==================== pkt_header_extract
pkt_header_extract, cells by drive strength:
(2 px per µm)
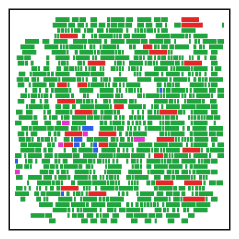

<file path="src/rtl/pkt_header_extract.sv">
// Reads a packet header byte-by-byte from packet memory and presents four 16-bit fields with a done strobe.
// Optional macro HDR_CHECK_EN: also reads one XOR checksum byte after the header and flags a mismatch on hdr_error.
module pkt_header_extract #(
    parameter int unsigned ADDR_WIDTH = 11,
    parameter int unsigned MEM_WIDTH  = 8,
    parameter int unsigned WORD_WIDTH = 16,
    parameter int unsigned HDR_BYTES  = 8
) (
    input  logic                  clock,
    input  logic                  nrst,
    input  logic                  en,
    input  logic                  start,
    input  logic [ADDR_WIDTH-1:0] base_addr,
    input  logic [MEM_WIDTH-1:0]  data_in,
    output logic [ADDR_WIDTH-1:0] address,
    output logic                  mem_rd,
    output logic [WORD_WIDTH-1:0] sourceID,
    output logic [WORD_WIDTH-1:0] destinationID,
    output logic [WORD_WIDTH-1:0] pktType,
    output logic [WORD_WIDTH-1:0] hopCount,
    output logic                  hdr_error,
    output logic                  done
);

`ifdef HDR_CHECK_EN
    localparam int unsigned NUM_RD = HDR_BYTES + 1;
`else
    localparam int unsigned NUM_RD = HDR_BYTES;
`endif
    localparam int unsigned IDX_W  = $clog2(NUM_RD + 1);
    localparam int unsigned SHD_W  = HDR_BYTES * MEM_WIDTH;
    localparam int unsigned F0_TOP = SHD_W - 1;
    localparam int unsigned F1_TOP = SHD_W - 1 - WORD_WIDTH;
    localparam int unsigned F2_TOP = SHD_W - 1 - 2 * WORD_WIDTH;
    localparam int unsigned F3_TOP = SHD_W - 1 - 3 * WORD_WIDTH;

    typedef enum logic [2:0] {
        S_IDLE,
        S_ARMED,
        S_READ,
        S_FLUSH,
        S_DONE
    } state_t;

    state_t                  r_state;
    state_t                  w_state_nxt;
    logic                    w_clear;
    logic                    w_load;
    logic                    w_issue;
    logic                    w_copy;

    logic [ADDR_WIDTH-1:0]   r_base;
    logic [IDX_W-1:0]        r_idx;
    logic [IDX_W-1:0]        r_cap_idx;
    logic [ADDR_WIDTH-1:0]   r_addr;
    logic                    r_mem_rd;
    logic [SHD_W-1:0]        r_shadow;
    logic [WORD_WIDTH-1:0]   r_src;
    logic [WORD_WIDTH-1:0]   r_dst;
    logic [WORD_WIDTH-1:0]   r_type;
    logic [WORD_WIDTH-1:0]   r_hop;
    logic                    r_done;

    // State register
    always_ff @(posedge clock) begin
        if (!nrst) r_state <= S_IDLE;
        else       r_state <= w_state_nxt;
    end

    // Next-state and control strobes
    always_comb begin
        w_state_nxt = r_state;
        w_clear     = 1'b0;
        w_load      = 1'b0;
        w_issue     = 1'b0;
        w_copy      = 1'b0;
        case (r_state)
            S_IDLE: begin
                if (en) begin
                    w_clear     = 1'b1;
                    w_state_nxt = S_ARMED;
                end
            end
            S_ARMED: begin
                if (start) begin
                    w_load      = 1'b1;
                    w_state_nxt = S_READ;
                end
            end
            S_READ: begin
                w_issue = 1'b1;
                if (r_idx == IDX_W'(NUM_RD - 1)) w_state_nxt = S_FLUSH;
            end
            S_FLUSH: w_state_nxt = S_DONE;
            S_DONE: begin
                w_copy      = 1'b1;
                w_state_nxt = S_IDLE;
            end
            default: w_state_nxt = S_IDLE;
        endcase
    end

`ifdef HDR_CHECK_EN
    logic [MEM_WIDTH-1:0] r_chk;
    logic [MEM_WIDTH-1:0] w_xor;
    logic                 r_hdr_err;

    always_comb begin
        w_xor = '0;
        for (int i = 0; i < HDR_BYTES; i++) begin
            w_xor = w_xor ^ r_shadow[i*MEM_WIDTH +: MEM_WIDTH];
        end
    end

    always_ff @(posedge clock) begin
        if (!nrst) begin
            r_chk     <= '0;
            r_hdr_err <= 1'b0;
        end else begin
            if (r_mem_rd && (r_cap_idx == IDX_W'(HDR_BYTES))) r_chk <= data_in;
            if (w_clear)     r_hdr_err <= 1'b0;
            else if (w_copy) r_hdr_err <= (w_xor != r_chk);
        end
    end

    assign hdr_error = r_hdr_err;
`else
    assign hdr_error = 1'b0;
`endif

    // Address issue, byte capture into big-endian shadow slots, output update
    always_ff @(posedge clock) begin
        if (!nrst) begin
            r_base    <= '0;
            r_idx     <= '0;
            r_cap_idx <= '0;
            r_addr    <= '0;
            r_mem_rd  <= 1'b0;
            r_shadow  <= '0;
            r_src     <= '0;
            r_dst     <= '0;
            r_type    <= '0;
            r_hop     <= '0;
            r_done    <= 1'b0;
        end else begin
            r_mem_rd <= w_issue;
            if (w_load) begin
                r_base    <= base_addr;
                r_idx     <= '0;
                r_cap_idx <= '0;
            end
            if (w_issue) begin
                r_addr <= r_base + ADDR_WIDTH'(r_idx);
                r_idx  <= r_idx + IDX_W'(1);
            end
            // Data for the address issued last cycle arrives now
            if (r_mem_rd) begin
                for (int i = 0; i < HDR_BYTES; i++) begin
                    if (r_cap_idx == IDX_W'(i)) begin
                        r_shadow[(HDR_BYTES-1-i)*MEM_WIDTH +: MEM_WIDTH] <= data_in;
                    end
                end
                r_cap_idx <= r_cap_idx + IDX_W'(1);
            end
            if (w_clear) begin
                r_src  <= '0;
                r_dst  <= '0;
                r_type <= '0;
                r_hop  <= '0;
                r_done <= 1'b0;
            end else if (w_copy) begin
                r_src  <= r_shadow[F0_TOP -: WORD_WIDTH];
                r_dst  <= r_shadow[F1_TOP -: WORD_WIDTH];
                r_type <= r_shadow[F2_TOP -: WORD_WIDTH];
                r_hop  <= r_shadow[F3_TOP -: WORD_WIDTH];
                r_done <= 1'b1;
            end
        end
    end

    assign address       = r_addr;
    assign mem_rd        = r_mem_rd;
    assign sourceID      = r_src;
    assign destinationID = r_dst;
    assign pktType       = r_type;
    assign hopCount      = r_hop;
    assign done          = r_done;

endmodule
</file>
<file path="config.mk">
export PLATFORM = sky130hd
export DESIGN_NAME = pkt_header_extract
export DESIGN_NICKNAME = d
export VERILOG_FILES = /design/src/rtl/pkt_header_extract.sv
export SDC_FILE = /design/constraint.sdc
export NUM_CORES = 1
export LEC_CHECK = 0
export CORE_MARGIN = 2
export CORE_UTILIZATION = 57
export CTS_CLUSTER_SIZE = 30
export DETAILED_ROUTE_END_ITERATION = 7
export PLACE_DENSITY_LB_ADDON = 0.3
export SYNTH_ARGS = -nofsm -noshare
export SYNTH_HDL_FRONTEND = slang
export SYNTH_SLANG_ARGS = --single-unit
</file>
<file path="constraint.sdc">
create_clock -name clock -period 5.3 [get_ports clock]
set_input_delay 0.53 -clock clock [delete_from_list [all_inputs] [get_ports clock]]
set_output_delay 0.53 -clock clock [all_outputs]
set_load 0.005 [all_outputs]
</file>
==================== toll_out_ctrl
File: src/rtl/toll_pkg.sv
// Shared types and default timing for the toll-gate output controller.
package toll_pkg;

  typedef enum logic [1:0] {
    IDLE  = 2'b00,
    OPEN  = 2'b01,
    CLOSE = 2'b10,
    ALARM = 2'b11
  } toll_state_e;

  localparam int DEF_GATE_TMO  = 200;
  localparam int DEF_CLOSE_CYC = 20;
  localparam int DEF_BUZZ_CYC  = 50;
  localparam int DEF_BLINK_CYC = 5;
  localparam int TOLL_FEE_W    = 8;

  function automatic int max3(input int a, input int b, input int c);
    int m;
    m = (a > b) ? a : b;
    return (m > c) ? m : c;
  endfunction

endpackage

File: src/rtl/toll_timer.sv
// Clearable saturating up-counter; tc flags count == limit and the count holds there.
module toll_timer #(
  parameter int TW = 8
) (
  input  logic          clk,
  input  logic          rst,
  input  logic          clr,
  input  logic [TW-1:0] limit,
  output logic          tc
);

  logic [TW-1:0] cnt;

  always_ff @(posedge clk or negedge rst) begin
    if (!rst)             cnt <= '0;
    else if (clr)         cnt <= '0;
    else if (cnt < limit) cnt <= cnt + 1'b1;
  end

  assign tc = (cnt == limit);

endmodule

File: src/rtl/toll_out_ctrl.sv
// Toll-gate actuator sequencer: barrier, buzzer and fee display driven from verdict pulses.
// Optional TOLL_BUZZ_BLINK_EN makes the buzzer blink with half-period BLINK_CYC while in ALARM.
module toll_out_ctrl
  import toll_pkg::*;
#(
  parameter int GATE_TMO  = DEF_GATE_TMO,
  parameter int CLOSE_CYC = DEF_CLOSE_CYC,
  parameter int BUZZ_CYC  = DEF_BUZZ_CYC,
  parameter int BLINK_CYC = DEF_BLINK_CYC,
  parameter int FEE_W     = TOLL_FEE_W
) (
  input  logic             clk,
  input  logic             rst,
  input  logic             pass_ok,
  input  logic             pass_fail,
  input  logic [FEE_W-1:0] fee,
  input  logic             car_clear,
  input  logic             abort,
  output logic             gate_open,
  output logic             buzzer,
  output logic [FEE_W-1:0] fee_disp,
  output logic             disp_valid,
  output logic             busy,
  output logic             done
);

  localparam int TW = $clog2(max3(GATE_TMO, CLOSE_CYC, BUZZ_CYC)) + 1;

  if (GATE_TMO < 1 || CLOSE_CYC < 1 || BUZZ_CYC < 1 || BLINK_CYC < 1) begin : g_bad_param
    $error("toll_out_ctrl: timing parameters must be >= 1");
  end

  toll_state_e   state, nxt;
  logic [TW-1:0] limit;
  logic          tc;
  logic          clr;

  always_comb begin
    nxt = state;
    unique case (state)
      IDLE:    if (pass_fail) nxt = ALARM;
               else if (pass_ok) nxt = OPEN;
      OPEN:    if (car_clear || abort || tc) nxt = CLOSE;
      CLOSE:   if (tc) nxt = IDLE;
      ALARM:   if (abort || tc) nxt = IDLE;
      default: nxt = IDLE;
    endcase
  end

  // Terminal count is one below the duration so each state lasts exactly N cycles.
  always_comb begin
    limit = '0;
    unique case (state)
      OPEN:    limit = TW'(GATE_TMO - 1);
      CLOSE:   limit = TW'(CLOSE_CYC - 1);
      ALARM:   limit = TW'(BUZZ_CYC - 1);
      default: limit = '0;
    endcase
  end

  assign clr = (nxt != state);

  toll_timer #(.TW(TW)) u_tmr (
    .clk   (clk),
    .rst   (rst),
    .clr   (clr),
    .limit (limit),
    .tc    (tc)
  );

`ifdef TOLL_BUZZ_BLINK_EN
  localparam int BW = $clog2(BLINK_CYC) + 1;
  logic [BW-1:0] blk_cnt;
`endif

  always_ff @(posedge clk or negedge rst) begin
    if (!rst) begin
      state      <= IDLE;
      gate_open  <= 1'b0;
      buzzer     <= 1'b0;
      fee_disp   <= '0;
      disp_valid <= 1'b0;
      busy       <= 1'b0;
      done       <= 1'b0;
`ifdef TOLL_BUZZ_BLINK_EN
      blk_cnt    <= '0;
`endif
    end else begin
      state      <= nxt;
      gate_open  <= (nxt == OPEN);
      disp_valid <= (nxt == OPEN) || (nxt == CLOSE);
      busy       <= (nxt != IDLE);
      done       <= (state != IDLE) && (nxt == IDLE);
      if (state == IDLE && nxt == OPEN) fee_disp <= fee;
`ifdef TOLL_BUZZ_BLINK_EN
      if (nxt != ALARM) begin
        buzzer  <= 1'b0;
        blk_cnt <= '0;
      end else if (state != ALARM) begin
        buzzer  <= 1'b1;
        blk_cnt <= '0;
      end else if (blk_cnt == BW'(BLINK_CYC - 1)) begin
        buzzer  <= ~buzzer;
        blk_cnt <= '0;
      end else begin
        blk_cnt <= blk_cnt + 1'b1;
      end
`else
      buzzer     <= (nxt == ALARM);
`endif
    end
  end

endmodule

File: config.mk
export PLATFORM = sky130hd
export DESIGN_NAME = toll_out_ctrl
export DESIGN_NICKNAME = d
export VERILOG_FILES = /design/src/rtl/toll_pkg.sv /design/src/rtl/toll_timer.sv /design/src/rtl/toll_out_ctrl.sv
export SDC_FILE = /design/constraint.sdc
export NUM_CORES = 1
export LEC_CHECK = 0
export CAP_MARGIN = 20
export CELL_PAD_IN_SITES_DETAIL_PLACEMENT = 0
export CELL_PAD_IN_SITES_GLOBAL_PLACEMENT = 1
export CORE_UTILIZATION = 40
export CTS_CLUSTER_DIAMETER = 60
export DETAILED_ROUTE_END_ITERATION = 10
export PLACE_DENSITY_LB_ADDON = 0.1
export SETUP_SLACK_MARGIN = 0.4
export SLEW_MARGIN = 10
export SYNTH_ARGS = -nofsm -noshare
export SYNTH_HDL_FRONTEND = slang
export SYNTH_SLANG_ARGS = --single-unit
File: constraint.sdc
create_clock -name clk -period 3.6 [get_ports clk]
set_input_delay 0.9 -clock clk [delete_from_list [all_inputs] [get_ports clk]]
set_output_delay 0.9 -clock clk [all_outputs]
set_load 0.01 [all_outputs]
toll_out_ctrl, placed standard cells:
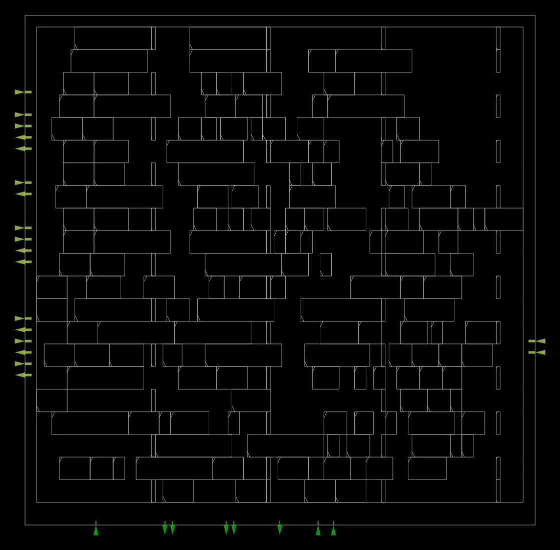
Finished Core Util: 53.6%
Core Area: 0.00334 mm²

==> metrics.cfg, toll_out_ctrl <==
[run_status]
outcome = complete, no violations

[critical_path]
critPathSlowestCell = dfrtp_2
ff2ff_path_depth = 13
crit_family = simple AND/OR/NAND/NOR gates
timing.rr.end = fee_disp[1]$_DFFE_PN0P_
path_class = flop to flop
cp_data_arrival_time_ns = 3.16

[final_layout]
largest-register = u_tmr.cnt
flop-count = 24
combGateArea_um2 = 763

[synth]
xor_share_pct = 4.99
ys_sh_simple_pct = 15.1
logic_family = simple AND/OR/NAND/NOR gates
synth_flops = 24

[sta]
finalCriticalPeriod_ns = 2.97

[clock_network]
cts_buffer_depth = 2
cts_tree = yes

[power]
pwr-share-seq_pct = 30.1
clkPwrFrac_pct = 7.4
power-top-group = combinational cells

[placement]
dp_hpwl_mm = 2.13
dp.cells = 196

[grt]
grt_max_degree = 25

[die]
io_pins = 27
die_w_um = 61.2

-- toll_out_ctrl: layout by cell type (no fill, tap or decap), drive strengths merged, types with 2 or more instances in the layout --
cell type      synthesis  final
clkdlybuf4s50          0     26
dfrtp                 24     24
ha                    14     14
inv                   12     12
nor3                  12     12
mux2                   8      8
xnor2                  7      7
nor2                   6      6
buf                    1      5
clkbuf                 0      3
nand2                  3      3
o31ai                  3      3
a21oi                  3      3
nand2b                 2      2
nand4                  2      2
o21a                   2      2
o31a                   2      2
o211ai                 2      2
a211oi                 2      2
o21ai                  2      2
pkt_header_extract, zoomed window:
Window x 30 to 80, y 52 to 102 µm. Cells in gray, sequential cells in the stronger gray; small squares are vias.
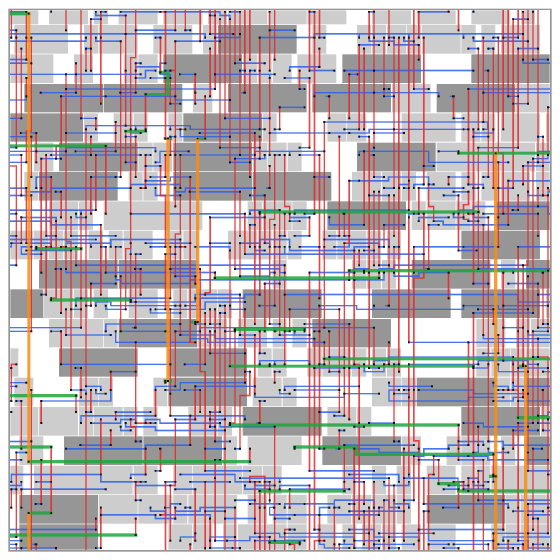
- metal 2: red
- metal 4: orange
- metal 3: green
- metal 1: blue
- cells with their middle in the window: 223
- netlist names of flops here include: `r_shadow` (22), `hopCount` (8), `sourceID` (7)
- most frequent: nand2_1 (93), dfxtp_1 (40), a21boi_0 (24)
- sequential cells in the window: 40

About 'cells by drive strength' of pkt_header_extract:
- _2 cells: blue (cells 8; share 0.94%)
- _0 and _1 cells: green (cells 810; share 96%)
- _6 and larger: red (cells 25; share 2.9%)
- _3 and _4 cells: magenta (cells 5; share 0.59%)
Worst Setup Slack, final: 2.84 ns
non-clock buffer count in the final layout: 102

==> metrics.cfg, pkt_header_extract <==
[run_status]
outcome = complete, no violations

[grt]
grt_max_degree = 100
grt_pass1_vias = 5083

[synth]
async_flop_share_pct = 0
synth-edff-count = 0
synth_top_cell_by_count = nand2_1
xor_share_pct = 0.690
ys_chip_area_mm2 = 0.00635
ys_sh_mux_pct = 1.42
yosysSeqAreaShare_pct = 51.4

[clock_network]
htree_levels = 4
cts-hold-fix-buffers = 0
postCtsResizedCells = 0
cts_buffer_depth = 2

[detailed_routing]
via_per_inst = 5.40
vias = 5334

[die]
die.size.y_um = 110
rows = 38

[power]
powerComb_uw = 109
p_per_area_mw_per_mm2 = 323
pwr-share-seq_pct = 49.1

[placement]
dp_slack_ns = 2.82

[critical_path]
r2r_setup_slack_ns = 3.14
timing.rr.end = r_shadow[52]$_SDFFE_PN0P_

[final_layout]
largestClassByArea = registers
combGateArea_mm2 = 0.00284
clock_buffers = 26

[sta]
rsz0062_at_grt = false
finalCriticalPeriod_ns = 2.46

==> pkt_header_extract: flip-flops by register name (all words and copies together), names as in the netlist <==
register and count:
mem_rd 1, r_base 11, hopCount 16, r_state 3, pktType 16, r_cap_idx 4
address 11, sourceID 16, destinationID 16, r_idx 4, done 1, r_shadow 64
==> pkt_header_extract: layer usage <==
metal  track usage [%]  up-vias  part of all wire, %
met1              29.2     2483                   42
met4              10.1        0                  2.4
li1                  -     2663                    -
met3              5.87       31                  5.7
met2              43.7      157                   50
met5                 0        -                    0

==> screenshots <==
Floorplan with the power grid.
(a)
(8 px per µm) Pins as bars on the die edge.
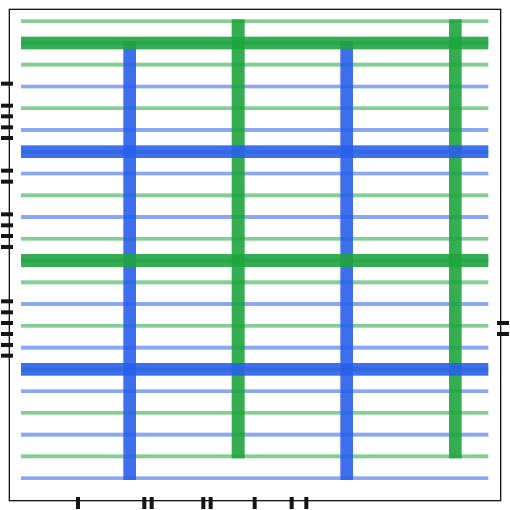
(b)
(4 px per µm) Pins as bars on the die edge.
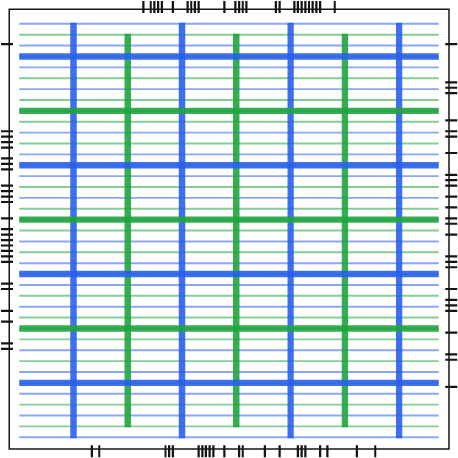
pkt_header_extract is (b).
toll_out_ctrl is (a).
Of these, largest die: (b)
Of these, most pins: (b)

Key to (b):
- VSS: blue
- VDD: green
- rows: 38
- met1 rails: 39
- signal pins: 101


==================== fetch_decode_queue
$ cat config.mk
export PLATFORM = sky130hd
export DESIGN_NAME = fetch_decode_queue
export DESIGN_NICKNAME = d
export VERILOG_FILES = /design/src/rtl/fetch_decode_queue.sv
export SDC_FILE = /design/constraint.sdc
export NUM_CORES = 1
export LEC_CHECK = 0
export ABC_AREA = 1
export CAP_MARGIN = 40
export CORE_ASPECT_RATIO = 1.2
export CORE_MARGIN = 2
export CORE_UTILIZATION = 51
export DETAILED_ROUTE_END_ITERATION = 7
export MAX_ROUTING_LAYER = met4
export PLACE_DENSITY = 0.75
export SETUP_SLACK_MARGIN = 0.5
export SLEW_MARGIN = 10
export SYNTH_ARGS = -nofsm -noshare
export SYNTH_HDL_FRONTEND = slang
export SYNTH_SLANG_ARGS = --single-unit
$ cat constraint.sdc
create_clock -name clk -period 3.5 [get_ports clk]
set_input_delay 0.7 -clock clk [delete_from_list [all_inputs] [get_ports clk]]
set_output_delay 0.7 -clock clk [all_outputs]
set_load 0.02 [all_outputs]
$ cat src/rtl/fetch_decode_queue.sv
// Show-ahead instruction FIFO between fetch and decode: holds {inst, pc} pairs,
// back-pressures fetch via queue_full and discards wrong-path entries on flush.
module fetch_decode_queue #(
   parameter int WORD_WIDTH = 16,
   parameter int ADDR_WIDTH = 16,
   parameter int DEPTH      = 4,
   parameter int PTR_BITS   = 2
) (
   input  logic                  clk,
   input  logic                  reset,
   input  logic                  push_valid,
   input  logic [WORD_WIDTH-1:0] push_inst,
   input  logic [ADDR_WIDTH-1:0] push_pc,
   output logic                  queue_full,
   input  logic                  flush,
   input  logic                  pop_ready,
   output logic                  out_valid,
   output logic [WORD_WIDTH-1:0] out_inst,
   output logic [ADDR_WIDTH-1:0] out_pc,
   output logic [PTR_BITS:0]     count,
   output logic                  push_drop
);

   localparam logic [PTR_BITS:0] FULL_CNT = DEPTH[PTR_BITS:0];

   logic [WORD_WIDTH-1:0] inst_mem_q [DEPTH];
   logic [ADDR_WIDTH-1:0] pc_mem_q   [DEPTH];

   logic [PTR_BITS-1:0] wr_ptr_q, wr_ptr_d;
   logic [PTR_BITS-1:0] rd_ptr_q, rd_ptr_d;
   logic [PTR_BITS:0]   count_q, count_d;
   logic                drop_q, drop_d;
   logic                push, pop;

   assign queue_full = (count_q == FULL_CNT);
   assign out_valid  = (count_q != '0);
   assign pop        = out_valid & pop_ready;
   assign push       = push_valid & (~queue_full | pop);

   // Head is forced to NOP/0 when empty so stale storage never leaks to decode.
   assign out_inst  = out_valid ? inst_mem_q[rd_ptr_q] : '0;
   assign out_pc    = out_valid ? pc_mem_q[rd_ptr_q]   : '0;
   assign count     = count_q;
   assign push_drop = drop_q;

   always_comb begin
      wr_ptr_d = wr_ptr_q;
      rd_ptr_d = rd_ptr_q;
      count_d  = count_q;
      drop_d   = 1'b0;
      if (flush) begin
         wr_ptr_d = '0;
         rd_ptr_d = '0;
         count_d  = '0;
      end else begin
         if (push) wr_ptr_d = wr_ptr_q + 1'b1;
         if (pop)  rd_ptr_d = rd_ptr_q + 1'b1;
         count_d = count_q + {{PTR_BITS{1'b0}}, push} - {{PTR_BITS{1'b0}}, pop};
         drop_d  = push_valid & ~push;
      end
   end

   always_ff @(posedge clk) begin
      if (!reset) begin
         wr_ptr_q <= '0;
         rd_ptr_q <= '0;
         count_q  <= '0;
         drop_q   <= 1'b0;
      end else begin
         wr_ptr_q <= wr_ptr_d;
         rd_ptr_q <= rd_ptr_d;
         count_q  <= count_d;
         drop_q   <= drop_d;
      end
   end

   // Storage carries no reset; it is only ever read through a valid head.
   always_ff @(posedge clk) begin
      if (reset && !flush && push) begin
         inst_mem_q[wr_ptr_q] <= push_inst;
         pc_mem_q[wr_ptr_q]   <= push_pc;
      end
   end

endmodule

==================== multimode_ff_bank
### config.mk
export PLATFORM = sky130hd
export DESIGN_NAME = multimode_ff_bank
export DESIGN_NICKNAME = d
export VERILOG_FILES = /design/src/rtl/ff_pkg.sv /design/src/rtl/ff_cell.sv /design/src/rtl/multimode_ff_bank.sv
export SDC_FILE = /design/constraint.sdc
export NUM_CORES = 1
export LEC_CHECK = 0
export CAP_MARGIN = 20
export CORE_AREA = 2 2 71 89
export DETAILED_ROUTE_END_ITERATION = 10
export DIE_AREA = 0 0 73 91
export GPL_TIMING_DRIVEN = 1
export SETUP_SLACK_MARGIN = 0.05
export SLEW_MARGIN = 5
export SYNTH_ARGS = -nofsm -noshare
export SYNTH_HDL_FRONTEND = slang
export SYNTH_SLANG_ARGS = --single-unit
### constraint.sdc
create_clock -name clk -period 2.9 [get_ports clk]
set_input_delay 0.58 -clock clk [delete_from_list [all_inputs] [get_ports clk]]
set_output_delay 0.58 -clock clk [all_outputs]
set_load 0.03 [all_outputs]
### src/rtl/ff_pkg.sv
// Shared definitions for the multimode flip-flop bank: mode and SR-policy
// encodings plus the single-channel next-state function.
package ff_pkg;

   typedef enum logic [1:0] {
      MODE_SR = 2'b00,
      MODE_JK = 2'b01,
      MODE_D  = 2'b10,
      MODE_T  = 2'b11
   } ff_mode_e;

   localparam logic [1:0] POL_HOLD = 2'd0;
   localparam logic [1:0] POL_SET  = 2'd1;
   localparam logic [1:0] POL_RST  = 2'd2;
   localparam logic [1:0] POL_TOG  = 2'd3;

   // Next value of one channel given its mode, the S=R=1 policy and its inputs.
   function automatic logic ff_next(input ff_mode_e mode, input logic [1:0] policy,
                                    input logic a, input logic b, input logic q);
      logic nxt;
      nxt = q;
      case (mode)
         MODE_SR: begin
            case ({a, b})
               2'b10:   nxt = 1'b1;
               2'b01:   nxt = 1'b0;
               2'b11: begin
                  case (policy)
                     POL_SET: nxt = 1'b1;
                     POL_RST: nxt = 1'b0;
                     POL_TOG: nxt = ~q;
                     default: nxt = q;
                  endcase
               end
               default: nxt = q;
            endcase
         end
         MODE_JK: begin
            case ({a, b})
               2'b10:   nxt = 1'b1;
               2'b01:   nxt = 1'b0;
               2'b11:   nxt = ~q;
               default: nxt = q;
            endcase
         end
         MODE_D:  nxt = a;
         MODE_T:  nxt = a ? ~q : q;
         default: nxt = q;
      endcase
      return nxt;
   endfunction

endpackage

### src/rtl/ff_cell.sv
// One flip-flop channel: registered state plus mode-dependent next-state logic.
module ff_cell
   import ff_pkg::*;
#(
   parameter logic [1:0] POLICY    = POL_HOLD,
   parameter logic       RESET_BIT = 1'b0
) (
   input  logic       clk,
   input  logic       rst,
   input  logic       en,
   input  logic [1:0] mode,
   input  logic       a,
   input  logic       b,
   output logic       q
);

   logic q_q;
   logic q_d;

   // Next state: evaluate the selected flop behaviour, or hold when disabled.
   always_comb begin
      q_d = q_q;
      if (en) begin
         q_d = ff_next(ff_mode_e'(mode), POLICY, a, b, q_q);
      end else begin
         q_d = q_q;
      end
   end

   // Channel state register.
   always_ff @(posedge clk) begin
      if (rst) begin
         q_q <= RESET_BIT;
      end else begin
         q_q <= q_d;
      end
   end

   assign q = q_q;

endmodule

### src/rtl/multimode_ff_bank.sv
// Bank of WIDTH runtime-selectable SR/JK/D/T flip-flops with sticky per-channel
// SR-conflict flags and a saturating count of conflict cycles.
module multimode_ff_bank
   import ff_pkg::*;
#(
   parameter int               WIDTH     = 8,
   parameter int               SR_POLICY = 0,
   parameter logic [WIDTH-1:0] RESET_VAL = {WIDTH{1'b0}},
   parameter int               CNT_W     = 8
) (
   input  logic             clk,
   input  logic             rst,
   input  logic             en,
   input  logic [1:0]       mode,
   input  logic [WIDTH-1:0] a,
   input  logic [WIDTH-1:0] b,
   input  logic             clr_conflict,
   output logic [WIDTH-1:0] q,
   output logic [WIDTH-1:0] q_n,
   output logic [WIDTH-1:0] conflict_flags,
   output logic [CNT_W-1:0] conflict_cnt
);

   localparam logic [CNT_W-1:0] CNT_MAX = {CNT_W{1'b1}};
   localparam logic [CNT_W-1:0] CNT_ONE = {{(CNT_W-1){1'b0}}, 1'b1};

   logic [WIDTH-1:0] new_c_s;
   logic [WIDTH-1:0] flags_q;
   logic [WIDTH-1:0] flags_d;
   logic [CNT_W-1:0] cnt_q;
   logic [CNT_W-1:0] cnt_d;
   logic [CNT_W-1:0] cnt_base_s;

   for (genvar i = 0; i < WIDTH; i++) begin : g_cell
      ff_cell #(
         .POLICY    (SR_POLICY[1:0]),
         .RESET_BIT (RESET_VAL[i])
      ) u_cell (
         .clk  (clk),
         .rst  (rst),
         .en   (en),
         .mode (mode),
         .a    (a[i]),
         .b    (b[i]),
         .q    (q[i])
      );
   end

   assign q_n = ~q;

   // Conflict detection and flag/counter next state; a clear never hides a same-cycle conflict.
   always_comb begin
      new_c_s    = {WIDTH{en & (mode == MODE_SR)}} & a & b;
      flags_d    = (clr_conflict ? {WIDTH{1'b0}} : flags_q) | new_c_s;
      cnt_base_s = clr_conflict ? {CNT_W{1'b0}} : cnt_q;
      if ((|new_c_s) && (cnt_base_s != CNT_MAX)) begin
         cnt_d = cnt_base_s + CNT_ONE;
      end else begin
         cnt_d = cnt_base_s;
      end
   end

   // Conflict flag and counter registers.
   always_ff @(posedge clk) begin
      if (rst) begin
         flags_q <= {WIDTH{1'b0}};
         cnt_q   <= {CNT_W{1'b0}};
      end else begin
         flags_q <= flags_d;
         cnt_q   <= cnt_d;
      end
   end

   assign conflict_flags = flags_q;
   assign conflict_cnt   = cnt_q;

endmodule


==> gallery <==
Wiring heat map.
Plate I
(3 px per µm) 20 x 24 tiles, from dark purple (low) to yellow (high), scaled to the fullest tile. Values are wire area over tile area, all layers added.
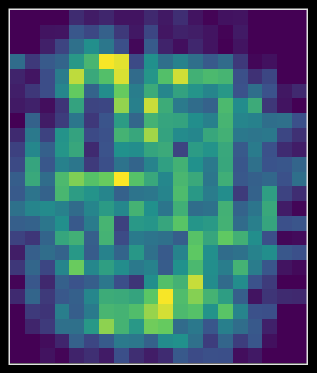
Plate II
(4 px per µm) 15 x 18 tiles, from dark purple (low) to yellow (high), scaled to the fullest tile. Values are wire area over tile area, all layers added.
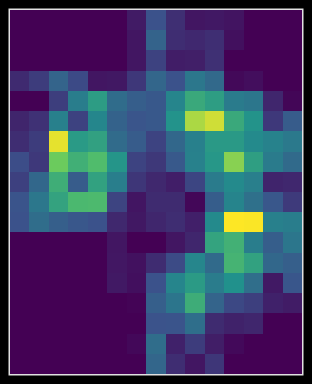
Of these, largest die: Plate I
- Plate I = fetch_decode_queue
- Plate II = multimode_ff_bank

Key to Plate II:
- mean over tiles: 0.092
- tiles over half the peak: 13%
- emptiest ninth of the die: lower left

fetch_decode_queue, floorplan with the power grid:
(4 px per µm) Pins as bars on the die edge.
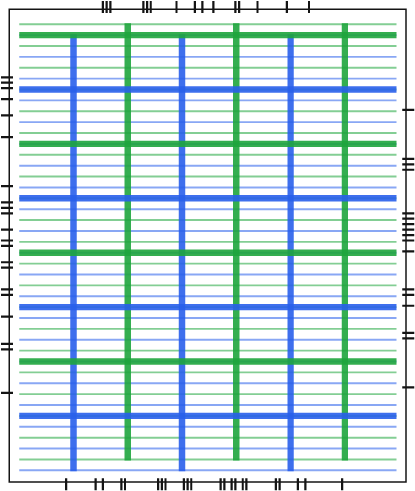
- VSS: blue
- VDD: green
- met5 straps: 8
- met4 straps: 6
- signal pins: 75
- rows: 41
- met1 rails: 42
worst vdd ir: 0.389 mV
Core Area: 0.0105 mm²
Die Height: 118 µm

==> metrics.cfg, fetch_decode_queue <==
[synth]
synth.top_cell.area_share_pct = 69.8
xor_share_pct = 0

[flow_run]
cap_violations = 0

[power]
pwr-share-comb_pct = 7.0
switching_power_uw = 849
p_clk_uw = 1940

[grt]
grt_pass1_vias = 3660
grt_util_all_layers_pct = 21.2

[min_path]
hold_path_class = flop to flop
worstHoldPathCells = 2

[detailed_routing]
wl_met3_um = 815
firstDrtPassIters = 5

[critical_path]
critPathBufInv = 3

[sta]
setup_viol = 0

[run_status]
outcome = complete, no violations

fetch_decode_queue: cell usage after synthesis (3+ instances only):
library cell,count
clkbuf_1,7
a21oi_1,37
buf_6,7
nand2_1,18
edfxtp_1,128
o21ai_1,39
dfxtp_1,10
buf_4,3
nand3_1,6
nor2_1,141
o21ai_0,25
buf_2,5
inv_1,21
ha_1,5
fetch_decode_queue: flip-flops by register name, summed over array words and instances, names as in the netlist, named ones only:
name / count
rd_ptr_q: 2
push_drop: 1
wr_ptr_q: 2
inst_mem_q: 64
count: 3
pc_mem_q: 64
multimode_ff_bank, cells by drive strength:
(3 px per µm)
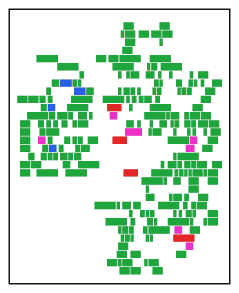
- _0 and _1 cells: green (cells 212; share 93%)
- _3 and _4 cells: magenta (cells 7; share 3.1%)
- _6 and larger: red (cells 4; share 1.8%)
- _2 cells: blue (cells 4; share 1.8%)
Worst Setup Slack, final: 0.523 ns
design area: 0.00197 mm²
area delta synth->final: 39.8%
non-clock buffer count in the final layout: 58

multimode_ff_bank, floorplan with the power grid:
(4 px per µm) Pins as bars on the die edge.
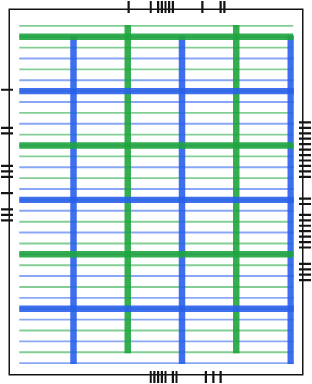
- VDD: green
- VSS: blue
- met5 straps: 6
- signal pins: 54
- met4 straps: 5
- rows: 31
worst vdd ir: 0.166 mV
Die W: 73 µm

==> metrics.cfg, multimode_ff_bank <==
[run_status]
outcome = complete, no violations

[critical_path]
rr_startpoint = conflict_cnt[0]$_SDFF_PP0_
r2r_setup_slack_ns = 1.00
cp_data_arrival_time_ns = 2.56
critPathBufInv = 1
cpPeakStageDelay_ns = 0.54

[power]
switching_power_uw = 205

[clock_network]
clock_sinks = 24

[grt]
grt_use_met3_pct = 1.78

[final_layout]
nets = 252
sh_seq_area_pct = 24.4
fillers = 614
utilization_pct = 34.1
n_antenna_cell = 0
comb_cells = 132

[placement]
gp_congestion = 0.845

[sta]
finalCriticalPeriod_ns = 2.38

[min_path]
min_to = conflict_flags[3]$_SDFF_PP0_

multimode_ff_bank: flip-flops by register name, indices dropped and copies added (netlist names):
register	count
g_cell.u_cell.q	8
conflict_flags	8
conflict_cnt	8
multimode_ff_bank: worst max path at each step:
stage / to
3_3_place_gp: conflict_cnt[3]$_SDFF_PP0_
6_report: conflict_cnt[3]$_SDFF_PP0_
5_1_grt: conflict_cnt[3]$_SDFF_PP0_
2_1_floorplan: conflict_cnt[3]$_SDFF_PP0_
4_1_cts: conflict_cnt[3]$_SDFF_PP0_
3_5_place_dp: conflict_cnt[3]$_SDFF_PP0_

==================== dtcu_scheduler
dtcu_scheduler, zoomed window:
Window x 16 to 66, y 32 to 82 µm. Cells in gray, sequential cells in the stronger gray; small squares are vias.
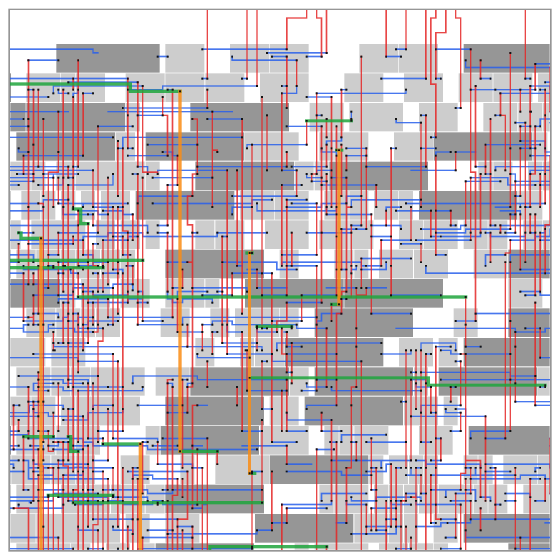

## config.mk

```make
export PLATFORM = sky130hd
export DESIGN_NAME = dtcu_scheduler
export DESIGN_NICKNAME = d
export VERILOG_FILES = /design/src/rtl/dtcu_scheduler.sv
export SDC_FILE = /design/constraint.sdc
export NUM_CORES = 1
export LEC_CHECK = 0
export CORE_MARGIN = 2
export CORE_UTILIZATION = 58
export CTS_CLUSTER_SIZE = 40
export DETAILED_ROUTE_END_ITERATION = 8
export PLACE_DENSITY = 0.8
export SLEW_MARGIN = 20
export SYNTH_ARGS = -nofsm -noshare
export SYNTH_HDL_FRONTEND = slang
export SYNTH_SLANG_ARGS = --single-unit
```

## constraint.sdc

```tcl
create_clock -name clk -period 2.74 [get_ports clk]
set_input_delay 0.548 -clock clk [delete_from_list [all_inputs] [get_ports clk]]
set_output_delay 0.548 -clock clk [all_outputs]
set_load 0.02 [all_outputs]
```

## src/rtl/dtcu_scheduler.sv

```systemverilog
// dtcu_scheduler: display refresh scheduler for the DTCU. Runs panel init after
// power-up, issues periodic frame transfers, swaps front/back buffers only at
// frame boundaries and recovers from NACKs or stalls by resetting the DTCU.
// Ports:
//   clk, reset_n      system clock, asynchronous active-low reset
//   enable            permits frame transfers (init runs regardless)
//   dtcu_busy         DTCU busy indication
//   dtcu_nack         DTCU sticky NACK flag
//   swap_req          renderer has finished the back buffer (level)
//   init_display      one-cycle panel init request
//   send_frame        one-cycle frame transfer request
//   dtcu_reset        active-high reset for DTCU and I2C controller
//   swap_ack          one-cycle pulse when a buffer swap takes effect
//   front_buffer      buffer the DTCU reads; renderer draws into ~front_buffer
//   overrun           one-cycle pulse when a tick finds a frame still pending
//   error             sticky fault flag
//   frame_count       successful frame count, wraps
module dtcu_scheduler #(
    parameter int POWERUP_CYCLES = 100000,
    parameter int FRAME_PERIOD   = 833333,
    parameter int TIMEOUT_CYCLES = 1000000,
    parameter int MAX_RETRIES    = 3
) (
    input  logic        clk,
    input  logic        reset_n,
    input  logic        enable,
    input  logic        dtcu_busy,
    input  logic        dtcu_nack,
    input  logic        swap_req,
    output logic        init_display,
    output logic        send_frame,
    output logic        dtcu_reset,
    output logic        swap_ack,
    output logic        front_buffer,
    output logic        overrun,
    output logic        error,
    output logic [15:0] frame_count
);
    localparam int CMAX = (POWERUP_CYCLES > TIMEOUT_CYCLES) ? POWERUP_CYCLES : TIMEOUT_CYCLES;
    localparam int CW   = $clog2(CMAX + 1);
    localparam int FW   = $clog2(FRAME_PERIOD);
    localparam int RW   = $clog2(MAX_RETRIES + 1);

    typedef enum logic [2:0] {
        POWERUP, INIT_REQ, INIT_WAIT, IDLE, FRAME_REQ, FRAME_WAIT, RECOVER, FAULT
    } state_t;

    state_t        state, state_n;
    logic [CW-1:0] cnt, cnt_n;
    logic [FW-1:0] ftmr, ftmr_n;
    logic [RW-1:0] retry_cnt, retry_n;
    logic [15:0]   count_n;
    logic          run, run_n;
    logic          pending, pending_n;
    logic          busy_seen, busy_seen_n;
    logic          front_n, swap_n, overrun_n;
    logic          tick, done, timeout, consume;

    always_comb begin
        state_n     = state;
        cnt_n       = cnt + 1'b1;
        retry_n     = retry_cnt;
        count_n     = frame_count;
        run_n       = run;
        busy_seen_n = busy_seen;
        front_n     = front_buffer;
        swap_n      = 1'b0;
        consume     = 1'b0;
        tick        = run && (ftmr == FW'(FRAME_PERIOD - 1));
        ftmr_n      = run ? (tick ? '0 : ftmr + 1'b1) : '0;
        done        = busy_seen && !dtcu_busy;
        timeout     = (cnt == CW'(TIMEOUT_CYCLES));
        case (state)
            POWERUP: begin
                if (cnt == CW'(POWERUP_CYCLES)) begin
                    state_n = INIT_REQ;
                    cnt_n   = '0;
                end
            end
            // The watchdog counts from the request cycle (cnt is 0 there).
            INIT_REQ, FRAME_REQ: begin
                state_n     = (state == INIT_REQ) ? INIT_WAIT : FRAME_WAIT;
                busy_seen_n = 1'b0;
            end
            INIT_WAIT, FRAME_WAIT: begin
                busy_seen_n = busy_seen | dtcu_busy;
                if (done && !dtcu_nack) begin
                    state_n = IDLE;
                    retry_n = '0;
                    if (state == FRAME_WAIT) begin
                        count_n = frame_count + 1'b1;
                    end else begin
                        run_n  = 1'b1;
                        ftmr_n = '0;
                    end
                end else if (done || timeout) begin
                    state_n = RECOVER;
                    cnt_n   = '0;
                    retry_n = retry_cnt + 1'b1;
                    run_n   = 1'b0;
                end
            end
            IDLE: begin
                cnt_n = '0;
                if (pending && enable) begin
                    state_n = FRAME_REQ;
                    consume = 1'b1;
                    front_n = swap_req ? ~front_buffer : front_buffer;
                    swap_n  = swap_req;
                end
            end
            RECOVER: begin
                if (cnt == CW'(1)) begin
                    state_n = (retry_cnt >= RW'(MAX_RETRIES)) ? FAULT : INIT_REQ;
                    cnt_n   = '0;
                end
            end
            FAULT: cnt_n = cnt;
        endcase
        // A tick coinciding with IDLE exit still latches; recovery drops stale ticks.
        pending_n = (state_n == RECOVER) ? 1'b0 : (tick | (pending & ~consume));
        overrun_n = tick & pending & ~consume;
    end

    always_ff @(posedge clk or negedge reset_n) begin
        if (!reset_n) begin
            state        <= POWERUP;
            cnt          <= '0;
            ftmr         <= '0;
            retry_cnt    <= '0;
            run          <= 1'b0;
            pending      <= 1'b0;
            busy_seen    <= 1'b0;
            init_display <= 1'b0;
            send_frame   <= 1'b0;
            dtcu_reset   <= 1'b1;
            swap_ack     <= 1'b0;
            front_buffer <= 1'b0;
            overrun      <= 1'b0;
            error        <= 1'b0;
            frame_count  <= '0;
        end else begin
            state        <= state_n;
            cnt          <= cnt_n;
            ftmr         <= ftmr_n;
            retry_cnt    <= retry_n;
            run          <= run_n;
            pending      <= pending_n;
            busy_seen    <= busy_seen_n;
            init_display <= (state_n == INIT_REQ);
            send_frame   <= (state_n == FRAME_REQ);
            dtcu_reset   <= (state_n inside {POWERUP, RECOVER, FAULT});
            swap_ack     <= swap_n;
            front_buffer <= front_n;
            overrun      <= overrun_n;
            error        <= (state_n == FAULT);
            frame_count  <= count_n;
        end
    end
endmodule
```

==================== gift_round_sequencer
`src/rtl/gift_round_sequencer.sv`:
```
// Iterative GIFT round controller: holds cipher and key state, steps an external
// combinational round datapath ROUNDS times per block, then presents the ciphertext.
module gift_round_sequencer #(
   parameter int ROUNDS  = 40,
   parameter int STATE_W = 64,
   parameter int KEY_W   = 128
) (
   input  logic               clk,
   input  logic               rst,
   input  logic               in_valid,
   output logic               in_ready,
   input  logic [STATE_W-1:0] in_plaintext,
   input  logic [KEY_W-1:0]   in_key,
   output logic [STATE_W-1:0] dp_state_o,
   output logic [KEY_W-1:0]   dp_key_o,
   output logic [5:0]         dp_round_o,
   input  logic [STATE_W-1:0] dp_state_i,
   input  logic [KEY_W-1:0]   dp_key_i,
   output logic               out_valid,
   input  logic               out_ready,
   output logic [STATE_W-1:0] out_ciphertext,
   output logic               busy
);

   // state | meaning
   // IDLE  | waiting for a block, in_ready high
   // RUN   | one datapath round per cycle, cnt_q is the round index
   // DONE  | ciphertext held on out_ciphertext until out_ready

   localparam int CNT_W = 6;
   localparam logic [CNT_W-1:0] LAST_ROUND = CNT_W'(ROUNDS - 1);

   typedef enum logic [1:0] {
      IDLE = 2'd0,
      RUN  = 2'd1,
      DONE = 2'd2
   } state_t;

   state_t             state_q;
   logic [STATE_W-1:0] st_q;
   logic [KEY_W-1:0]   key_q;
   logic [CNT_W-1:0]   cnt_q;
   logic               in_ready_q;
   logic               out_valid_q;
   logic               busy_q;

   // Datapath inputs are only sampled in RUN so X outside RUN never reaches st_q/key_q.
   always_ff @(posedge clk) begin
      if (rst) begin
         state_q     <= IDLE;
         st_q        <= '0;
         key_q       <= '0;
         cnt_q       <= '0;
         in_ready_q  <= 1'b1;
         out_valid_q <= 1'b0;
         busy_q      <= 1'b0;
      end else begin
         case (state_q)
            IDLE: begin
               if (in_valid) begin
                  st_q       <= in_plaintext;
                  key_q      <= in_key;
                  cnt_q      <= '0;
                  state_q    <= RUN;
                  in_ready_q <= 1'b0;
                  busy_q     <= 1'b1;
               end
            end
            RUN: begin
               st_q  <= dp_state_i;
               key_q <= dp_key_i;
               if (cnt_q == LAST_ROUND) begin
                  state_q     <= DONE;
                  out_valid_q <= 1'b1;
               end else begin
                  cnt_q <= cnt_q + CNT_W'(1);
               end
            end
            DONE: begin
               if (out_ready) begin
                  state_q     <= IDLE;
                  out_valid_q <= 1'b0;
                  in_ready_q  <= 1'b1;
                  busy_q      <= 1'b0;
               end
            end
            default: begin
               state_q     <= IDLE;
               in_ready_q  <= 1'b1;
               out_valid_q <= 1'b0;
               busy_q      <= 1'b0;
            end
         endcase
      end
   end

   assign in_ready       = in_ready_q;
   assign out_valid      = out_valid_q;
   assign busy           = busy_q;
   assign out_ciphertext = st_q;
   assign dp_state_o     = st_q;
   assign dp_key_o       = key_q;
   assign dp_round_o     = cnt_q;

endmodule

```
`config.mk`:
```
export PLATFORM = sky130hd
export DESIGN_NAME = gift_round_sequencer
export DESIGN_NICKNAME = d
export VERILOG_FILES = /design/src/rtl/gift_round_sequencer.sv
export SDC_FILE = /design/constraint.sdc
export NUM_CORES = 1
export LEC_CHECK = 0
export CORE_AREA = 4 4 249 251
export DETAILED_ROUTE_END_ITERATION = 16
export DIE_AREA = 0 0 253 255
export SLEW_MARGIN = 15
export SYNTH_ARGS = -nofsm -noshare
export SYNTH_HDL_FRONTEND = slang
export SYNTH_SLANG_ARGS = --single-unit
```
`constraint.sdc`:
```
create_clock -name clk -period 1.8 [get_ports clk]
set_input_delay 0.36 -clock clk [delete_from_list [all_inputs] [get_ports clk]]
set_output_delay 0.36 -clock clk [all_outputs]
set_load 0.02 [all_outputs]
```
==================== me_result_arbiter_flat
--- src/rtl/me_pkg.sv ---
// Shared definitions for the motion-estimation result arbiter.
// Holds the result field widths, the motion-vector correction constants, the result record
// and the helpers that turn a raw engine motion vector into the corrected output vector.
package me_pkg;

    localparam int unsigned SAD_W     = 14;
    localparam int unsigned MV_W      = 4;
    localparam int unsigned MVO_W     = 5;
    localparam int          MV_X_OFS  = 2;
    localparam int          MV_Y_OFS  = 1;
    localparam int          MV_X_WRAP = 14;

    // Largest corrected x before it wraps back into the negative range.
    localparam logic signed [MVO_W-1:0] MV_X_MAX = 5'sd8;

    typedef struct packed {
        logic [SAD_W-1:0] sad;
        logic [MV_W-1:0]  mv_x;
        logic [MV_W-1:0]  mv_y;
    } me_res_t;

    function automatic logic [MVO_W-1:0] correct_mv_x(input logic [MV_W-1:0] mv_x);
        logic signed [MVO_W-1:0] ext;
        logic signed [MVO_W-1:0] sum;
        ext = signed'({mv_x[MV_W-1], mv_x});
        sum = ext + MVO_W'(MV_X_OFS);
        // Offset results past +8 fold back by the wrap distance instead.
        if (sum > MV_X_MAX) begin
            return ext - MVO_W'(MV_X_WRAP);
        end
        return sum;
    endfunction

    function automatic logic [MVO_W-1:0] correct_mv_y(input logic [MV_W-1:0] mv_y);
        logic signed [MVO_W-1:0] ext;
        ext = signed'({mv_y[MV_W-1], mv_y});
        return ext + MVO_W'(MV_Y_OFS);
    endfunction

endpackage

--- src/rtl/me_result_arbiter_if.sv ---
// Bundle of engine result inputs, merged result handshake and status flags.
//   engine side : finish_a_cur<n>, min_sad<n>, mv_x<n>, mv_y<n> (n = 0, 1)
//   output side : out_valid/out_ready handshake with out_eng, out_seq, out_mv_x, out_mv_y, out_sad
//   status      : ovf0/ovf1 sticky drop flags, clr_ovf clear, busy
// slave is the arbiter's view, master is the view of whatever drives engines and consumer.
interface me_result_arbiter_if #(
    parameter int unsigned SEQ_W = 8
);
    import me_pkg::*;

    logic                    finish_a_cur0;
    logic [SAD_W-1:0]        min_sad0;
    logic [MV_W-1:0]         mv_x0;
    logic [MV_W-1:0]         mv_y0;
    logic                    finish_a_cur1;
    logic [SAD_W-1:0]        min_sad1;
    logic [MV_W-1:0]         mv_x1;
    logic [MV_W-1:0]         mv_y1;

    logic                    out_valid;
    logic                    out_ready;
    logic                    out_eng;
    logic [SEQ_W-1:0]        out_seq;
    logic [MVO_W-1:0]        out_mv_x;
    logic [MVO_W-1:0]        out_mv_y;
    logic [SAD_W-1:0]        out_sad;

    logic                    ovf0;
    logic                    ovf1;
    logic                    clr_ovf;
    logic                    busy;

    modport slave (
        input  finish_a_cur0, min_sad0, mv_x0, mv_y0,
        input  finish_a_cur1, min_sad1, mv_x1, mv_y1,
        input  out_ready, clr_ovf,
        output out_valid, out_eng, out_seq, out_mv_x, out_mv_y, out_sad,
        output ovf0, ovf1, busy
    );

    modport master (
        output finish_a_cur0, min_sad0, mv_x0, mv_y0,
        output finish_a_cur1, min_sad1, mv_x1, mv_y1,
        output out_ready, clr_ovf,
        input  out_valid, out_eng, out_seq, out_mv_x, out_mv_y, out_sad,
        input  ovf0, ovf1, busy
    );

endinterface

--- src/rtl/me_res_fifo.sv ---
// Synchronous result FIFO, one per engine.
//   clk, rst  : clock, asynchronous active-low reset
//   push_i    : write wdata_i; ignored when full (fullness taken before the edge)
//   pop_i     : advance read side; ignored when empty
//   rdata_o   : head entry, valid while !empty_o
//   full_o, empty_o : occupancy flags
module me_res_fifo #(
    parameter int unsigned Depth = 4,
    parameter int unsigned Width = 8
) (
    input  logic             clk,
    input  logic             rst,
    input  logic             push_i,
    input  logic             pop_i,
    input  logic [Width-1:0] wdata_i,
    output logic [Width-1:0] rdata_o,
    output logic             full_o,
    output logic             empty_o
);

    localparam int unsigned PtrW = $clog2(Depth);

    logic [Width-1:0] mem_q [Depth];
    logic [Width-1:0] mem_d [Depth];
    logic [PtrW-1:0]  wr_ptr_q, wr_ptr_d;
    logic [PtrW-1:0]  rd_ptr_q, rd_ptr_d;
    logic [PtrW:0]    count_q, count_d;
    logic             do_push, do_pop;

    assign full_o  = (count_q == (PtrW+1)'(Depth));
    assign empty_o = (count_q == '0);
    assign rdata_o = mem_q[rd_ptr_q];

    always_comb begin
        do_push  = push_i & ~full_o;
        do_pop   = pop_i & ~empty_o;
        mem_d    = mem_q;
        wr_ptr_d = wr_ptr_q;
        rd_ptr_d = rd_ptr_q;
        count_d  = count_q;
        if (do_push) begin
            mem_d[wr_ptr_q] = wdata_i;
            wr_ptr_d        = wr_ptr_q + 1'b1;
        end
        if (do_pop) begin
            rd_ptr_d = rd_ptr_q + 1'b1;
        end
        unique case ({do_push, do_pop})
            2'b10:   count_d = count_q + 1'b1;
            2'b01:   count_d = count_q - 1'b1;
            default: count_d = count_q;
        endcase
    end

    always_ff @(posedge clk or negedge rst) begin
        if (!rst) begin
            for (int i = 0; i < int'(Depth); i++) begin
                mem_q[i] <= '0;
            end
            wr_ptr_q <= '0;
            rd_ptr_q <= '0;
            count_q  <= '0;
        end else begin
            mem_q    <= mem_d;
            wr_ptr_q <= wr_ptr_d;
            rd_ptr_q <= rd_ptr_d;
            count_q  <= count_d;
        end
    end

endmodule

--- src/rtl/me_result_arbiter.sv ---
// Merges results from two motion-estimation engines into one registered output stream.
//   clk, rst : clock, asynchronous active-low reset
//   bus      : engine inputs, out_valid/out_ready result handshake, ovf/clr_ovf, busy
// Each engine result is tagged with a per-engine sequence number and buffered in its own FIFO;
// a round-robin arbiter feeds a single output register, applying motion-vector correction on load.
module me_result_arbiter #(
    parameter int unsigned FIFO_DEPTH = 4,
    parameter int unsigned SEQ_W      = 8
) (
    input  logic               clk,
    input  logic               rst,
    me_result_arbiter_if.slave bus
);
    import me_pkg::*;

    typedef struct packed {
        me_res_t          res;
        logic [SEQ_W-1:0] seq;
    } entry_t;

    localparam int unsigned EntryW = $bits(entry_t);

    entry_t           wr0, wr1, rd0, rd1, sel;
    logic             full0, full1, empty0, empty1;
    logic             pop0, pop1, load, gnt;

    logic [SEQ_W-1:0] seq0_q, seq0_d, seq1_q, seq1_d;
    logic             ovf0_q, ovf0_d, ovf1_q, ovf1_d;
    logic             last_q, last_d;
    logic             out_valid_q, out_valid_d;
    logic             out_eng_q, out_eng_d;
    logic [SEQ_W-1:0] out_seq_q, out_seq_d;
    logic [MVO_W-1:0] out_mv_x_q, out_mv_x_d;
    logic [MVO_W-1:0] out_mv_y_q, out_mv_y_d;
    logic [SAD_W-1:0] out_sad_q, out_sad_d;

    assign wr0 = '{res: '{sad: bus.min_sad0, mv_x: bus.mv_x0, mv_y: bus.mv_y0}, seq: seq0_q};
    assign wr1 = '{res: '{sad: bus.min_sad1, mv_x: bus.mv_x1, mv_y: bus.mv_y1}, seq: seq1_q};

    me_res_fifo #(
        .Depth (FIFO_DEPTH),
        .Width (EntryW)
    ) u_fifo0 (
        .clk     (clk),
        .rst     (rst),
        .push_i  (bus.finish_a_cur0),
        .pop_i   (pop0),
        .wdata_i (wr0),
        .rdata_o (rd0),
        .full_o  (full0),
        .empty_o (empty0)
    );

    me_res_fifo #(
        .Depth (FIFO_DEPTH),
        .Width (EntryW)
    ) u_fifo1 (
        .clk     (clk),
        .rst     (rst),
        .push_i  (bus.finish_a_cur1),
        .pop_i   (pop1),
        .wdata_i (wr1),
        .rdata_o (rd1),
        .full_o  (full1),
        .empty_o (empty1)
    );

    always_comb begin
        // Sequence numbers advance on every finish, including dropped ones.
        seq0_d = bus.finish_a_cur0 ? seq0_q + 1'b1 : seq0_q;
        seq1_d = bus.finish_a_cur1 ? seq1_q + 1'b1 : seq1_q;

        // Drop sets the flag; a simultaneous clear loses.
        ovf0_d = (bus.finish_a_cur0 & full0) | (ovf0_q & ~bus.clr_ovf);
        ovf1_d = (bus.finish_a_cur1 & full1) | (ovf1_q & ~bus.clr_ovf);

        // Round robin on a tie, otherwise whichever FIFO holds data.
        gnt = (!empty0 && !empty1) ? ~last_q : empty0;
        sel = gnt ? rd1 : rd0;

        load = (!out_valid_q || bus.out_ready) && (!empty0 || !empty1);
        pop0 = load & ~gnt;
        pop1 = load & gnt;

        last_d      = last_q;
        out_valid_d = out_valid_q;
        out_eng_d   = out_eng_q;
        out_seq_d   = out_seq_q;
        out_mv_x_d  = out_mv_x_q;
        out_mv_y_d  = out_mv_y_q;
        out_sad_d   = out_sad_q;

        if (load) begin
            last_d      = gnt;
            out_valid_d = 1'b1;
            out_eng_d   = gnt;
            out_seq_d   = sel.seq;
            out_mv_x_d  = correct_mv_x(sel.res.mv_x);
            out_mv_y_d  = correct_mv_y(sel.res.mv_y);
            out_sad_d   = sel.res.sad;
        end else if (bus.out_ready) begin
            out_valid_d = 1'b0;
        end
    end

    always_ff @(posedge clk or negedge rst) begin
        if (!rst) begin
            seq0_q      <= '0;
            seq1_q      <= '0;
            ovf0_q      <= 1'b0;
            ovf1_q      <= 1'b0;
            last_q      <= 1'b1;
            out_valid_q <= 1'b0;
            out_eng_q   <= 1'b0;
            out_seq_q   <= '0;
            out_mv_x_q  <= '0;
            out_mv_y_q  <= '0;
            out_sad_q   <= '0;
        end else begin
            seq0_q      <= seq0_d;
            seq1_q      <= seq1_d;
            ovf0_q      <= ovf0_d;
            ovf1_q      <= ovf1_d;
            last_q      <= last_d;
            out_valid_q <= out_valid_d;
            out_eng_q   <= out_eng_d;
            out_seq_q   <= out_seq_d;
            out_mv_x_q  <= out_mv_x_d;
            out_mv_y_q  <= out_mv_y_d;
            out_sad_q   <= out_sad_d;
        end
    end

    assign bus.out_valid = out_valid_q;
    assign bus.out_eng   = out_eng_q;
    assign bus.out_seq   = out_seq_q;
    assign bus.out_mv_x  = out_mv_x_q;
    assign bus.out_mv_y  = out_mv_y_q;
    assign bus.out_sad   = out_sad_q;
    assign bus.ovf0      = ovf0_q;
    assign bus.ovf1      = ovf1_q;
    assign bus.busy      = out_valid_q | ~empty0 | ~empty1;

endmodule

--- src/flat_wrapper.sv ---
// flat-port wrapper written by rule: the top's interface ports become plain ports
module me_result_arbiter_flat import me_pkg::*;
#(
    parameter int unsigned FIFO_DEPTH = 4,
    parameter int unsigned SEQ_W      = 8
)
  (clk, rst, bus_finish_a_cur0, bus_min_sad0, bus_mv_x0, bus_mv_y0, bus_finish_a_cur1, bus_min_sad1, bus_mv_x1, bus_mv_y1, bus_out_ready, bus_clr_ovf, bus_out_valid, bus_out_eng, bus_out_seq, bus_out_mv_x, bus_out_mv_y, bus_out_sad, bus_ovf0, bus_ovf1, bus_busy);
  me_result_arbiter_if #(.SEQ_W(SEQ_W)) bus_i ();
  input  logic clk;
  input  logic rst;
  input wire logic [$bits(bus_i.finish_a_cur0)-1:0] bus_finish_a_cur0;
  input wire logic [$bits(bus_i.min_sad0)-1:0] bus_min_sad0;
  input wire logic [$bits(bus_i.mv_x0)-1:0] bus_mv_x0;
  input wire logic [$bits(bus_i.mv_y0)-1:0] bus_mv_y0;
  input wire logic [$bits(bus_i.finish_a_cur1)-1:0] bus_finish_a_cur1;
  input wire logic [$bits(bus_i.min_sad1)-1:0] bus_min_sad1;
  input wire logic [$bits(bus_i.mv_x1)-1:0] bus_mv_x1;
  input wire logic [$bits(bus_i.mv_y1)-1:0] bus_mv_y1;
  input wire logic [$bits(bus_i.out_ready)-1:0] bus_out_ready;
  input wire logic [$bits(bus_i.clr_ovf)-1:0] bus_clr_ovf;
  output wire logic [$bits(bus_i.out_valid)-1:0] bus_out_valid;
  output wire logic [$bits(bus_i.out_eng)-1:0] bus_out_eng;
  output wire logic [$bits(bus_i.out_seq)-1:0] bus_out_seq;
  output wire logic [$bits(bus_i.out_mv_x)-1:0] bus_out_mv_x;
  output wire logic [$bits(bus_i.out_mv_y)-1:0] bus_out_mv_y;
  output wire logic [$bits(bus_i.out_sad)-1:0] bus_out_sad;
  output wire logic [$bits(bus_i.ovf0)-1:0] bus_ovf0;
  output wire logic [$bits(bus_i.ovf1)-1:0] bus_ovf1;
  output wire logic [$bits(bus_i.busy)-1:0] bus_busy;
  assign bus_i.finish_a_cur0 = bus_finish_a_cur0;
  assign bus_i.min_sad0 = bus_min_sad0;
  assign bus_i.mv_x0 = bus_mv_x0;
  assign bus_i.mv_y0 = bus_mv_y0;
  assign bus_i.finish_a_cur1 = bus_finish_a_cur1;
  assign bus_i.min_sad1 = bus_min_sad1;
  assign bus_i.mv_x1 = bus_mv_x1;
  assign bus_i.mv_y1 = bus_mv_y1;
  assign bus_i.out_ready = bus_out_ready;
  assign bus_i.clr_ovf = bus_clr_ovf;
  assign bus_out_valid = bus_i.out_valid;
  assign bus_out_eng = bus_i.out_eng;
  assign bus_out_seq = bus_i.out_seq;
  assign bus_out_mv_x = bus_i.out_mv_x;
  assign bus_out_mv_y = bus_i.out_mv_y;
  assign bus_out_sad = bus_i.out_sad;
  assign bus_ovf0 = bus_i.ovf0;
  assign bus_ovf1 = bus_i.ovf1;
  assign bus_busy = bus_i.busy;
  me_result_arbiter #(.FIFO_DEPTH(FIFO_DEPTH), .SEQ_W(SEQ_W)) u_core (.clk(clk), .rst(rst), .bus(bus_i));
endmodule
--- config.mk ---
export PLATFORM = sky130hd
export DESIGN_NAME = me_result_arbiter_flat
export DESIGN_NICKNAME = d
export VERILOG_FILES = /design/src/rtl/me_pkg.sv /design/src/rtl/me_result_arbiter_if.sv /design/src/rtl/me_res_fifo.sv /design/src/rtl/me_result_arbiter.sv /design/src/flat_wrapper.sv
export SDC_FILE = /design/constraint.sdc
export NUM_CORES = 1
export LEC_CHECK = 0
export CORE_UTILIZATION = 55
export CTS_BUF_LIST = sky130_fd_sc_hd__clkbuf_8
export CTS_CLUSTER_SIZE = 20
export DETAILED_ROUTE_END_ITERATION = 7
export PLACE_DENSITY = 0.78
export SLEW_MARGIN = 10
export SYNTH_ARGS = -nofsm -noshare
export SYNTH_HDL_FRONTEND = slang
export SYNTH_SLANG_ARGS = --single-unit
--- constraint.sdc ---
create_clock -name clk -period 2.14 [get_ports clk]
set_input_delay 0.428 -clock clk [delete_from_list [all_inputs] [get_ports clk]]
set_output_delay 0.428 -clock clk [all_outputs]
set_load 0.02 [all_outputs]
me_result_arbiter_flat, zoomed window:
Window x 54 to 104, y 86 to 136 µm. Cells in gray, sequential cells in the stronger gray; small squares are vias.
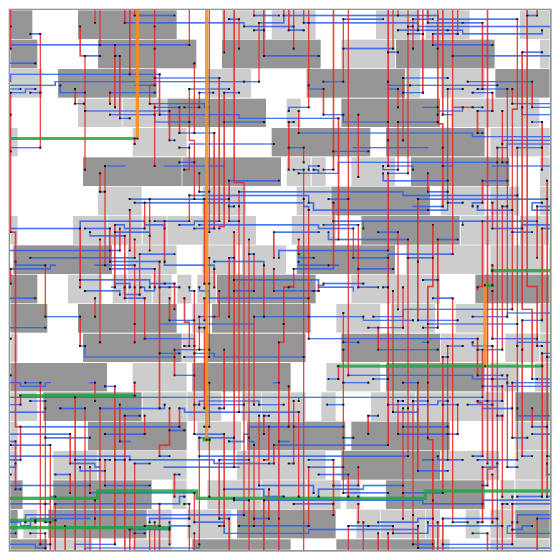
- metal 1: blue
- metal 3: green
- metal 2: red
- metal 4: orange
- netlist names of flops here include: `u_core.u_fifo1.mem_q` (26), `u_core.seq1_q` (8), `u_core.bus.out_sad` (2)
- cells with their middle in the window: 126
- sequential cells in the window: 37
- most frequent: dfrtp_1 (37), mux2_2 (26), nand2_1 (13)

==> metrics.cfg, me_result_arbiter_flat <==
[synth]
synth-main-ff-cell = dfrtp_1
synth_adder_area_share_pct = 1.50

[run_status]
violations = setup timing
outcome = complete, but fails checks

[power]
pwr-share-seq_pct = 39.1
leakage_uw = 0.00717
power-top-group = combinational cells
p_per_area_mw_per_mm2 = 1620

[clock_network]
cts_tree = yes
clock_sinks = 307
htree_levels = 2

[detailed_routing]
drt_iter0_drc = 421
drcViolationCount = 0

[critical_path]
timing.rr.end = u_core.u_fifo1.count_q[2]$_DFFE_PN0P_
cp-startpoint = u_core.u_fifo0.count_q[1]$_DFFE_PN0P_
critPathBufInv = 1
worstPathCellList = or3_4 -> or3_4 -> buf_6

[final_layout]
fin_cells = 1433
n_all_inverters = 16
clock_buffers = 64
final_area_mm2 = 0.0163

[grt]
grt-ovfl-total = 0

[sta]
layout_setup_ws_ns = -0.116
setup_viol = 1

[placement]
place_area_mm2 = 0.0152

[me_result_arbiter_flat: metal layers]
layer | up-vias | part of all wire, %
li1 | 3612 | -
met1 | 4185 | 44
met2 | 192 | 49
met3 | 51 | 4.7
met4 | 0 | 2.5
met5 | - | 0
[me_result_arbiter_flat: per-stage QoR]
stage	total power [µW]	setup TNS, ns	hold WS, ns
final	26400	-0.116	0.385
after global routing	28100	-0.299	0.398
after CTS	26500	-0.151	0.376
after detailed placement	21400	-3.20	0.392
after global placement	21000	-1.16	0.394
after floorplan	17800	0	0.132
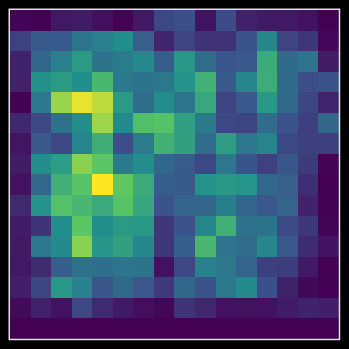
dtcu_scheduler: wiring heat map
(4 px per µm) 16 x 16 tiles, from dark purple (low) to yellow (high), scaled to the fullest tile. Values are wire area over tile area, all layers added.
- fullest tile: 0.55
- tiles over half the peak: 19%
- mean over tiles: 0.17
Total Routed Length: 7.08 mm
average wire per standard cell: 14.8 µm

Notes on 'zoomed window' of dtcu_scheduler above:
- metal 2: red
- metal 1: blue
- metal 3: green
- metal 4: orange
- sequential cells in the window: 29
- most frequent: dfrtp_1 (28), nand2_1 (21), nor2_1 (21)
- netlist names of flops here include: `frame_count` (10), `ftmr` (6), `cnt` (3)
- cells with their middle in the window: 190

==> metrics.cfg, dtcu_scheduler <==
[final_layout]
syn_to_final_growth_pct = 17.2
drive_gt1_share_pct = 9.18
utilization_pct = 70.1
largestRegisters = cnt: 20 flops, ftmr: 20 flops, frame_count: 16 flops

[clock_network]
root_buffer = clkbuf_8
cts_tree = yes
clkTransAtPathRegs_ns = 0.07
cts-hold-fix-buffers = 0

[synth]
largest_area_cell = dfrtp_1
synth_cells = 360

[grt]
grt_pass1_vias = 2534

[placement]
place_area_mm2 = 0.00396

[power]
leakage_uw = 0.00188
power-top-group = sequential cells

[detailed_routing]
dr.max_layer_used = met4
met2WireLength_mm = 3.56

[run_status]
outcome = complete, no violations

[die]
fp_util_pct = 59.9

## dtcu_scheduler: area by class of cell
cell class / instances / area (µm²)
clock buffers: 11 / 151
clock inverters: 4 / 45.0
fillers: 430 / 1770
inverters: 13 / 48.8
multi-input cells: 268 / 1680
flip-flops and latches: 71 / 1780
well taps: 75 / 93.8
repair buffers: 36 / 360
gift_round_sequencer, zoomed window:
Window x 102 to 152, y 154 to 204 µm. Cells in gray, sequential cells in the stronger gray; small squares are vias.
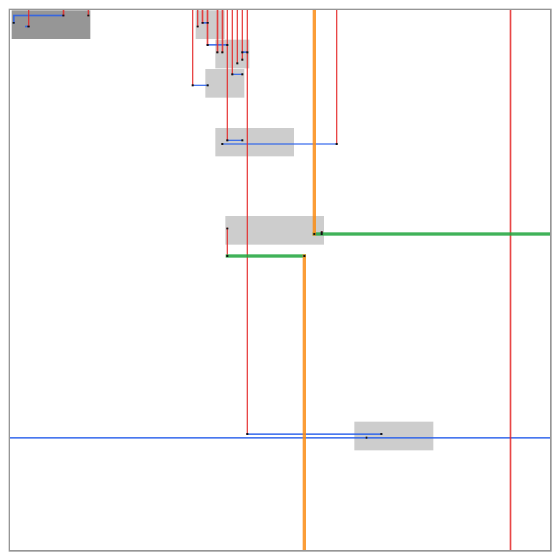
- metal 4: orange
- metal 3: green
- metal 2: red
- metal 1: blue
- netlist names of flops here include: `dp_key_o` (1)
- cells with their middle in the window: 7
- sequential cells in the window: 1
- most frequent: buf_12 (2)

==> metrics.cfg, gift_round_sequencer <==
[synth]
xor_share_pct = 0
synth-edff-count = 0
synth-main-ff-cell = dfxtp_1
synthAoiAreaFrac_pct = 19.3

[die]
fp_util_pct = 15.6

[critical_path]
worstPathMaxFanout = 3
cp_data_arrival_time_ns = 1.37
critPathLaunchType = flop
ff2ff_path_depth = 5

[power]
switching_share_pct = 30.0
power-top-group = sequential cells
p_total_uw = 13900

[sta]
fin_tns_setup_ns = 0

[final_layout]
n_antenna_cell = 0

[clock_network]
root_buffer = clkbuf_16

[run_status]
outcome = complete, no violations

[gift_round_sequencer: cell usage after synthesis (all sizes together) (2+ instances only)]
master  instances
clkbuf         28
nand3           4
nand2b          2
a21oi           4
inv             3
o21ai           2
dfxtp         203
nand2         389
nor2          196
buf           146
nor3b           2
nor2b           2
o21a            2
a311oi        193
[gift_round_sequencer: area by class of cell]
type                            instances  area share (%)
Timing Repair Buffer                  751            41.6
Clock buffer                           35            4.17
Inverter                                3          0.0658
Multi-Input combinational cell        812            24.2
Clock inverter                          6           0.490
Tap cell                              782            5.72
Sequential cell                       203            23.7

==> layout pictures side by side <==
Placed standard cells.
shot_01.png
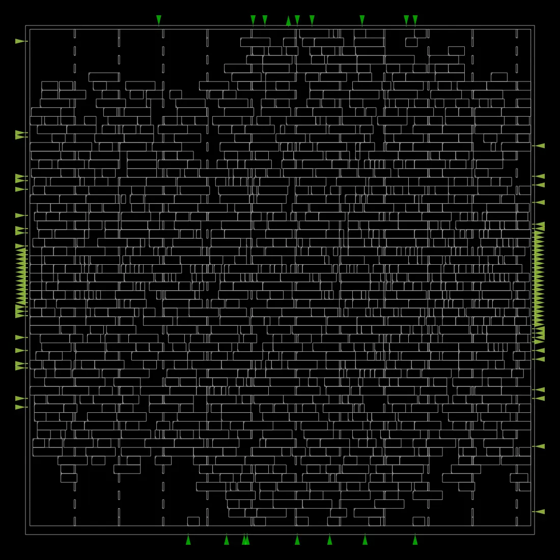
shot_02.png
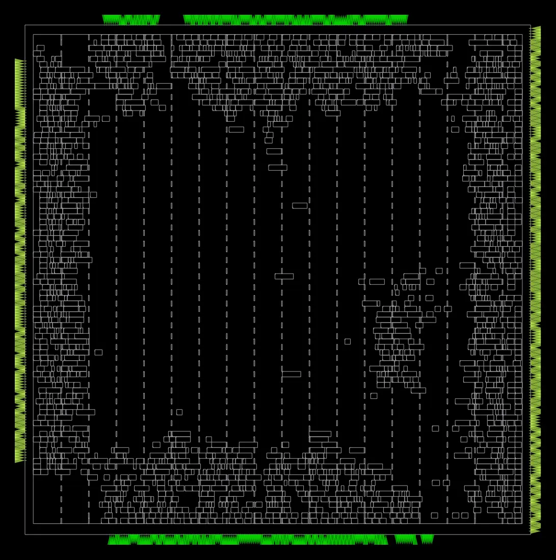
shot_03.png
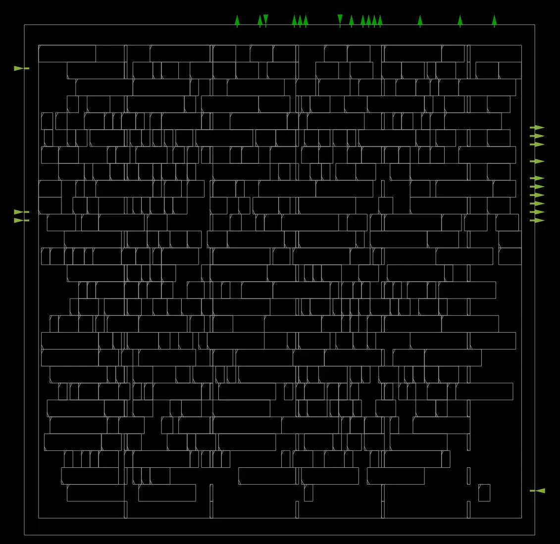
- most sequential cells: shot_01.png
| picture | from |
|---|---|
| shot_02.png | gift_round_sequencer |
| shot_03.png | dtcu_scheduler |
| shot_01.png | me_result_arbiter_flat |


==================== irq_ctrl
irq_ctrl, wiring heat map:
(4 px per µm) 19 x 20 tiles, from dark purple (low) to yellow (high), scaled to the fullest tile. Values are wire area over tile area, all layers added.
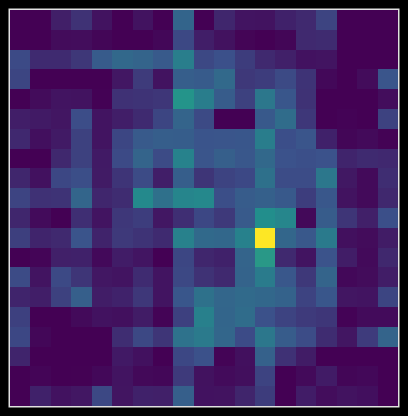

==> config.mk <==
export PLATFORM = sky130hd
export DESIGN_NAME = irq_ctrl
export DESIGN_NICKNAME = d
export VERILOG_FILES = /design/src/rtl/irq_ctrl.sv
export SDC_FILE = /design/constraint.sdc
export NUM_CORES = 1
export LEC_CHECK = 0
export ABC_CLOCK_PERIOD_IN_PS = 3100
export CAP_MARGIN = 0
export CELL_PAD_IN_SITES_DETAIL_PLACEMENT = 1
export CELL_PAD_IN_SITES_GLOBAL_PLACEMENT = 1
export CORE_AREA = 2 2 95 97
export CTS_CLUSTER_DIAMETER = 200
export DETAILED_ROUTE_END_ITERATION = 10
export DIE_AREA = 0 0 97 99
export PLACE_DENSITY_LB_ADDON = 0.1
export SYNTH_ARGS = -nofsm -noshare
export SYNTH_HDL_FRONTEND = slang
export SYNTH_SLANG_ARGS = --single-unit
==> constraint.sdc <==
create_clock -name clk -period 3.1 [get_ports clk]
set_input_delay 0.465 -clock clk [delete_from_list [all_inputs] [get_ports clk]]
set_output_delay 0.465 -clock clk [all_outputs]
set_load 0.05 [all_outputs]
==> src/rtl/irq_ctrl.sv <==
// Interrupt controller: N_SRC synchronised sources, edge/level pending, mask, global enable, Wishbone regs.
// Latency: edge request reaches INT four edges after it is driven; register writes show on INT/CAUSE one edge later.
// Backpressure: none; every request is acknowledged on the following cycle and STB held high completes every second cycle.
module irq_ctrl #(
    parameter int          N_SRC      = 8,
    parameter logic [31:0] EDGE_SEL   = 32'h0000_00FF,
    parameter logic [31:0] CAUSE_BASE = 32'h0000_0003
) (
    input  logic             clk,
    input  logic             RSTN,
    input  logic [N_SRC-1:0] irq_in,
    input  logic             STB,
    input  logic             WE,
    input  logic [31:0]      ADDR,
    input  logic [31:0]      DAT_I,
    output logic [31:0]      DAT_O,
    output logic             ACK,
    output logic             INT,
    output logic [31:0]      CAUSE
);
    localparam logic [N_SRC-1:0] EDGE_MASK = EDGE_SEL[N_SRC-1:0];

    logic [N_SRC-1:0] s1, s2, p;
    logic [N_SRC-1:0] pending, mask;
    logic             gen;

    logic             req, wr;
    logic [1:0]       word;
    logic [N_SRC-1:0] set, w1c, active, pending_nxt;
    logic [31:0]      pending_ext, mask_ext, rd_dat;
    logic             int_nxt;
    logic [31:0]      cause_nxt;
    logic             unused_bits;

    assign req  = STB & ~ACK;
    assign wr   = req & WE;
    assign word = ADDR[3:2];

    assign set    = s2 & ~p;
    assign w1c    = (wr && word == 2'd0) ? DAT_I[N_SRC-1:0] : '0;
    assign active = pending & mask;

    // A new edge in the same cycle as its W1C keeps the bit set; level bits simply follow s2.
    assign pending_nxt = (EDGE_MASK & ((pending & ~w1c) | set)) | (~EDGE_MASK & s2);

    assign unused_bits = ^{ADDR[31:4], ADDR[1:0], DAT_I};

    always_comb begin
        pending_ext                = '0;
        mask_ext                   = '0;
        rd_dat                     = '0;
        pending_ext[N_SRC-1:0]     = pending;
        mask_ext[N_SRC-1:0]        = mask;
        case (word)
            2'd0:    rd_dat = pending_ext;
            2'd1:    rd_dat = mask_ext;
            2'd2:    rd_dat = CAUSE;
            default: rd_dat = {16'h0, 8'(N_SRC), 7'h0, gen};
        endcase
    end

    // Scan from the top so the lowest active index is the last one written.
    always_comb begin
        int_nxt   = gen & (|active);
        cause_nxt = '0;
        for (int i = N_SRC - 1; i >= 0; i--) begin
            if (active[i]) cause_nxt = CAUSE_BASE + 32'(i);
        end
        if (!gen) cause_nxt = '0;
    end

    always_ff @(posedge clk) begin
        if (!RSTN) begin
            s1      <= '0;
            s2      <= '0;
            p       <= '0;
            pending <= '0;
            mask    <= '0;
            gen     <= 1'b0;
            ACK     <= 1'b0;
            DAT_O   <= '0;
            INT     <= 1'b0;
            CAUSE   <= '0;
        end else begin
            s1      <= irq_in;
            s2      <= s1;
            p       <= s2;
            pending <= pending_nxt;
            if (wr && word == 2'd1) mask <= DAT_I[N_SRC-1:0];
            if (wr && word == 2'd3) gen  <= DAT_I[0];
            ACK     <= req;
            DAT_O   <= (req && !WE) ? rd_dat : '0;
            INT     <= int_nxt;
            CAUSE   <= cause_nxt;
        end
    end
endmodule

==================== multicycle_adder
--- src/rtl/multicycle_adder_pkg.sv ---
// multicycle_adder_pkg: FSM state type and mode encodings shared by the multicycle adder.
package multicycle_adder_pkg;
  typedef enum logic [1:0] {IDLE, ADD, WRAP, DONE} state_t;
  localparam logic MODE_TWOS = 1'b0;
  localparam logic MODE_ONES = 1'b1;
endpackage

--- src/rtl/multicycle_adder_slice.sv ---
// adder_slice: combinational W-bit adder with carry in and carry out.
module adder_slice #(
  parameter int W = 4
) (
  input  logic [W-1:0] a,
  input  logic [W-1:0] b,
  input  logic         cin,
  output logic [W-1:0] sum,
  output logic         cout
);
  assign {cout, sum} = {1'b0, a} + {1'b0, b} + {{W{1'b0}}, cin};
endmodule

--- src/rtl/multicycle_adder.sv ---
// multicycle_adder: chunk-serial adder, two's or ones' complement with end-around carry.
// Define MULTICYCLE_ADDER_OVF_EN to add the signed-overflow output.
module multicycle_adder
  import multicycle_adder_pkg::*;
#(
  parameter int WIDTH = 16,
  parameter int CHUNK = 4
) (
  input  logic             clk,
  input  logic             rst,
  input  logic             in_valid,
  output logic             in_ready,
  input  logic [WIDTH-1:0] a,
  input  logic [WIDTH-1:0] b,
  input  logic             mode,
  output logic             out_valid,
  input  logic             out_ready,
  output logic [WIDTH-1:0] result,
  output logic             carry_out,
  output logic             busy
`ifdef MULTICYCLE_ADDER_OVF_EN
  ,
  output logic             overflow
`endif
);
  localparam int NCHUNK = WIDTH / CHUNK;
  localparam int IW = NCHUNK > 1 ? $clog2(NCHUNK) : 1;
  state_t state, next;
  logic [WIDTH-1:0] a_r, b_r, res;
  logic mode_r, carry, cin, cout, last;
  logic [IW-1:0] idx;
  logic [CHUNK-1:0] sa, sb, sum;
  // WRAP reuses the slice to ripple the end-around 1 through the result
  assign sa = state == WRAP ? res[idx*CHUNK +: CHUNK] : a_r[idx*CHUNK +: CHUNK];
  assign sb = state == WRAP ? '0 : b_r[idx*CHUNK +: CHUNK];
  assign cin = state == WRAP ? 1'b1 : carry;
  assign last = idx == IW'(NCHUNK - 1);
  assign result = res;
  adder_slice #(.W(CHUNK)) u_slice (.a(sa), .b(sb), .cin(cin), .sum(sum), .cout(cout));
  always_ff @(posedge clk or posedge rst)
    if (rst) state <= IDLE;
    else state <= next;
  always_comb
    next = state == IDLE ? (in_valid ? ADD : IDLE)
         : state == ADD  ? (last ? ((mode_r == MODE_ONES && cout) ? WRAP : DONE) : ADD)
         : state == WRAP ? ((!cout || last) ? DONE : WRAP)
         : (out_ready ? IDLE : DONE);
  always_comb begin
    in_ready = state == IDLE;
    busy = state != IDLE;
    out_valid = state == DONE;
  end
  always_ff @(posedge clk or posedge rst)
    if (rst) begin
      a_r <= '0;
      b_r <= '0;
      mode_r <= MODE_TWOS;
      carry <= 1'b0;
      idx <= '0;
      res <= '0;
      carry_out <= 1'b0;
    end else if (state == IDLE) begin
      if (in_valid) begin
        a_r <= a;
        b_r <= b;
        mode_r <= mode;
        carry <= 1'b0;
        idx <= '0;
      end
    end else if (state == ADD || state == WRAP) begin
      res[idx*CHUNK +: CHUNK] <= sum;
      carry <= cout;
      idx <= last ? '0 : idx + IW'(1);
      if (state == ADD && last) carry_out <= cout;
    end
`ifdef MULTICYCLE_ADDER_OVF_EN
  assign overflow = out_valid & (a_r[WIDTH-1] == b_r[WIDTH-1]) & (res[WIDTH-1] != a_r[WIDTH-1]);
`endif
endmodule

--- config.mk ---
export PLATFORM = sky130hd
export DESIGN_NAME = multicycle_adder
export DESIGN_NICKNAME = d
export VERILOG_FILES = /design/src/rtl/multicycle_adder_pkg.sv /design/src/rtl/multicycle_adder_slice.sv /design/src/rtl/multicycle_adder.sv
export SDC_FILE = /design/constraint.sdc
export NUM_CORES = 1
export LEC_CHECK = 0
export CAP_MARGIN = 0
export CORE_MARGIN = 2
export CORE_UTILIZATION = 55
export DETAILED_ROUTE_END_ITERATION = 8
export MAX_ROUTING_LAYER = met4
export PLACE_DENSITY = 0.87
export SLEW_MARGIN = 20
export SYNTH_ARGS = -nofsm -noshare
export SYNTH_HDL_FRONTEND = slang
export SYNTH_SLANG_ARGS = --single-unit
--- constraint.sdc ---
create_clock -name clk -period 7.16 [get_ports clk]
set_input_delay 1.432 -clock clk [delete_from_list [all_inputs] [get_ports clk]]
set_output_delay 1.432 -clock clk [all_outputs]
set_load 0.005 [all_outputs]
multicycle_adder, zoomed window:
Window x 13 to 63, y 25 to 75 µm. Cells in gray, sequential cells in the stronger gray; small squares are vias.
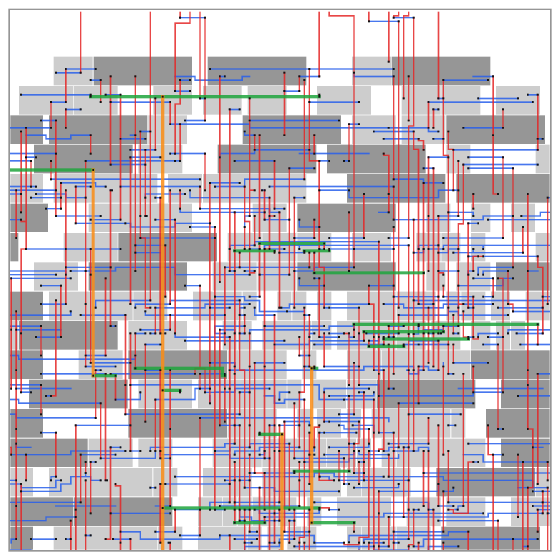
- metal 1: blue
- metal 3: green
- metal 4: orange
- metal 2: red
- cells with their middle in the window: 145
- netlist names of flops here include: `result` (10), `a_r` (7), `b_r` (4)
- most frequent: dfrtp_1 (28), nand2_1 (19), mux2_2 (13)
- sequential cells in the window: 28

==> metrics.cfg, multicycle_adder <==
[detailed_routing]
drt_iter0_drc = 159
drcViolationCount = 0
firstDrtPassIters = 4
drtAntennaViolNets = 0
vias = 1876
wl_met1_mm = 2.39

[placement]
dp.cells = 318
gp_congestion = 0.938

[synth]
yosysUniqueCellTypes = 30
synth-main-ff-cell = dfrtp_1
synth_top_cell_by_count = dfrtp_1
yosysSeqAreaShare_pct = 49.6
synthAoiAreaFrac_pct = 7.89
ys_sh_mux_pct = 24.4

[critical_path]
cpPeakStageDelay_ns = 0.59
crit_cells = 11
cp-startpoint = state[0]$_DFF_PP0_

[power]
p_total_uw = 1520
vdd_ir_drop_max_mv = 0.220

[final_layout]
syn_to_final_growth_pct = 25.4
combGateArea_mm2 = 0.00131

[clock_network]
postCtsResizedCells = 0
cts_made_buffers = 5

[grt]
met2_usage_pct = 35.0

[min_path]
worstHoldStart = b_r[5]$_DFFE_PP0P_

[run_status]
outcome = complete, no violations

[die]
die_w_um = 75.0

[multicycle_adder: stage by stage]
stage	area [µm²]	utilization, %
floorplan	2770	-
global placement	3380	70.6
detailed placement	3380	70.6
CTS	3480	72.7
global route	3480	72.7
finish	3480	72.7
[multicycle_adder: layout make-up]
| type | instances | area share (%) |
|---|---|---|
| inverters | 8 | 0.899 |
| flip-flops and latches | 55 | 39.6 |
| well taps | 67 | 2.41 |
| clock buffers | 8 | 2.88 |
| repair buffers | 58 | 16.5 |
| multi-input cells | 130 | 37.7 |
[multicycle_adder: power by group]
part	internal, µW	switching (µW)
clock network	88.4	94.6
registers	446	86.9
logic	411	395
irq_ctrl, placed standard cells:
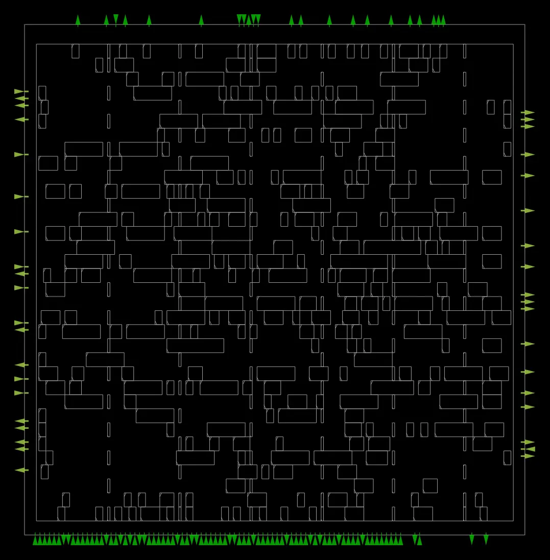
Seq area share: 40.0%
FP Rows: 34

About 'wiring heat map' of irq_ctrl:
- densest ninth of the die: center
- mean over tiles: 0.070
- fullest tile: 0.48
Total Routed Length: 4.29 mm
average wire per standard cell: 10.8 µm
routed vias: 1,536
global-route usage over all layers: 8.75%

==> metrics.cfg, irq_ctrl <==
[sta]
drv_slew = 0
fin_worst_skew_ns = 0.00970

[run_status]
outcome = complete, no violations

[grt]
met2_usage_pct = 13.7

[power]
p_clk_uw = 644
pwr-share-seq_pct = 46.4
switching_share_pct = 26.5

[final_layout]
largestClassByArea = registers
fin_cells = 397
seqCellArea_mm2 = 0.00112
nets = 364

[synth]
synth_top_cell_by_count = dfxtp_1
synth_cells = 252
synth-edff-count = 0
synthTopCellsByCount = 56 x dfxtp_1, 51 x buf_4, 34 x nand2_1
synth-main-ff-cell = dfxtp_1

[placement]
place_area_mm2 = 0.00265
gp_congestion = 0.745

[die]
fp_util_pct = 27.7

[detailed_routing]
via_per_inst = 3.87

[clock_network]
cts-hold-fix-buffers = 0

irq_ctrl: cells in the final DEF, fill, tap and decap left out, drive strengths merged, types with 2 or more instances in the layout:
cell type	count
mux2i	16
nor2b	2
or2	4
conb	51
nand4	2
clkdlybuf4s50	36
clkbuf	5
buf	3
inv	16
nand2	34
o311ai	8
a22oi	2
dfxtp	56
nor2	7
bufinv	3
o21ai	9
and2	17
a21oi	4
nand4bb	2
irq_ctrl: layer usage:
metal	share of wire [%]	vias to the layer above
li1	-	796
met3	5.4	5
met4	1.1	0
met1	49	690
met2	45	45
met5	0	-

==================== uart_ascii_rx
### config.mk
export PLATFORM = sky130hd
export DESIGN_NAME = uart_ascii_rx
export DESIGN_NICKNAME = d
export VERILOG_FILES = /design/src/rtl/uart_ascii_rx.sv
export SDC_FILE = /design/constraint.sdc
export NUM_CORES = 1
export LEC_CHECK = 0
export ABC_AREA = 1
export CELL_PAD_IN_SITES_DETAIL_PLACEMENT = 2
export CELL_PAD_IN_SITES_GLOBAL_PLACEMENT = 2
export CORE_MARGIN = 2
export CORE_UTILIZATION = 39
export CTS_CLUSTER_SIZE = 25
export DETAILED_ROUTE_END_ITERATION = 7
export GPL_ROUTABILITY_DRIVEN = 0
export PLACE_DENSITY = 0.84
export SYNTH_ARGS = -nofsm -noshare
export SYNTH_HDL_FRONTEND = slang
export SYNTH_SLANG_ARGS = --single-unit
### constraint.sdc
create_clock -name clk -period 2.6 [get_ports clk]
set_clock_uncertainty 0.2 [all_clocks]
set_input_delay 0.78 -clock clk [delete_from_list [all_inputs] [get_ports clk]]
set_output_delay 0.78 -clock clk [all_outputs]
set_load 0.01 [all_outputs]
### src/rtl/uart_ascii_rx.sv
`default_nettype none
// =============================================================================
// Module   : uart_ascii_rx
// Brief    : UART 8N1 receiver with ASCII translation (CR->LF, CRLF->LF,
//            DEL->BS) driving the terminal add_char/char_value interface.
//            Define UART_RX_PARITY_EN for 8E1 frames with parity checking.
// Revision : 1.0 - initial release
// =============================================================================
module uart_ascii_rx #(
  parameter int CLKS_PER_BIT = 868,
  parameter int CNT_BITS     = 10
) (
  input  logic       clk,
  input  logic       reset,
  input  logic       rx,
  output logic       add_char,
  output logic [6:0] char_value,
  output logic       frame_error
);

  localparam logic [CNT_BITS-1:0] c_half_m1 = CNT_BITS'(CLKS_PER_BIT / 2 - 1);
  localparam logic [CNT_BITS-1:0] c_bit_m1  = CNT_BITS'(CLKS_PER_BIT - 1);

`ifdef UART_RX_PARITY_EN
  typedef enum logic [2:0] {
    S_IDLE    = 3'd0,
    S_START   = 3'd1,
    S_DATA    = 3'd2,
    S_PARITY  = 3'd3,
    S_STOP    = 3'd4,
    S_RECOVER = 3'd5
  } state_t;
`else
  typedef enum logic [2:0] {
    S_IDLE    = 3'd0,
    S_START   = 3'd1,
    S_DATA    = 3'd2,
    S_STOP    = 3'd3,
    S_RECOVER = 3'd4
  } state_t;
`endif

  logic [1:0]          r_sync;
  state_t              r_state,   w_state_n;
  logic [CNT_BITS-1:0] r_cnt,     w_cnt_n;
  logic [2:0]          r_bit_idx, w_bit_idx_n;
  logic [7:0]          r_shift,   w_shift_n;
  logic                r_last_cr, w_last_cr_n;
  logic                r_add,     w_add_n;
  logic [6:0]          r_char,    w_char_n;
  logic                r_err,     w_err_n;
  logic                w_rx_s;
  logic                w_tick;
  logic                w_par_bad;

  // rx is asynchronous to clk; both flops idle high so reset never looks like a start bit
  always_ff @(posedge clk or posedge reset) begin
    if (reset) r_sync <= 2'b11;
    else       r_sync <= {r_sync[0], rx};
  end

  assign w_rx_s = r_sync[1];
  assign w_tick = (r_cnt == '0);

`ifdef UART_RX_PARITY_EN
  logic r_par_err, w_par_err_n;

  always_ff @(posedge clk or posedge reset) begin
    if (reset) r_par_err <= 1'b0;
    else       r_par_err <= w_par_err_n;
  end

  assign w_par_bad = r_par_err;
`else
  assign w_par_bad = 1'b0;
`endif

  always_ff @(posedge clk or posedge reset) begin
    if (reset) begin
      r_state   <= S_IDLE;
      r_cnt     <= '0;
      r_bit_idx <= '0;
      r_shift   <= '0;
      r_last_cr <= 1'b0;
      r_add     <= 1'b0;
      r_char    <= '0;
      r_err     <= 1'b0;
    end else begin
      r_state   <= w_state_n;
      r_cnt     <= w_cnt_n;
      r_bit_idx <= w_bit_idx_n;
      r_shift   <= w_shift_n;
      r_last_cr <= w_last_cr_n;
      r_add     <= w_add_n;
      r_char    <= w_char_n;
      r_err     <= w_err_n;
    end
  end

  always_comb begin
    w_state_n   = r_state;
    w_cnt_n     = r_cnt;
    w_bit_idx_n = r_bit_idx;
    w_shift_n   = r_shift;
    w_last_cr_n = r_last_cr;
    w_add_n     = 1'b0;
    w_char_n    = r_char;
    w_err_n     = 1'b0;
`ifdef UART_RX_PARITY_EN
    w_par_err_n = r_par_err;
`endif

    if (r_state != S_IDLE) begin
      w_cnt_n = w_tick ? c_bit_m1 : r_cnt - CNT_BITS'(1);
    end

    case (r_state)
      S_IDLE: begin
        if (!w_rx_s) begin
          w_state_n = S_START;
          w_cnt_n   = c_half_m1;
        end
      end

      S_START: begin
        if (w_tick) begin
          if (w_rx_s) begin
            w_state_n = S_IDLE;
          end else begin
            w_bit_idx_n = '0;
            w_state_n   = S_DATA;
          end
        end
      end

      S_DATA: begin
        if (w_tick) begin
          w_shift_n   = {w_rx_s, r_shift[7:1]};
          w_bit_idx_n = r_bit_idx + 3'd1;
          if (r_bit_idx == 3'd7) begin
`ifdef UART_RX_PARITY_EN
            w_state_n = S_PARITY;
`else
            w_state_n = S_STOP;
`endif
          end
        end
      end

`ifdef UART_RX_PARITY_EN
      S_PARITY: begin
        if (w_tick) begin
          w_par_err_n = (^r_shift) ^ w_rx_s;
          w_state_n   = S_STOP;
        end
      end
`endif

      S_STOP: begin
        if (w_tick) begin
          if (!w_rx_s) begin
            w_err_n   = 1'b1;
            w_state_n = S_RECOVER;
          end else begin
            w_state_n = S_IDLE;
            if (w_par_bad) begin
              w_err_n = 1'b1;
            end else if (!r_shift[7]) begin
              // Bytes with bit 7 set fall through untouched: dropped, last_cr kept
              if (r_shift == 8'h0D) begin
                w_add_n     = 1'b1;
                w_char_n    = 7'h0A;
                w_last_cr_n = 1'b1;
              end else if (r_shift == 8'h0A && r_last_cr) begin
                w_last_cr_n = 1'b0;
              end else begin
                w_add_n     = 1'b1;
                w_char_n    = (r_shift == 8'h7F) ? 7'h08 : r_shift[6:0];
                w_last_cr_n = 1'b0;
              end
            end
          end
        end
      end

      // A held-low line (break) must not be re-read as a string of zero frames
      S_RECOVER: begin
        if (w_rx_s) w_state_n = S_IDLE;
      end

      default: w_state_n = S_IDLE;
    endcase
  end

  assign add_char    = r_add;
  assign char_value  = r_char;
  assign frame_error = r_err;

endmodule
`default_nettype wire

==================== fx_pcs_tx_encoder
===== src/rtl/fx_pcs_pkg.sv =====
// fx_pcs_pkg: shared definitions for the 100BASE-FX PCS transmit path.
//   - 4B/5B control code groups (idle, stream delimiters, error)
//   - transmit FSM state encoding
//   - enc4b5b(): data nibble to 5-bit code group
package fx_pcs_pkg;

  localparam logic [4:0] CODE_I = 5'b11111;
  localparam logic [4:0] CODE_J = 5'b11000;
  localparam logic [4:0] CODE_K = 5'b10001;
  localparam logic [4:0] CODE_T = 5'b01101;
  localparam logic [4:0] CODE_R = 5'b00111;
  localparam logic [4:0] CODE_H = 5'b00100;

  typedef enum logic [2:0] {
    S_IDLE  = 3'd0,
    S_SSD_K = 3'd1,
    S_DATA  = 3'd2,
    S_ESD_T = 3'd3,
    S_ESD_R = 3'd4
  } state_t;

  function automatic logic [4:0] enc4b5b(input logic [3:0] nibble);
    logic [4:0] code;
    case (nibble)
      4'h0:    code = 5'b11110;
      4'h1:    code = 5'b01001;
      4'h2:    code = 5'b10100;
      4'h3:    code = 5'b10101;
      4'h4:    code = 5'b01010;
      4'h5:    code = 5'b01011;
      4'h6:    code = 5'b01110;
      4'h7:    code = 5'b01111;
      4'h8:    code = 5'b10010;
      4'h9:    code = 5'b10011;
      4'hA:    code = 5'b10110;
      4'hB:    code = 5'b10111;
      4'hC:    code = 5'b11010;
      4'hD:    code = 5'b11011;
      4'hE:    code = 5'b11100;
      default: code = 5'b11101;
    endcase
    return code;
  endfunction

endpackage


===== src/rtl/fx_nrzi_word.sv =====
// fx_nrzi_word: 5-bit parallel NRZI encoder with a stored line level.
//   i_clk, i_res : clock, synchronous active-high reset
//   code         : code group, bit 4 transmitted first
//   sym          : registered line symbol word, bit 4 transmitted first
// With NRZI_EN=0 the word is a registered copy of code and the level is unused.
module fx_nrzi_word #(
  parameter bit   NRZI_EN   = 1'b1,
  parameter logic NRZI_INIT = 1'b0
) (
  input  logic       i_clk,
  input  logic       i_res,
  input  logic [4:0] code,
  output logic [4:0] sym
);

  logic       level;
  logic [4:0] ripple;

  // Each output bit is the line level after that bit: a 1 toggles, a 0 holds.
  always_comb begin
    logic lv;
    ripple = '0;
    lv     = level;
    for (int i = 4; i >= 0; i--) begin
      lv        = lv ^ code[i];
      ripple[i] = lv;
    end
  end

  always_ff @(posedge i_clk) begin
    if (i_res) begin
      level <= NRZI_INIT;
      sym   <= 5'b00000;
    end else if (NRZI_EN) begin
      sym   <= ripple;
      level <= ripple[0];
    end else begin
      sym   <= code;
    end
  end

endmodule


===== src/rtl/fx_pcs_tx_encoder.sv =====
// fx_pcs_tx_encoder: 100BASE-FX PCS transmit stage (MII nibbles -> 4B/5B).
//   i_clk, i_res        : 25 MHz clock, synchronous active-high reset
//   i_mii_tx_en/txd/er  : MII transmit inputs
//   o_tx_code           : 4B/5B code group, 2 clk after the MII input
//   o_tx_sym            : NRZI (or plain) line word, 3 clk after the MII input
//   o_busy              : high on every slot that carries a stream code (J..R)
//   o_violation         : 1-clk pulse on runt frame or missing inter-packet gap
//
// state   | meaning
// S_IDLE  | sending I; en_d starts a stream with J
// S_SSD_K | sending K (second start delimiter); no en_d here means a runt
// S_DATA  | sending data code groups (H when er_d)
// S_ESD_T | sending T after a runt
// S_ESD_R | sending R; en_d here is dropped and flagged
module fx_pcs_tx_encoder
  import fx_pcs_pkg::*;
#(
  parameter bit   NRZI_EN   = 1'b1,
  parameter logic NRZI_INIT = 1'b0
) (
  input  logic       i_clk,
  input  logic       i_res,
  input  logic       i_mii_tx_en,
  input  logic [3:0] i_mii_txd,
  input  logic       i_mii_tx_er,
  output logic [4:0] o_tx_code,
  output logic [4:0] o_tx_sym,
  output logic       o_busy,
  output logic       o_violation
);

  logic       en_d;
  logic [3:0] txd_d;
  logic       er_d;
  state_t     state;

  always_ff @(posedge i_clk) begin
    if (i_res) begin
      en_d  <= 1'b0;
      txd_d <= 4'h0;
      er_d  <= 1'b0;
    end else begin
      en_d  <= i_mii_tx_en;
      txd_d <= i_mii_txd;
      er_d  <= i_mii_tx_er;
    end
  end

  // o_busy follows the emitted code rather than the next state, so it covers
  // the J slot (leaving idle) and the R slot (returning to idle).
  always_ff @(posedge i_clk) begin
    if (i_res) begin
      state       <= S_IDLE;
      o_tx_code   <= CODE_I;
      o_busy      <= 1'b0;
      o_violation <= 1'b0;
    end else begin
      o_violation <= 1'b0;
      o_busy      <= 1'b1;
      case (state)
        S_IDLE: begin
          if (en_d) begin
            o_tx_code <= CODE_J;
            state     <= S_SSD_K;
          end else begin
            o_tx_code <= CODE_I;
            o_busy    <= 1'b0;
          end
        end
        S_SSD_K: begin
          o_tx_code <= CODE_K;
          if (en_d) begin
            state <= S_DATA;
          end else begin
            o_violation <= 1'b1;
            state       <= S_ESD_T;
          end
        end
        S_DATA: begin
          if (en_d) begin
            o_tx_code <= er_d ? CODE_H : enc4b5b(txd_d);
          end else begin
            o_tx_code <= CODE_T;
            state     <= S_ESD_R;
          end
        end
        S_ESD_T: begin
          o_tx_code <= CODE_T;
          state     <= S_ESD_R;
        end
        S_ESD_R: begin
          o_tx_code   <= CODE_R;
          o_violation <= en_d;
          state       <= S_IDLE;
        end
        default: begin
          o_tx_code <= CODE_I;
          o_busy    <= 1'b0;
          state     <= S_IDLE;
        end
      endcase
    end
  end

  fx_nrzi_word #(
    .NRZI_EN   (NRZI_EN),
    .NRZI_INIT (NRZI_INIT)
  ) u_nrzi (
    .i_clk (i_clk),
    .i_res (i_res),
    .code  (o_tx_code),
    .sym   (o_tx_sym)
  );

endmodule

===== config.mk =====
export PLATFORM = sky130hd
export DESIGN_NAME = fx_pcs_tx_encoder
export DESIGN_NICKNAME = d
export VERILOG_FILES = /design/src/rtl/fx_pcs_pkg.sv /design/src/rtl/fx_nrzi_word.sv /design/src/rtl/fx_pcs_tx_encoder.sv
export SDC_FILE = /design/constraint.sdc
export NUM_CORES = 1
export LEC_CHECK = 0
export CORE_AREA = 2 2 45 47
export DETAILED_ROUTE_END_ITERATION = 16
export DIE_AREA = 0 0 47 49
export PLACE_DENSITY_LB_ADDON = 0.3
export SKIP_CTS_REPAIR_TIMING = 1
export SLEW_MARGIN = 20
export SYNTH_ARGS = -nofsm -noshare
export SYNTH_HDL_FRONTEND = slang
export SYNTH_SLANG_ARGS = --single-unit

===== constraint.sdc =====
create_clock -name i_clk -period 2.57 [get_ports i_clk]
set_input_delay 0.514 -clock i_clk [delete_from_list [all_inputs] [get_ports i_clk]]
set_output_delay 0.514 -clock i_clk [all_outputs]
set_load 0.05 [all_outputs]

==================== dlfloat_operand_sequencer
`src/rtl/dlfloat_operand_sequencer.sv`:
```
// Pairs consecutive DLFloat16 words into {A,B} operands, queues them in a small
// FIFO for the MAC, and tracks accumulator clears, issued pairs and NaN words.
module dlfloat_operand_sequencer #(
  parameter int unsigned DEPTH = 4,
  parameter int unsigned CNT_W = 8
) (
  input  logic             clk,
  input  logic             rst_n,
  input  logic [15:0]      in_data,
  input  logic             in_valid,
  output logic             in_ready,
  output logic [15:0]      out_a,
  output logic [15:0]      out_b,
  output logic             out_valid,
  input  logic             out_ready,
  input  logic             clear_req,
  output logic             acc_clear,
  output logic [CNT_W-1:0] pair_count,
  output logic             nan_seen,
  output logic             held_a
);

  localparam int unsigned PW = (DEPTH > 1) ? $clog2(DEPTH) : 1;
  localparam int unsigned CW = PW + 1;
  localparam logic [CW-1:0] FULL = CW'(DEPTH);

  typedef enum logic {WAIT_A, WAIT_B} state_t;

  state_t           r_state, w_state_nxt;
  logic [15:0]      r_a_hold;
  logic [15:0]      r_mem_a [DEPTH];
  logic [15:0]      r_mem_b [DEPTH];
  logic [PW-1:0]    r_wr_ptr, r_rd_ptr;
  logic [CW-1:0]    r_count;
  logic             r_acc_clear;
  logic [CNT_W-1:0] r_pair_count;
  logic             r_nan_seen;

  logic w_accept, w_push, w_pop, w_empty;

  // Ready depends only on registered state so out_ready never reaches in_ready.
  assign in_ready = (r_state == WAIT_A) | (r_count < FULL);
  assign w_accept = in_valid & in_ready & ~clear_req;
  assign w_push   = w_accept & (r_state == WAIT_B);
  assign w_empty  = (r_count == '0);
  assign w_pop    = ~w_empty & out_ready & ~clear_req;

  assign out_valid  = ~w_empty;
  assign out_a      = w_empty ? '0 : r_mem_a[r_rd_ptr];
  assign out_b      = w_empty ? '0 : r_mem_b[r_rd_ptr];
  assign held_a     = (r_state == WAIT_B);
  assign acc_clear  = r_acc_clear;
  assign pair_count = r_pair_count;
  assign nan_seen   = r_nan_seen;

  always_comb begin
    w_state_nxt = r_state;
    if (clear_req) begin
      w_state_nxt = WAIT_A;
    end else if (w_accept) begin
      w_state_nxt = (r_state == WAIT_A) ? WAIT_B : WAIT_A;
    end
  end

  always_ff @(posedge clk or negedge rst_n) begin
    if (!rst_n) begin
      r_state <= WAIT_A;
    end else begin
      r_state <= w_state_nxt;
    end
  end

  always_ff @(posedge clk) begin
    if (w_push) begin
      r_mem_a[r_wr_ptr] <= r_a_hold;
      r_mem_b[r_wr_ptr] <= in_data;
    end
  end

  always_ff @(posedge clk or negedge rst_n) begin
    if (!rst_n) begin
      r_a_hold     <= '0;
      r_wr_ptr     <= '0;
      r_rd_ptr     <= '0;
      r_count      <= '0;
      r_acc_clear  <= 1'b0;
      r_pair_count <= '0;
      r_nan_seen   <= 1'b0;
    end else begin
      r_acc_clear <= clear_req;
      if (clear_req) begin
        r_wr_ptr     <= '0;
        r_rd_ptr     <= '0;
        r_count      <= '0;
        r_pair_count <= '0;
        r_nan_seen   <= 1'b0;
      end else begin
        if (w_accept && (r_state == WAIT_A)) begin
          r_a_hold <= in_data;
        end
        if (w_push) begin
          r_wr_ptr <= r_wr_ptr + PW'(1);
        end
        if (w_pop) begin
          r_rd_ptr <= r_rd_ptr + PW'(1);
          if (r_pair_count != '1) begin
            r_pair_count <= r_pair_count + CNT_W'(1);
          end
        end
        unique case ({w_push, w_pop})
          2'b10:   r_count <= r_count + CW'(1);
          2'b01:   r_count <= r_count - CW'(1);
          default: r_count <= r_count;
        endcase
        if (w_accept && (in_data == 16'hFFFF)) begin
          r_nan_seen <= 1'b1;
        end
      end
    end
  end

endmodule
```
`config.mk`:
```
export PLATFORM = sky130hd
export DESIGN_NAME = dlfloat_operand_sequencer
export DESIGN_NICKNAME = d
export VERILOG_FILES = /design/src/rtl/dlfloat_operand_sequencer.sv
export SDC_FILE = /design/constraint.sdc
export NUM_CORES = 1
export LEC_CHECK = 0
export CORE_MARGIN = 2
export CORE_UTILIZATION = 56
export DETAILED_ROUTE_END_ITERATION = 10
export GPL_TIMING_DRIVEN = 1
export HOLD_SLACK_MARGIN = 0.05
export MAX_ROUTING_LAYER = met4
export PLACE_DENSITY_LB_ADDON = 0.15
export SLEW_MARGIN = 20
export SYNTH_ARGS = -nofsm -noshare
export SYNTH_HDL_FRONTEND = slang
export SYNTH_SLANG_ARGS = --single-unit
```
`constraint.sdc`:
```
create_clock -name clk -period 2.7 [get_ports clk]
set_clock_uncertainty 0.05 [all_clocks]
set_input_delay 0.675 -clock clk [delete_from_list [all_inputs] [get_ports clk]]
set_output_delay 0.675 -clock clk [all_outputs]
set_load 0.01 [all_outputs]
```
dlfloat_operand_sequencer, floorplan with the power grid:
(4 px per µm) Pins as bars on the die edge.
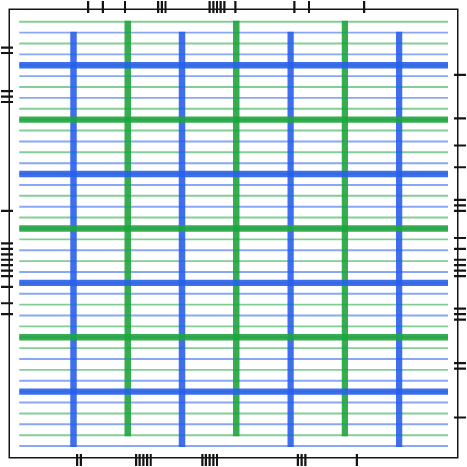
- VDD: green
- VSS: blue
- signal pins: 66
- met5 straps: 7
- met1 rails: 40
- rows: 39
- met4 straps: 7
Die W: 112 µm
Core Area: 0.0114 mm²
worst vdd ir: 0.383 mV
Die Height: 112 µm

==> metrics.cfg, dlfloat_operand_sequencer <==
[run_status]
outcome = complete, but fails checks
violations = setup timing

[detailed_routing]
wl_per_cell_um = 21.0
drcViolationCount = 0

[synth]
fp_nets = 377
synthTopCellsByCount = 128 x edfxtp_1, 37 x and2_1, 34 x dfrtp_1
synthAoiAreaFrac_pct = 2.27
synth_flops = 162
ys_chip_area_mm2 = 0.00650

[critical_path]
crit_top_cell = buf_12
path_class = flop to output pin
ff2ff_path_depth = 7

[flow_run]
cap_violations = 0

[final_layout]
largestRegisters = r_mem_a: 64 flops, r_mem_b: 64 flops, r_a_hold: 16 flops
n_all_inverters = 4
comb_cells = 168

[die]
n_tap_cell = 143

[sta]
layout_setup_ws_ns = -0.0511
setup_viol = 10

[clock_network]
postCtsSetupBuffers = 14

[min_path]
min_to = r_mem_a[3][12]$_DFFE_PP_

==> dlfloat_operand_sequencer: metrics by stage <==
step | std cells | setup slack (ns) | hold slack (ns) | power (µW)
floorplan | 350 | 0.350 | 0.329 | 3190
finish | 616 | -0.0511 | 0.470 | 5970
global route | 616 | -0.101 | 0.483 | 6170
global placement | 566 | 0.156 | 0.439 | 3420
CTS | 614 | -0.118 | 0.467 | 5990
detailed placement | 566 | 0.151 | 0.454 | 3440
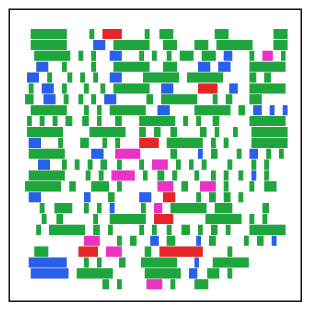
uart_ascii_rx: cells by drive strength
(4 px per µm)
- _2 cells: blue (cells 34; share 15%)
- _3 and _4 cells: magenta (cells 10; share 4.4%)
- _0 and _1 cells: green (cells 176; share 78%)
- _6 and larger: red (cells 7; share 3.1%)
area delta synth->final: 14.6%
design area: 0.00211 mm²
non-clock buffer count in the final layout: 12
Worst Setup Slack, final: 0.403 ns

uart_ascii_rx, floorplan with the power grid:
(6 px per µm) Pins as bars on the die edge.
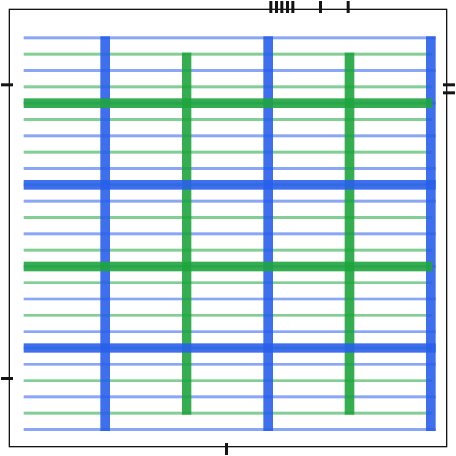
- VDD: green
- VSS: blue
- met5 straps: 4
- met4 straps: 5
- signal pins: 12
- rows: 24
- met1 rails: 25
Die Height: 72.7 µm
Die W: 72.7 µm
Core Area: 0.00444 mm²
worst vdd ir: 0.353 mV

==> metrics.cfg, uart_ascii_rx <==
[sta]
fin_tns_setup_ns = 0

[synth]
xor_share_pct = 0.953
synth_cells = 209

[critical_path]
critPathRequiredTime_ns = 1.62
cp_data_arrival_time_ns = 1.22
r2r_setup_slack_ns = 0.74

[power]
powerComb_uw = 17.9

[grt]
grt_use_met3_pct = 4.14

[final_layout]
largest-register = r_cnt
layout.cells.most_common = nand2_1
comb_share_pct = 37.8

[run_status]
outcome = complete, no violations

[flow_run]
cap_violations = 0

[min_path]
hold_path_class = flop to flop

[clock_network]
postCtsSetupBuffers = 0

-- uart_ascii_rx: synthesized netlist by cell type (all sizes together) --
cell type / count / area, µm²
ha: 3 / 37.5
a21oi: 3 / 18.8
o21ai: 23 / 175
nor3: 5 / 36.3
xor2: 2 / 17.5
buf: 2 / 22.5
nand3: 20 / 113
inv: 29 / 116
nand4: 4 / 25.0
o221ai: 1 / 8.76
nor2: 16 / 85.1
dfstp: 2 / 52.6
dfrtp: 34 / 851
nand2: 65 / 279
fx_pcs_tx_encoder, cells by drive strength:
(6 px per µm)
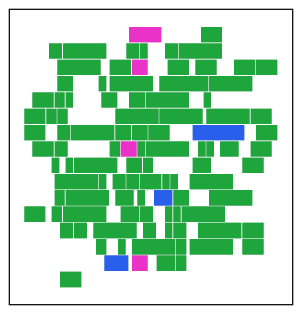
- _0 and _1 cells: green (cells 94; share 93%)
- _3 and _4 cells: magenta (cells 4; share 4.0%)
- _2 cells: blue (cells 3; share 3.0%)
design area: 0.00106 mm²
non-clock buffer count in the final layout: 19
Worst Setup Slack, final: 0.525 ns
area delta synth->final: 25.6%

==> metrics.cfg, fx_pcs_tx_encoder <==
[flow_run]
cap_violations = 0

[grt]
grt_pass1_vias = 579
grt-ovfl-total = 0
met2_usage_pct = 22.6

[run_status]
outcome = complete, no violations

[detailed_routing]
postRouteWirelength_mm = 1.41
firstDrtPassIters = 4
wl_met3_um = 63

[final_layout]
utilization_pct = 57.7
comb_cells = 56
drive_gt1_share_pct = 6.93

[sta]
tightest_slew_ns = 0.706

[synth]
synth-edff-count = 0

[die]
rows = 16

[critical_path]
worst_setup_path_end_kind = output pin

[power]
pwr-share-comb_pct = 34.2
p_per_area_mw_per_mm2 = 796

[fx_pcs_tx_encoder: power groups by stage]
| stage | Clock [µW] | Sequential, µW | Combinational (µW) |
|---|---|---|---|
| after floorplan | 0 | 499 | 130 |
| after global placement | 0 | 417 | 286 |
| after detailed placement | 0 | 418 | 291 |
| after CTS | 150 | 411 | 292 |
| after global routing | 163 | 416 | 306 |
| final | 148 | 410 | 289 |

==> layout pictures side by side <==
Wiring heat map.
picture 1
(3 px per µm) 22 x 22 tiles, from dark purple (low) to yellow (high), scaled to the fullest tile. Values are wire area over tile area, all layers added.
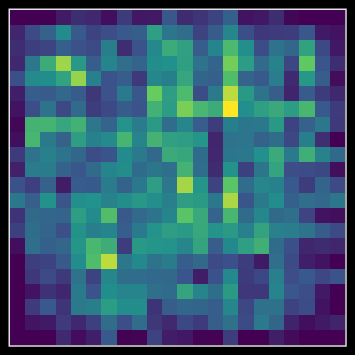
picture 2
(8 px per µm) 9 x 10 tiles, from dark purple (low) to yellow (high), scaled to the fullest tile. Values are wire area over tile area, all layers added.
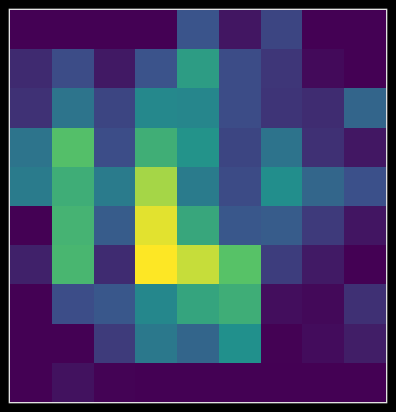
picture 3
(4 px per µm) 15 x 15 tiles, from dark purple (low) to yellow (high), scaled to the fullest tile. Values are wire area over tile area, all layers added.
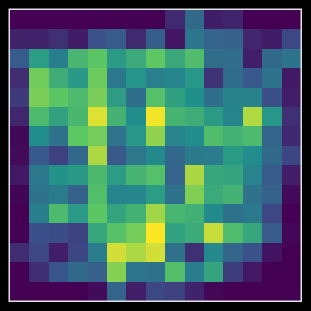
uart_ascii_rx -> picture 3
fx_pcs_tx_encoder -> picture 2
dlfloat_operand_sequencer -> picture 1
The one with the largest die is picture 1.
The one with the smallest die is picture 2.

Key to picture 2:
- nearly empty tiles: 23%
- mean over tiles: 0.10
- densest ninth of the die: center
- fullest tile: 0.39
- tiles over half the peak: 17%


==================== multi_4bits_seq_ctrl_flat
[src/rtl/multi_4bits_pkg.sv]
// Shared types and constants for the sequential 4-bit multiplier controller.
package multi_4bits_pkg;

  localparam int DEF_WIDTH = 4;

  typedef enum logic [1:0] {
    IDLE = 2'd0,
    CALC = 2'd1,
    DONE = 2'd2
  } state_t;

  // Iteration counter width; keeps at least one bit for degenerate WIDTH=1
  function automatic int cnt_width(input int width);
    return (width > 1) ? $clog2(width) : 1;
  endfunction

endpackage

[src/rtl/multi_4bits_seq_ctrl_if.sv]
// Operand/product handshake bundle for multi_4bits_seq_ctrl.
// acc_clr only exists when MULTI_ACC_EN is defined.
interface multi_4bits_seq_ctrl_if #(
  parameter int WIDTH = multi_4bits_pkg::DEF_WIDTH
) ();

  logic [2*WIDTH-1:0] ui_in;
  logic               in_valid;
  logic               in_ready;
  logic               out_valid;
  logic               out_ready;
  logic [2*WIDTH-1:0] uio_out;
  logic               busy;
`ifdef MULTI_ACC_EN
  logic               acc_clr;

  modport master (
    output ui_in, in_valid, out_ready, acc_clr,
    input  in_ready, out_valid, uio_out, busy
  );

  modport slave (
    input  ui_in, in_valid, out_ready, acc_clr,
    output in_ready, out_valid, uio_out, busy
  );
`else
  modport master (
    output ui_in, in_valid, out_ready,
    input  in_ready, out_valid, uio_out, busy
  );

  modport slave (
    input  ui_in, in_valid, out_ready,
    output in_ready, out_valid, uio_out, busy
  );
`endif

endinterface

[src/rtl/multi_4bits_shift_add.sv]
// Datapath: operand registers, accumulator and bit counter for shift-and-add.
module multi_4bits_shift_add #(
  parameter int WIDTH = multi_4bits_pkg::DEF_WIDTH,
  parameter int CNT_W = multi_4bits_pkg::cnt_width(WIDTH)
) (
  input  logic               clk,
  input  logic               rst_n,
  input  logic               load,
  input  logic               clr,
  input  logic               step,
  input  logic [WIDTH-1:0]   a,
  input  logic [WIDTH-1:0]   b,
  output logic [2*WIDTH-1:0] acc,
  output logic [CNT_W-1:0]   count
);

  logic [WIDTH-1:0]   a_reg;
  logic [WIDTH-1:0]   b_reg;
  logic [2*WIDTH-1:0] addend;

  assign addend = {{WIDTH{1'b0}}, a_reg} << count;

  // Accumulator wraps silently when chaining products in MAC mode
  always_ff @(posedge clk) begin
    if (!rst_n) begin
      a_reg <= '0;
      b_reg <= '0;
      acc   <= '0;
      count <= '0;
    end else if (load) begin
      a_reg <= a;
      b_reg <= b;
      count <= '0;
      if (clr) acc <= '0;
    end else if (step) begin
      if (b_reg[count]) acc <= acc + addend;
      count <= count + 1'b1;
    end
  end

endmodule

[src/rtl/multi_4bits_seq_ctrl.sv]
// FSM and handshake control for the sequential shift-and-add multiplier.
// Optional MULTI_ACC_EN turns the accumulator into a MAC gated by acc_clr.
module multi_4bits_seq_ctrl #(
  parameter int WIDTH = multi_4bits_pkg::DEF_WIDTH
) (
  input logic                    clk,
  input logic                    rst_n,
  multi_4bits_seq_ctrl_if.slave  bus
);
  import multi_4bits_pkg::*;

  localparam int CNT_W = cnt_width(WIDTH);
  localparam logic [CNT_W-1:0] LAST = CNT_W'(WIDTH - 1);

  state_t           state_q;
  state_t           state_d;
  logic [CNT_W-1:0] count;
  logic             load;
  logic             step;
  logic             clr;

`ifdef MULTI_ACC_EN
  assign clr = bus.acc_clr;
`else
  assign clr = 1'b1;
`endif

  always_ff @(posedge clk) begin
    if (!rst_n) state_q <= IDLE;
    else        state_q <= state_d;
  end

  // in_ready is low in DONE, so a new accept never overlaps the output handshake
  always_comb begin
    state_d = state_q;
    load    = 1'b0;
    step    = 1'b0;
    case (state_q)
      IDLE: begin
        if (bus.in_valid) begin
          load    = 1'b1;
          state_d = CALC;
        end
      end
      CALC: begin
        step = 1'b1;
        if (count == LAST) state_d = DONE;
      end
      DONE: begin
        if (bus.out_ready) state_d = IDLE;
      end
      default: state_d = IDLE;
    endcase
  end

  assign bus.in_ready  = (state_q == IDLE);
  assign bus.out_valid = (state_q == DONE);
  assign bus.busy      = (state_q == CALC) || (state_q == DONE);

  multi_4bits_shift_add #(
    .WIDTH (WIDTH),
    .CNT_W (CNT_W)
  ) u_shift_add (
    .clk   (clk),
    .rst_n (rst_n),
    .load  (load),
    .clr   (clr),
    .step  (step),
    .a     (bus.ui_in[WIDTH-1:0]),
    .b     (bus.ui_in[2*WIDTH-1:WIDTH]),
    .acc   (bus.uio_out),
    .count (count)
  );

endmodule

[src/flat_wrapper.sv]
// flat-port wrapper written by rule: the top's interface ports become plain ports
module multi_4bits_seq_ctrl_flat import multi_4bits_pkg::*;
#(
  parameter int WIDTH = multi_4bits_pkg::DEF_WIDTH
)
  (clk, rst_n, bus_ui_in, bus_in_valid, bus_out_ready, bus_in_ready, bus_out_valid, bus_uio_out, bus_busy);
  multi_4bits_seq_ctrl_if #(.WIDTH(WIDTH)) bus_i ();
  input logic clk;
  input logic rst_n;
  input wire logic [$bits(bus_i.ui_in)-1:0] bus_ui_in;
  input wire logic [$bits(bus_i.in_valid)-1:0] bus_in_valid;
  input wire logic [$bits(bus_i.out_ready)-1:0] bus_out_ready;
  output wire logic [$bits(bus_i.in_ready)-1:0] bus_in_ready;
  output wire logic [$bits(bus_i.out_valid)-1:0] bus_out_valid;
  output wire logic [$bits(bus_i.uio_out)-1:0] bus_uio_out;
  output wire logic [$bits(bus_i.busy)-1:0] bus_busy;
  assign bus_i.ui_in = bus_ui_in;
  assign bus_i.in_valid = bus_in_valid;
  assign bus_i.out_ready = bus_out_ready;
  assign bus_in_ready = bus_i.in_ready;
  assign bus_out_valid = bus_i.out_valid;
  assign bus_uio_out = bus_i.uio_out;
  assign bus_busy = bus_i.busy;
  multi_4bits_seq_ctrl #(.WIDTH(WIDTH)) u_core (.clk(clk), .rst_n(rst_n), .bus(bus_i));
endmodule
[config.mk]
export PLATFORM = sky130hd
export DESIGN_NAME = multi_4bits_seq_ctrl_flat
export DESIGN_NICKNAME = d
export VERILOG_FILES = /design/src/rtl/multi_4bits_pkg.sv /design/src/rtl/multi_4bits_seq_ctrl_if.sv /design/src/rtl/multi_4bits_shift_add.sv /design/src/rtl/multi_4bits_seq_ctrl.sv /design/src/flat_wrapper.sv
export SDC_FILE = /design/constraint.sdc
export NUM_CORES = 1
export LEC_CHECK = 0
export CORE_MARGIN = 2
export CORE_UTILIZATION = 55
export CTS_CLUSTER_DIAMETER = 120
export CTS_CLUSTER_SIZE = 24
export DETAILED_ROUTE_END_ITERATION = 7
export GPL_TIMING_DRIVEN = 0
export PLACE_DENSITY = 0.94
export SYNTH_ARGS = -nofsm -noshare
export SYNTH_HDL_FRONTEND = slang
export SYNTH_HIERARCHICAL = 1
export SYNTH_SLANG_ARGS = --single-unit
[constraint.sdc]
create_clock -name clk -period 6.2 [get_ports clk]
set_input_delay 0.93 -clock clk [delete_from_list [all_inputs] [get_ports clk]]
set_output_delay 0.93 -clock clk [all_outputs]
set_load 0.01 [all_outputs]
multi_4bits_seq_ctrl_flat, wiring heat map:
(8 px per µm) 10 x 10 tiles, from dark purple (low) to yellow (high), scaled to the fullest tile. Values are wire area over tile area, all layers added.
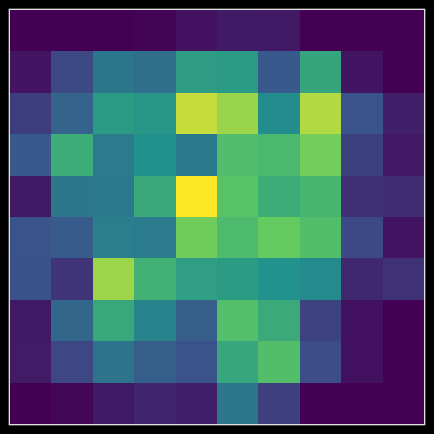
- fullest tile: 0.46
- densest ninth of the die: center
- mean over tiles: 0.16
- tiles over half the peak: 32%
- nearly empty tiles: 15%
- emptiest ninth of the die: lower right
average wire per standard cell: 13.9 µm
global-route usage over all layers: 23.5%
routed vias: 1,097
Total Routed Length: 2.66 mm

multi_4bits_seq_ctrl_flat, cells by drive strength:
(6 px per µm)
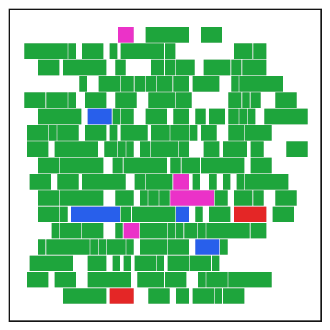
- _0 and _1 cells: green (cells 153; share 94%)
- _2 cells: blue (cells 4; share 2.5%)
- _3 and _4 cells: magenta (cells 4; share 2.5%)
- _6 and larger: red (cells 2; share 1.2%)
area delta synth->final: 22.2%
non-clock buffer count in the final layout: 28

==> metrics.cfg <==
[detailed_routing]
dr.max_layer_used = met4

[sta]
whs_ns = 0.498
drv_slew = 0
fmax_mhz = 398
fin_crit_sh_pct = 40.5
finalCriticalPeriod_ns = 2.51

[flow_run]
cap_violations = 0

[synth]
ys_sh_mux_pct = 13.1
yosysUniqueCellTypes = 39
xor_share_pct = 2.10
synth-edff-count = 0

[final_layout]
largestClassByArea = logic gates
final_cell_mix = 22 x clkdlybuf4s50_1, 20 x dfxtp_1, 16 x nor2_1

[min_path]
min_to = u_core/u_shift_add/acc[4]$_SDFFE_PN0P_
worstHoldStart = u_core/u_shift_add/acc[4]$_SDFFE_PN0P_

[clock_network]
clkTransAtPathRegs_ns = 0.11
cts_tree = yes
cts_made_buffers = 3
insertion_delay_ns = 0.31
clock_sinks = 20

[grt]
use_met1_pct = 24.9
grt_max_degree = 11

[critical_path]
path_class = flop to output pin
timing.rr.end = u_core/u_shift_add/acc[5]$_SDFFE_PN0P_

[placement]
portBuffers = 22

[run_status]
outcome = complete, no violations

multi_4bits_seq_ctrl_flat, placed standard cells:
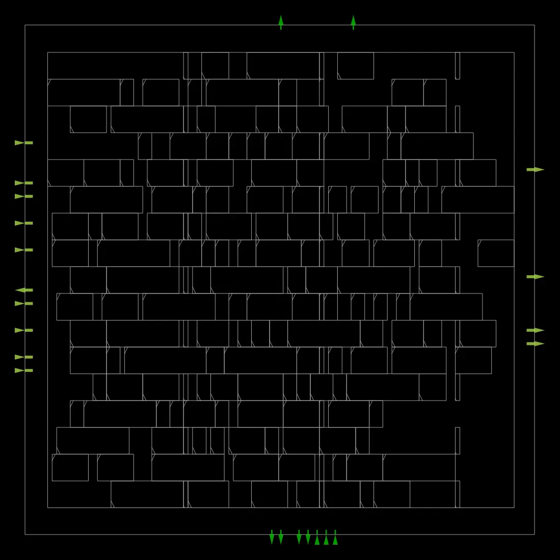
FP Rows: 17
Finished Core Util: 69.9%
Core Area: 0.00219 mm²
Non-Filler Instances: 191

## synthesized netlist by cell type, drive strengths merged (2+ instances only)
library cell,count
dfxtp,20
nor2,16
mux2i,13
nand2,12
a21oi,10
ha,10
nand3,6
inv,5
and3,3
buf,3
clkbuf,3
nand2b,3
nand3b,3
a2111o,2
a211o,2
a21o,2
nand4,2
nand4b,2
o21ai,2
o21bai,2
o311ai,2
xnor2,2
## worst max-delay path, cell delays in order, from the launching register on
cell,delay (ns)
dfxtp_1,0.40
inv_1,0.08
ha_1,0.27
clkdlybuf4s50_1,0.53


==> notes/layouts.md <==
Pictures saved along the way, in no particular order.

Wiring heat map.
panel A
(1.5 px per µm) 25 x 26 tiles, from dark purple (low) to yellow (high), scaled to the fullest tile. Values are wire area over tile area, all layers added.
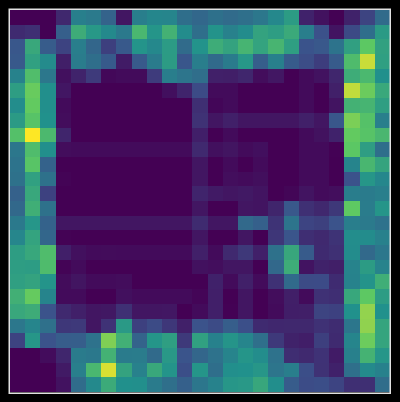
panel B
(6 px per µm) 12 x 12 tiles, from dark purple (low) to yellow (high), scaled to the fullest tile. Values are wire area over tile area, all layers added.
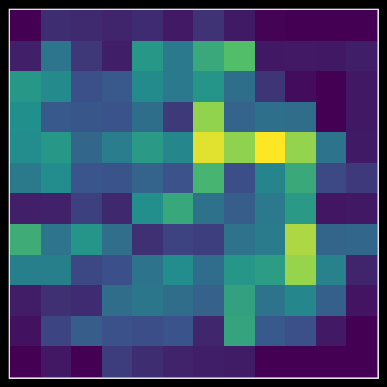
panel C
(3 px per µm) 22 x 22 tiles, from dark purple (low) to yellow (high), scaled to the fullest tile. Values are wire area over tile area, all layers added.
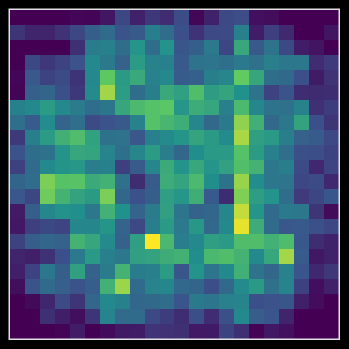
panel D
(2 px per µm) 32 x 32 tiles, from dark purple (low) to yellow (high), scaled to the fullest tile. Values are wire area over tile area, all layers added.
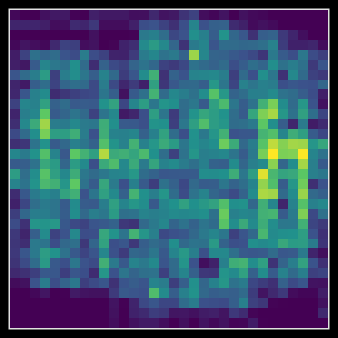
panel E
(4 px per µm) 15 x 15 tiles, from dark purple (low) to yellow (high), scaled to the fullest tile. Values are wire area over tile area, all layers added.
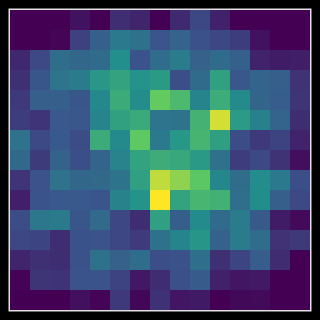
For me_result_arbiter_flat, see panel D.
For toll_out_ctrl, see panel B.
For gift_round_sequencer, see panel A.
For multicycle_adder, see panel E.
For pkt_header_extract, see panel C.

Key to panel B:
- fullest tile: 0.39
- tiles over half the peak: 17%
- emptiest ninth of the die: upper right
- nearly empty tiles: 9.7%
- mean over tiles: 0.11


==> gallery <==
Cells by drive strength.
image #1
(3 px per µm)
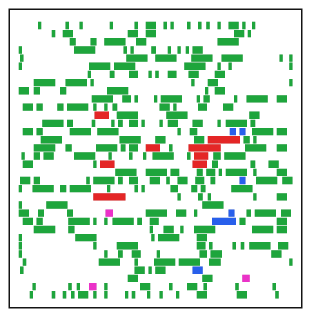
image #2
(1.5 px per µm)
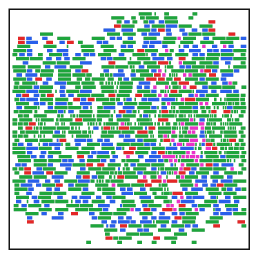
image #3
(4 px per µm)
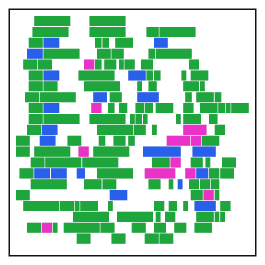
image #4
(2 px per µm)
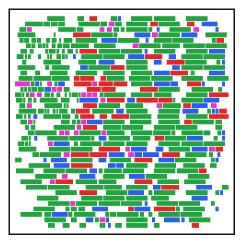
image #5
(4 px per µm)
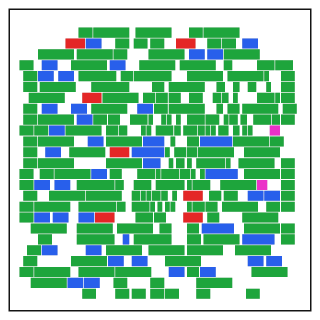
image #6
(3 px per µm)
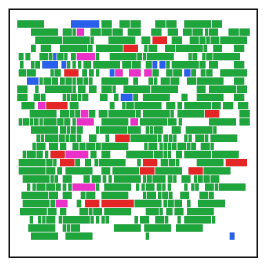
The one with the largest die is image #2.
Image #4 comes from dlfloat_operand_sequencer.
Image #2 comes from me_result_arbiter_flat.
Image #6 comes from dtcu_scheduler.
Image #1 comes from irq_ctrl.
Image #5 comes from multicycle_adder.
Image #3 comes from toll_out_ctrl.

Power figures rest on the tool's default switching activity, not on a simulated workload.
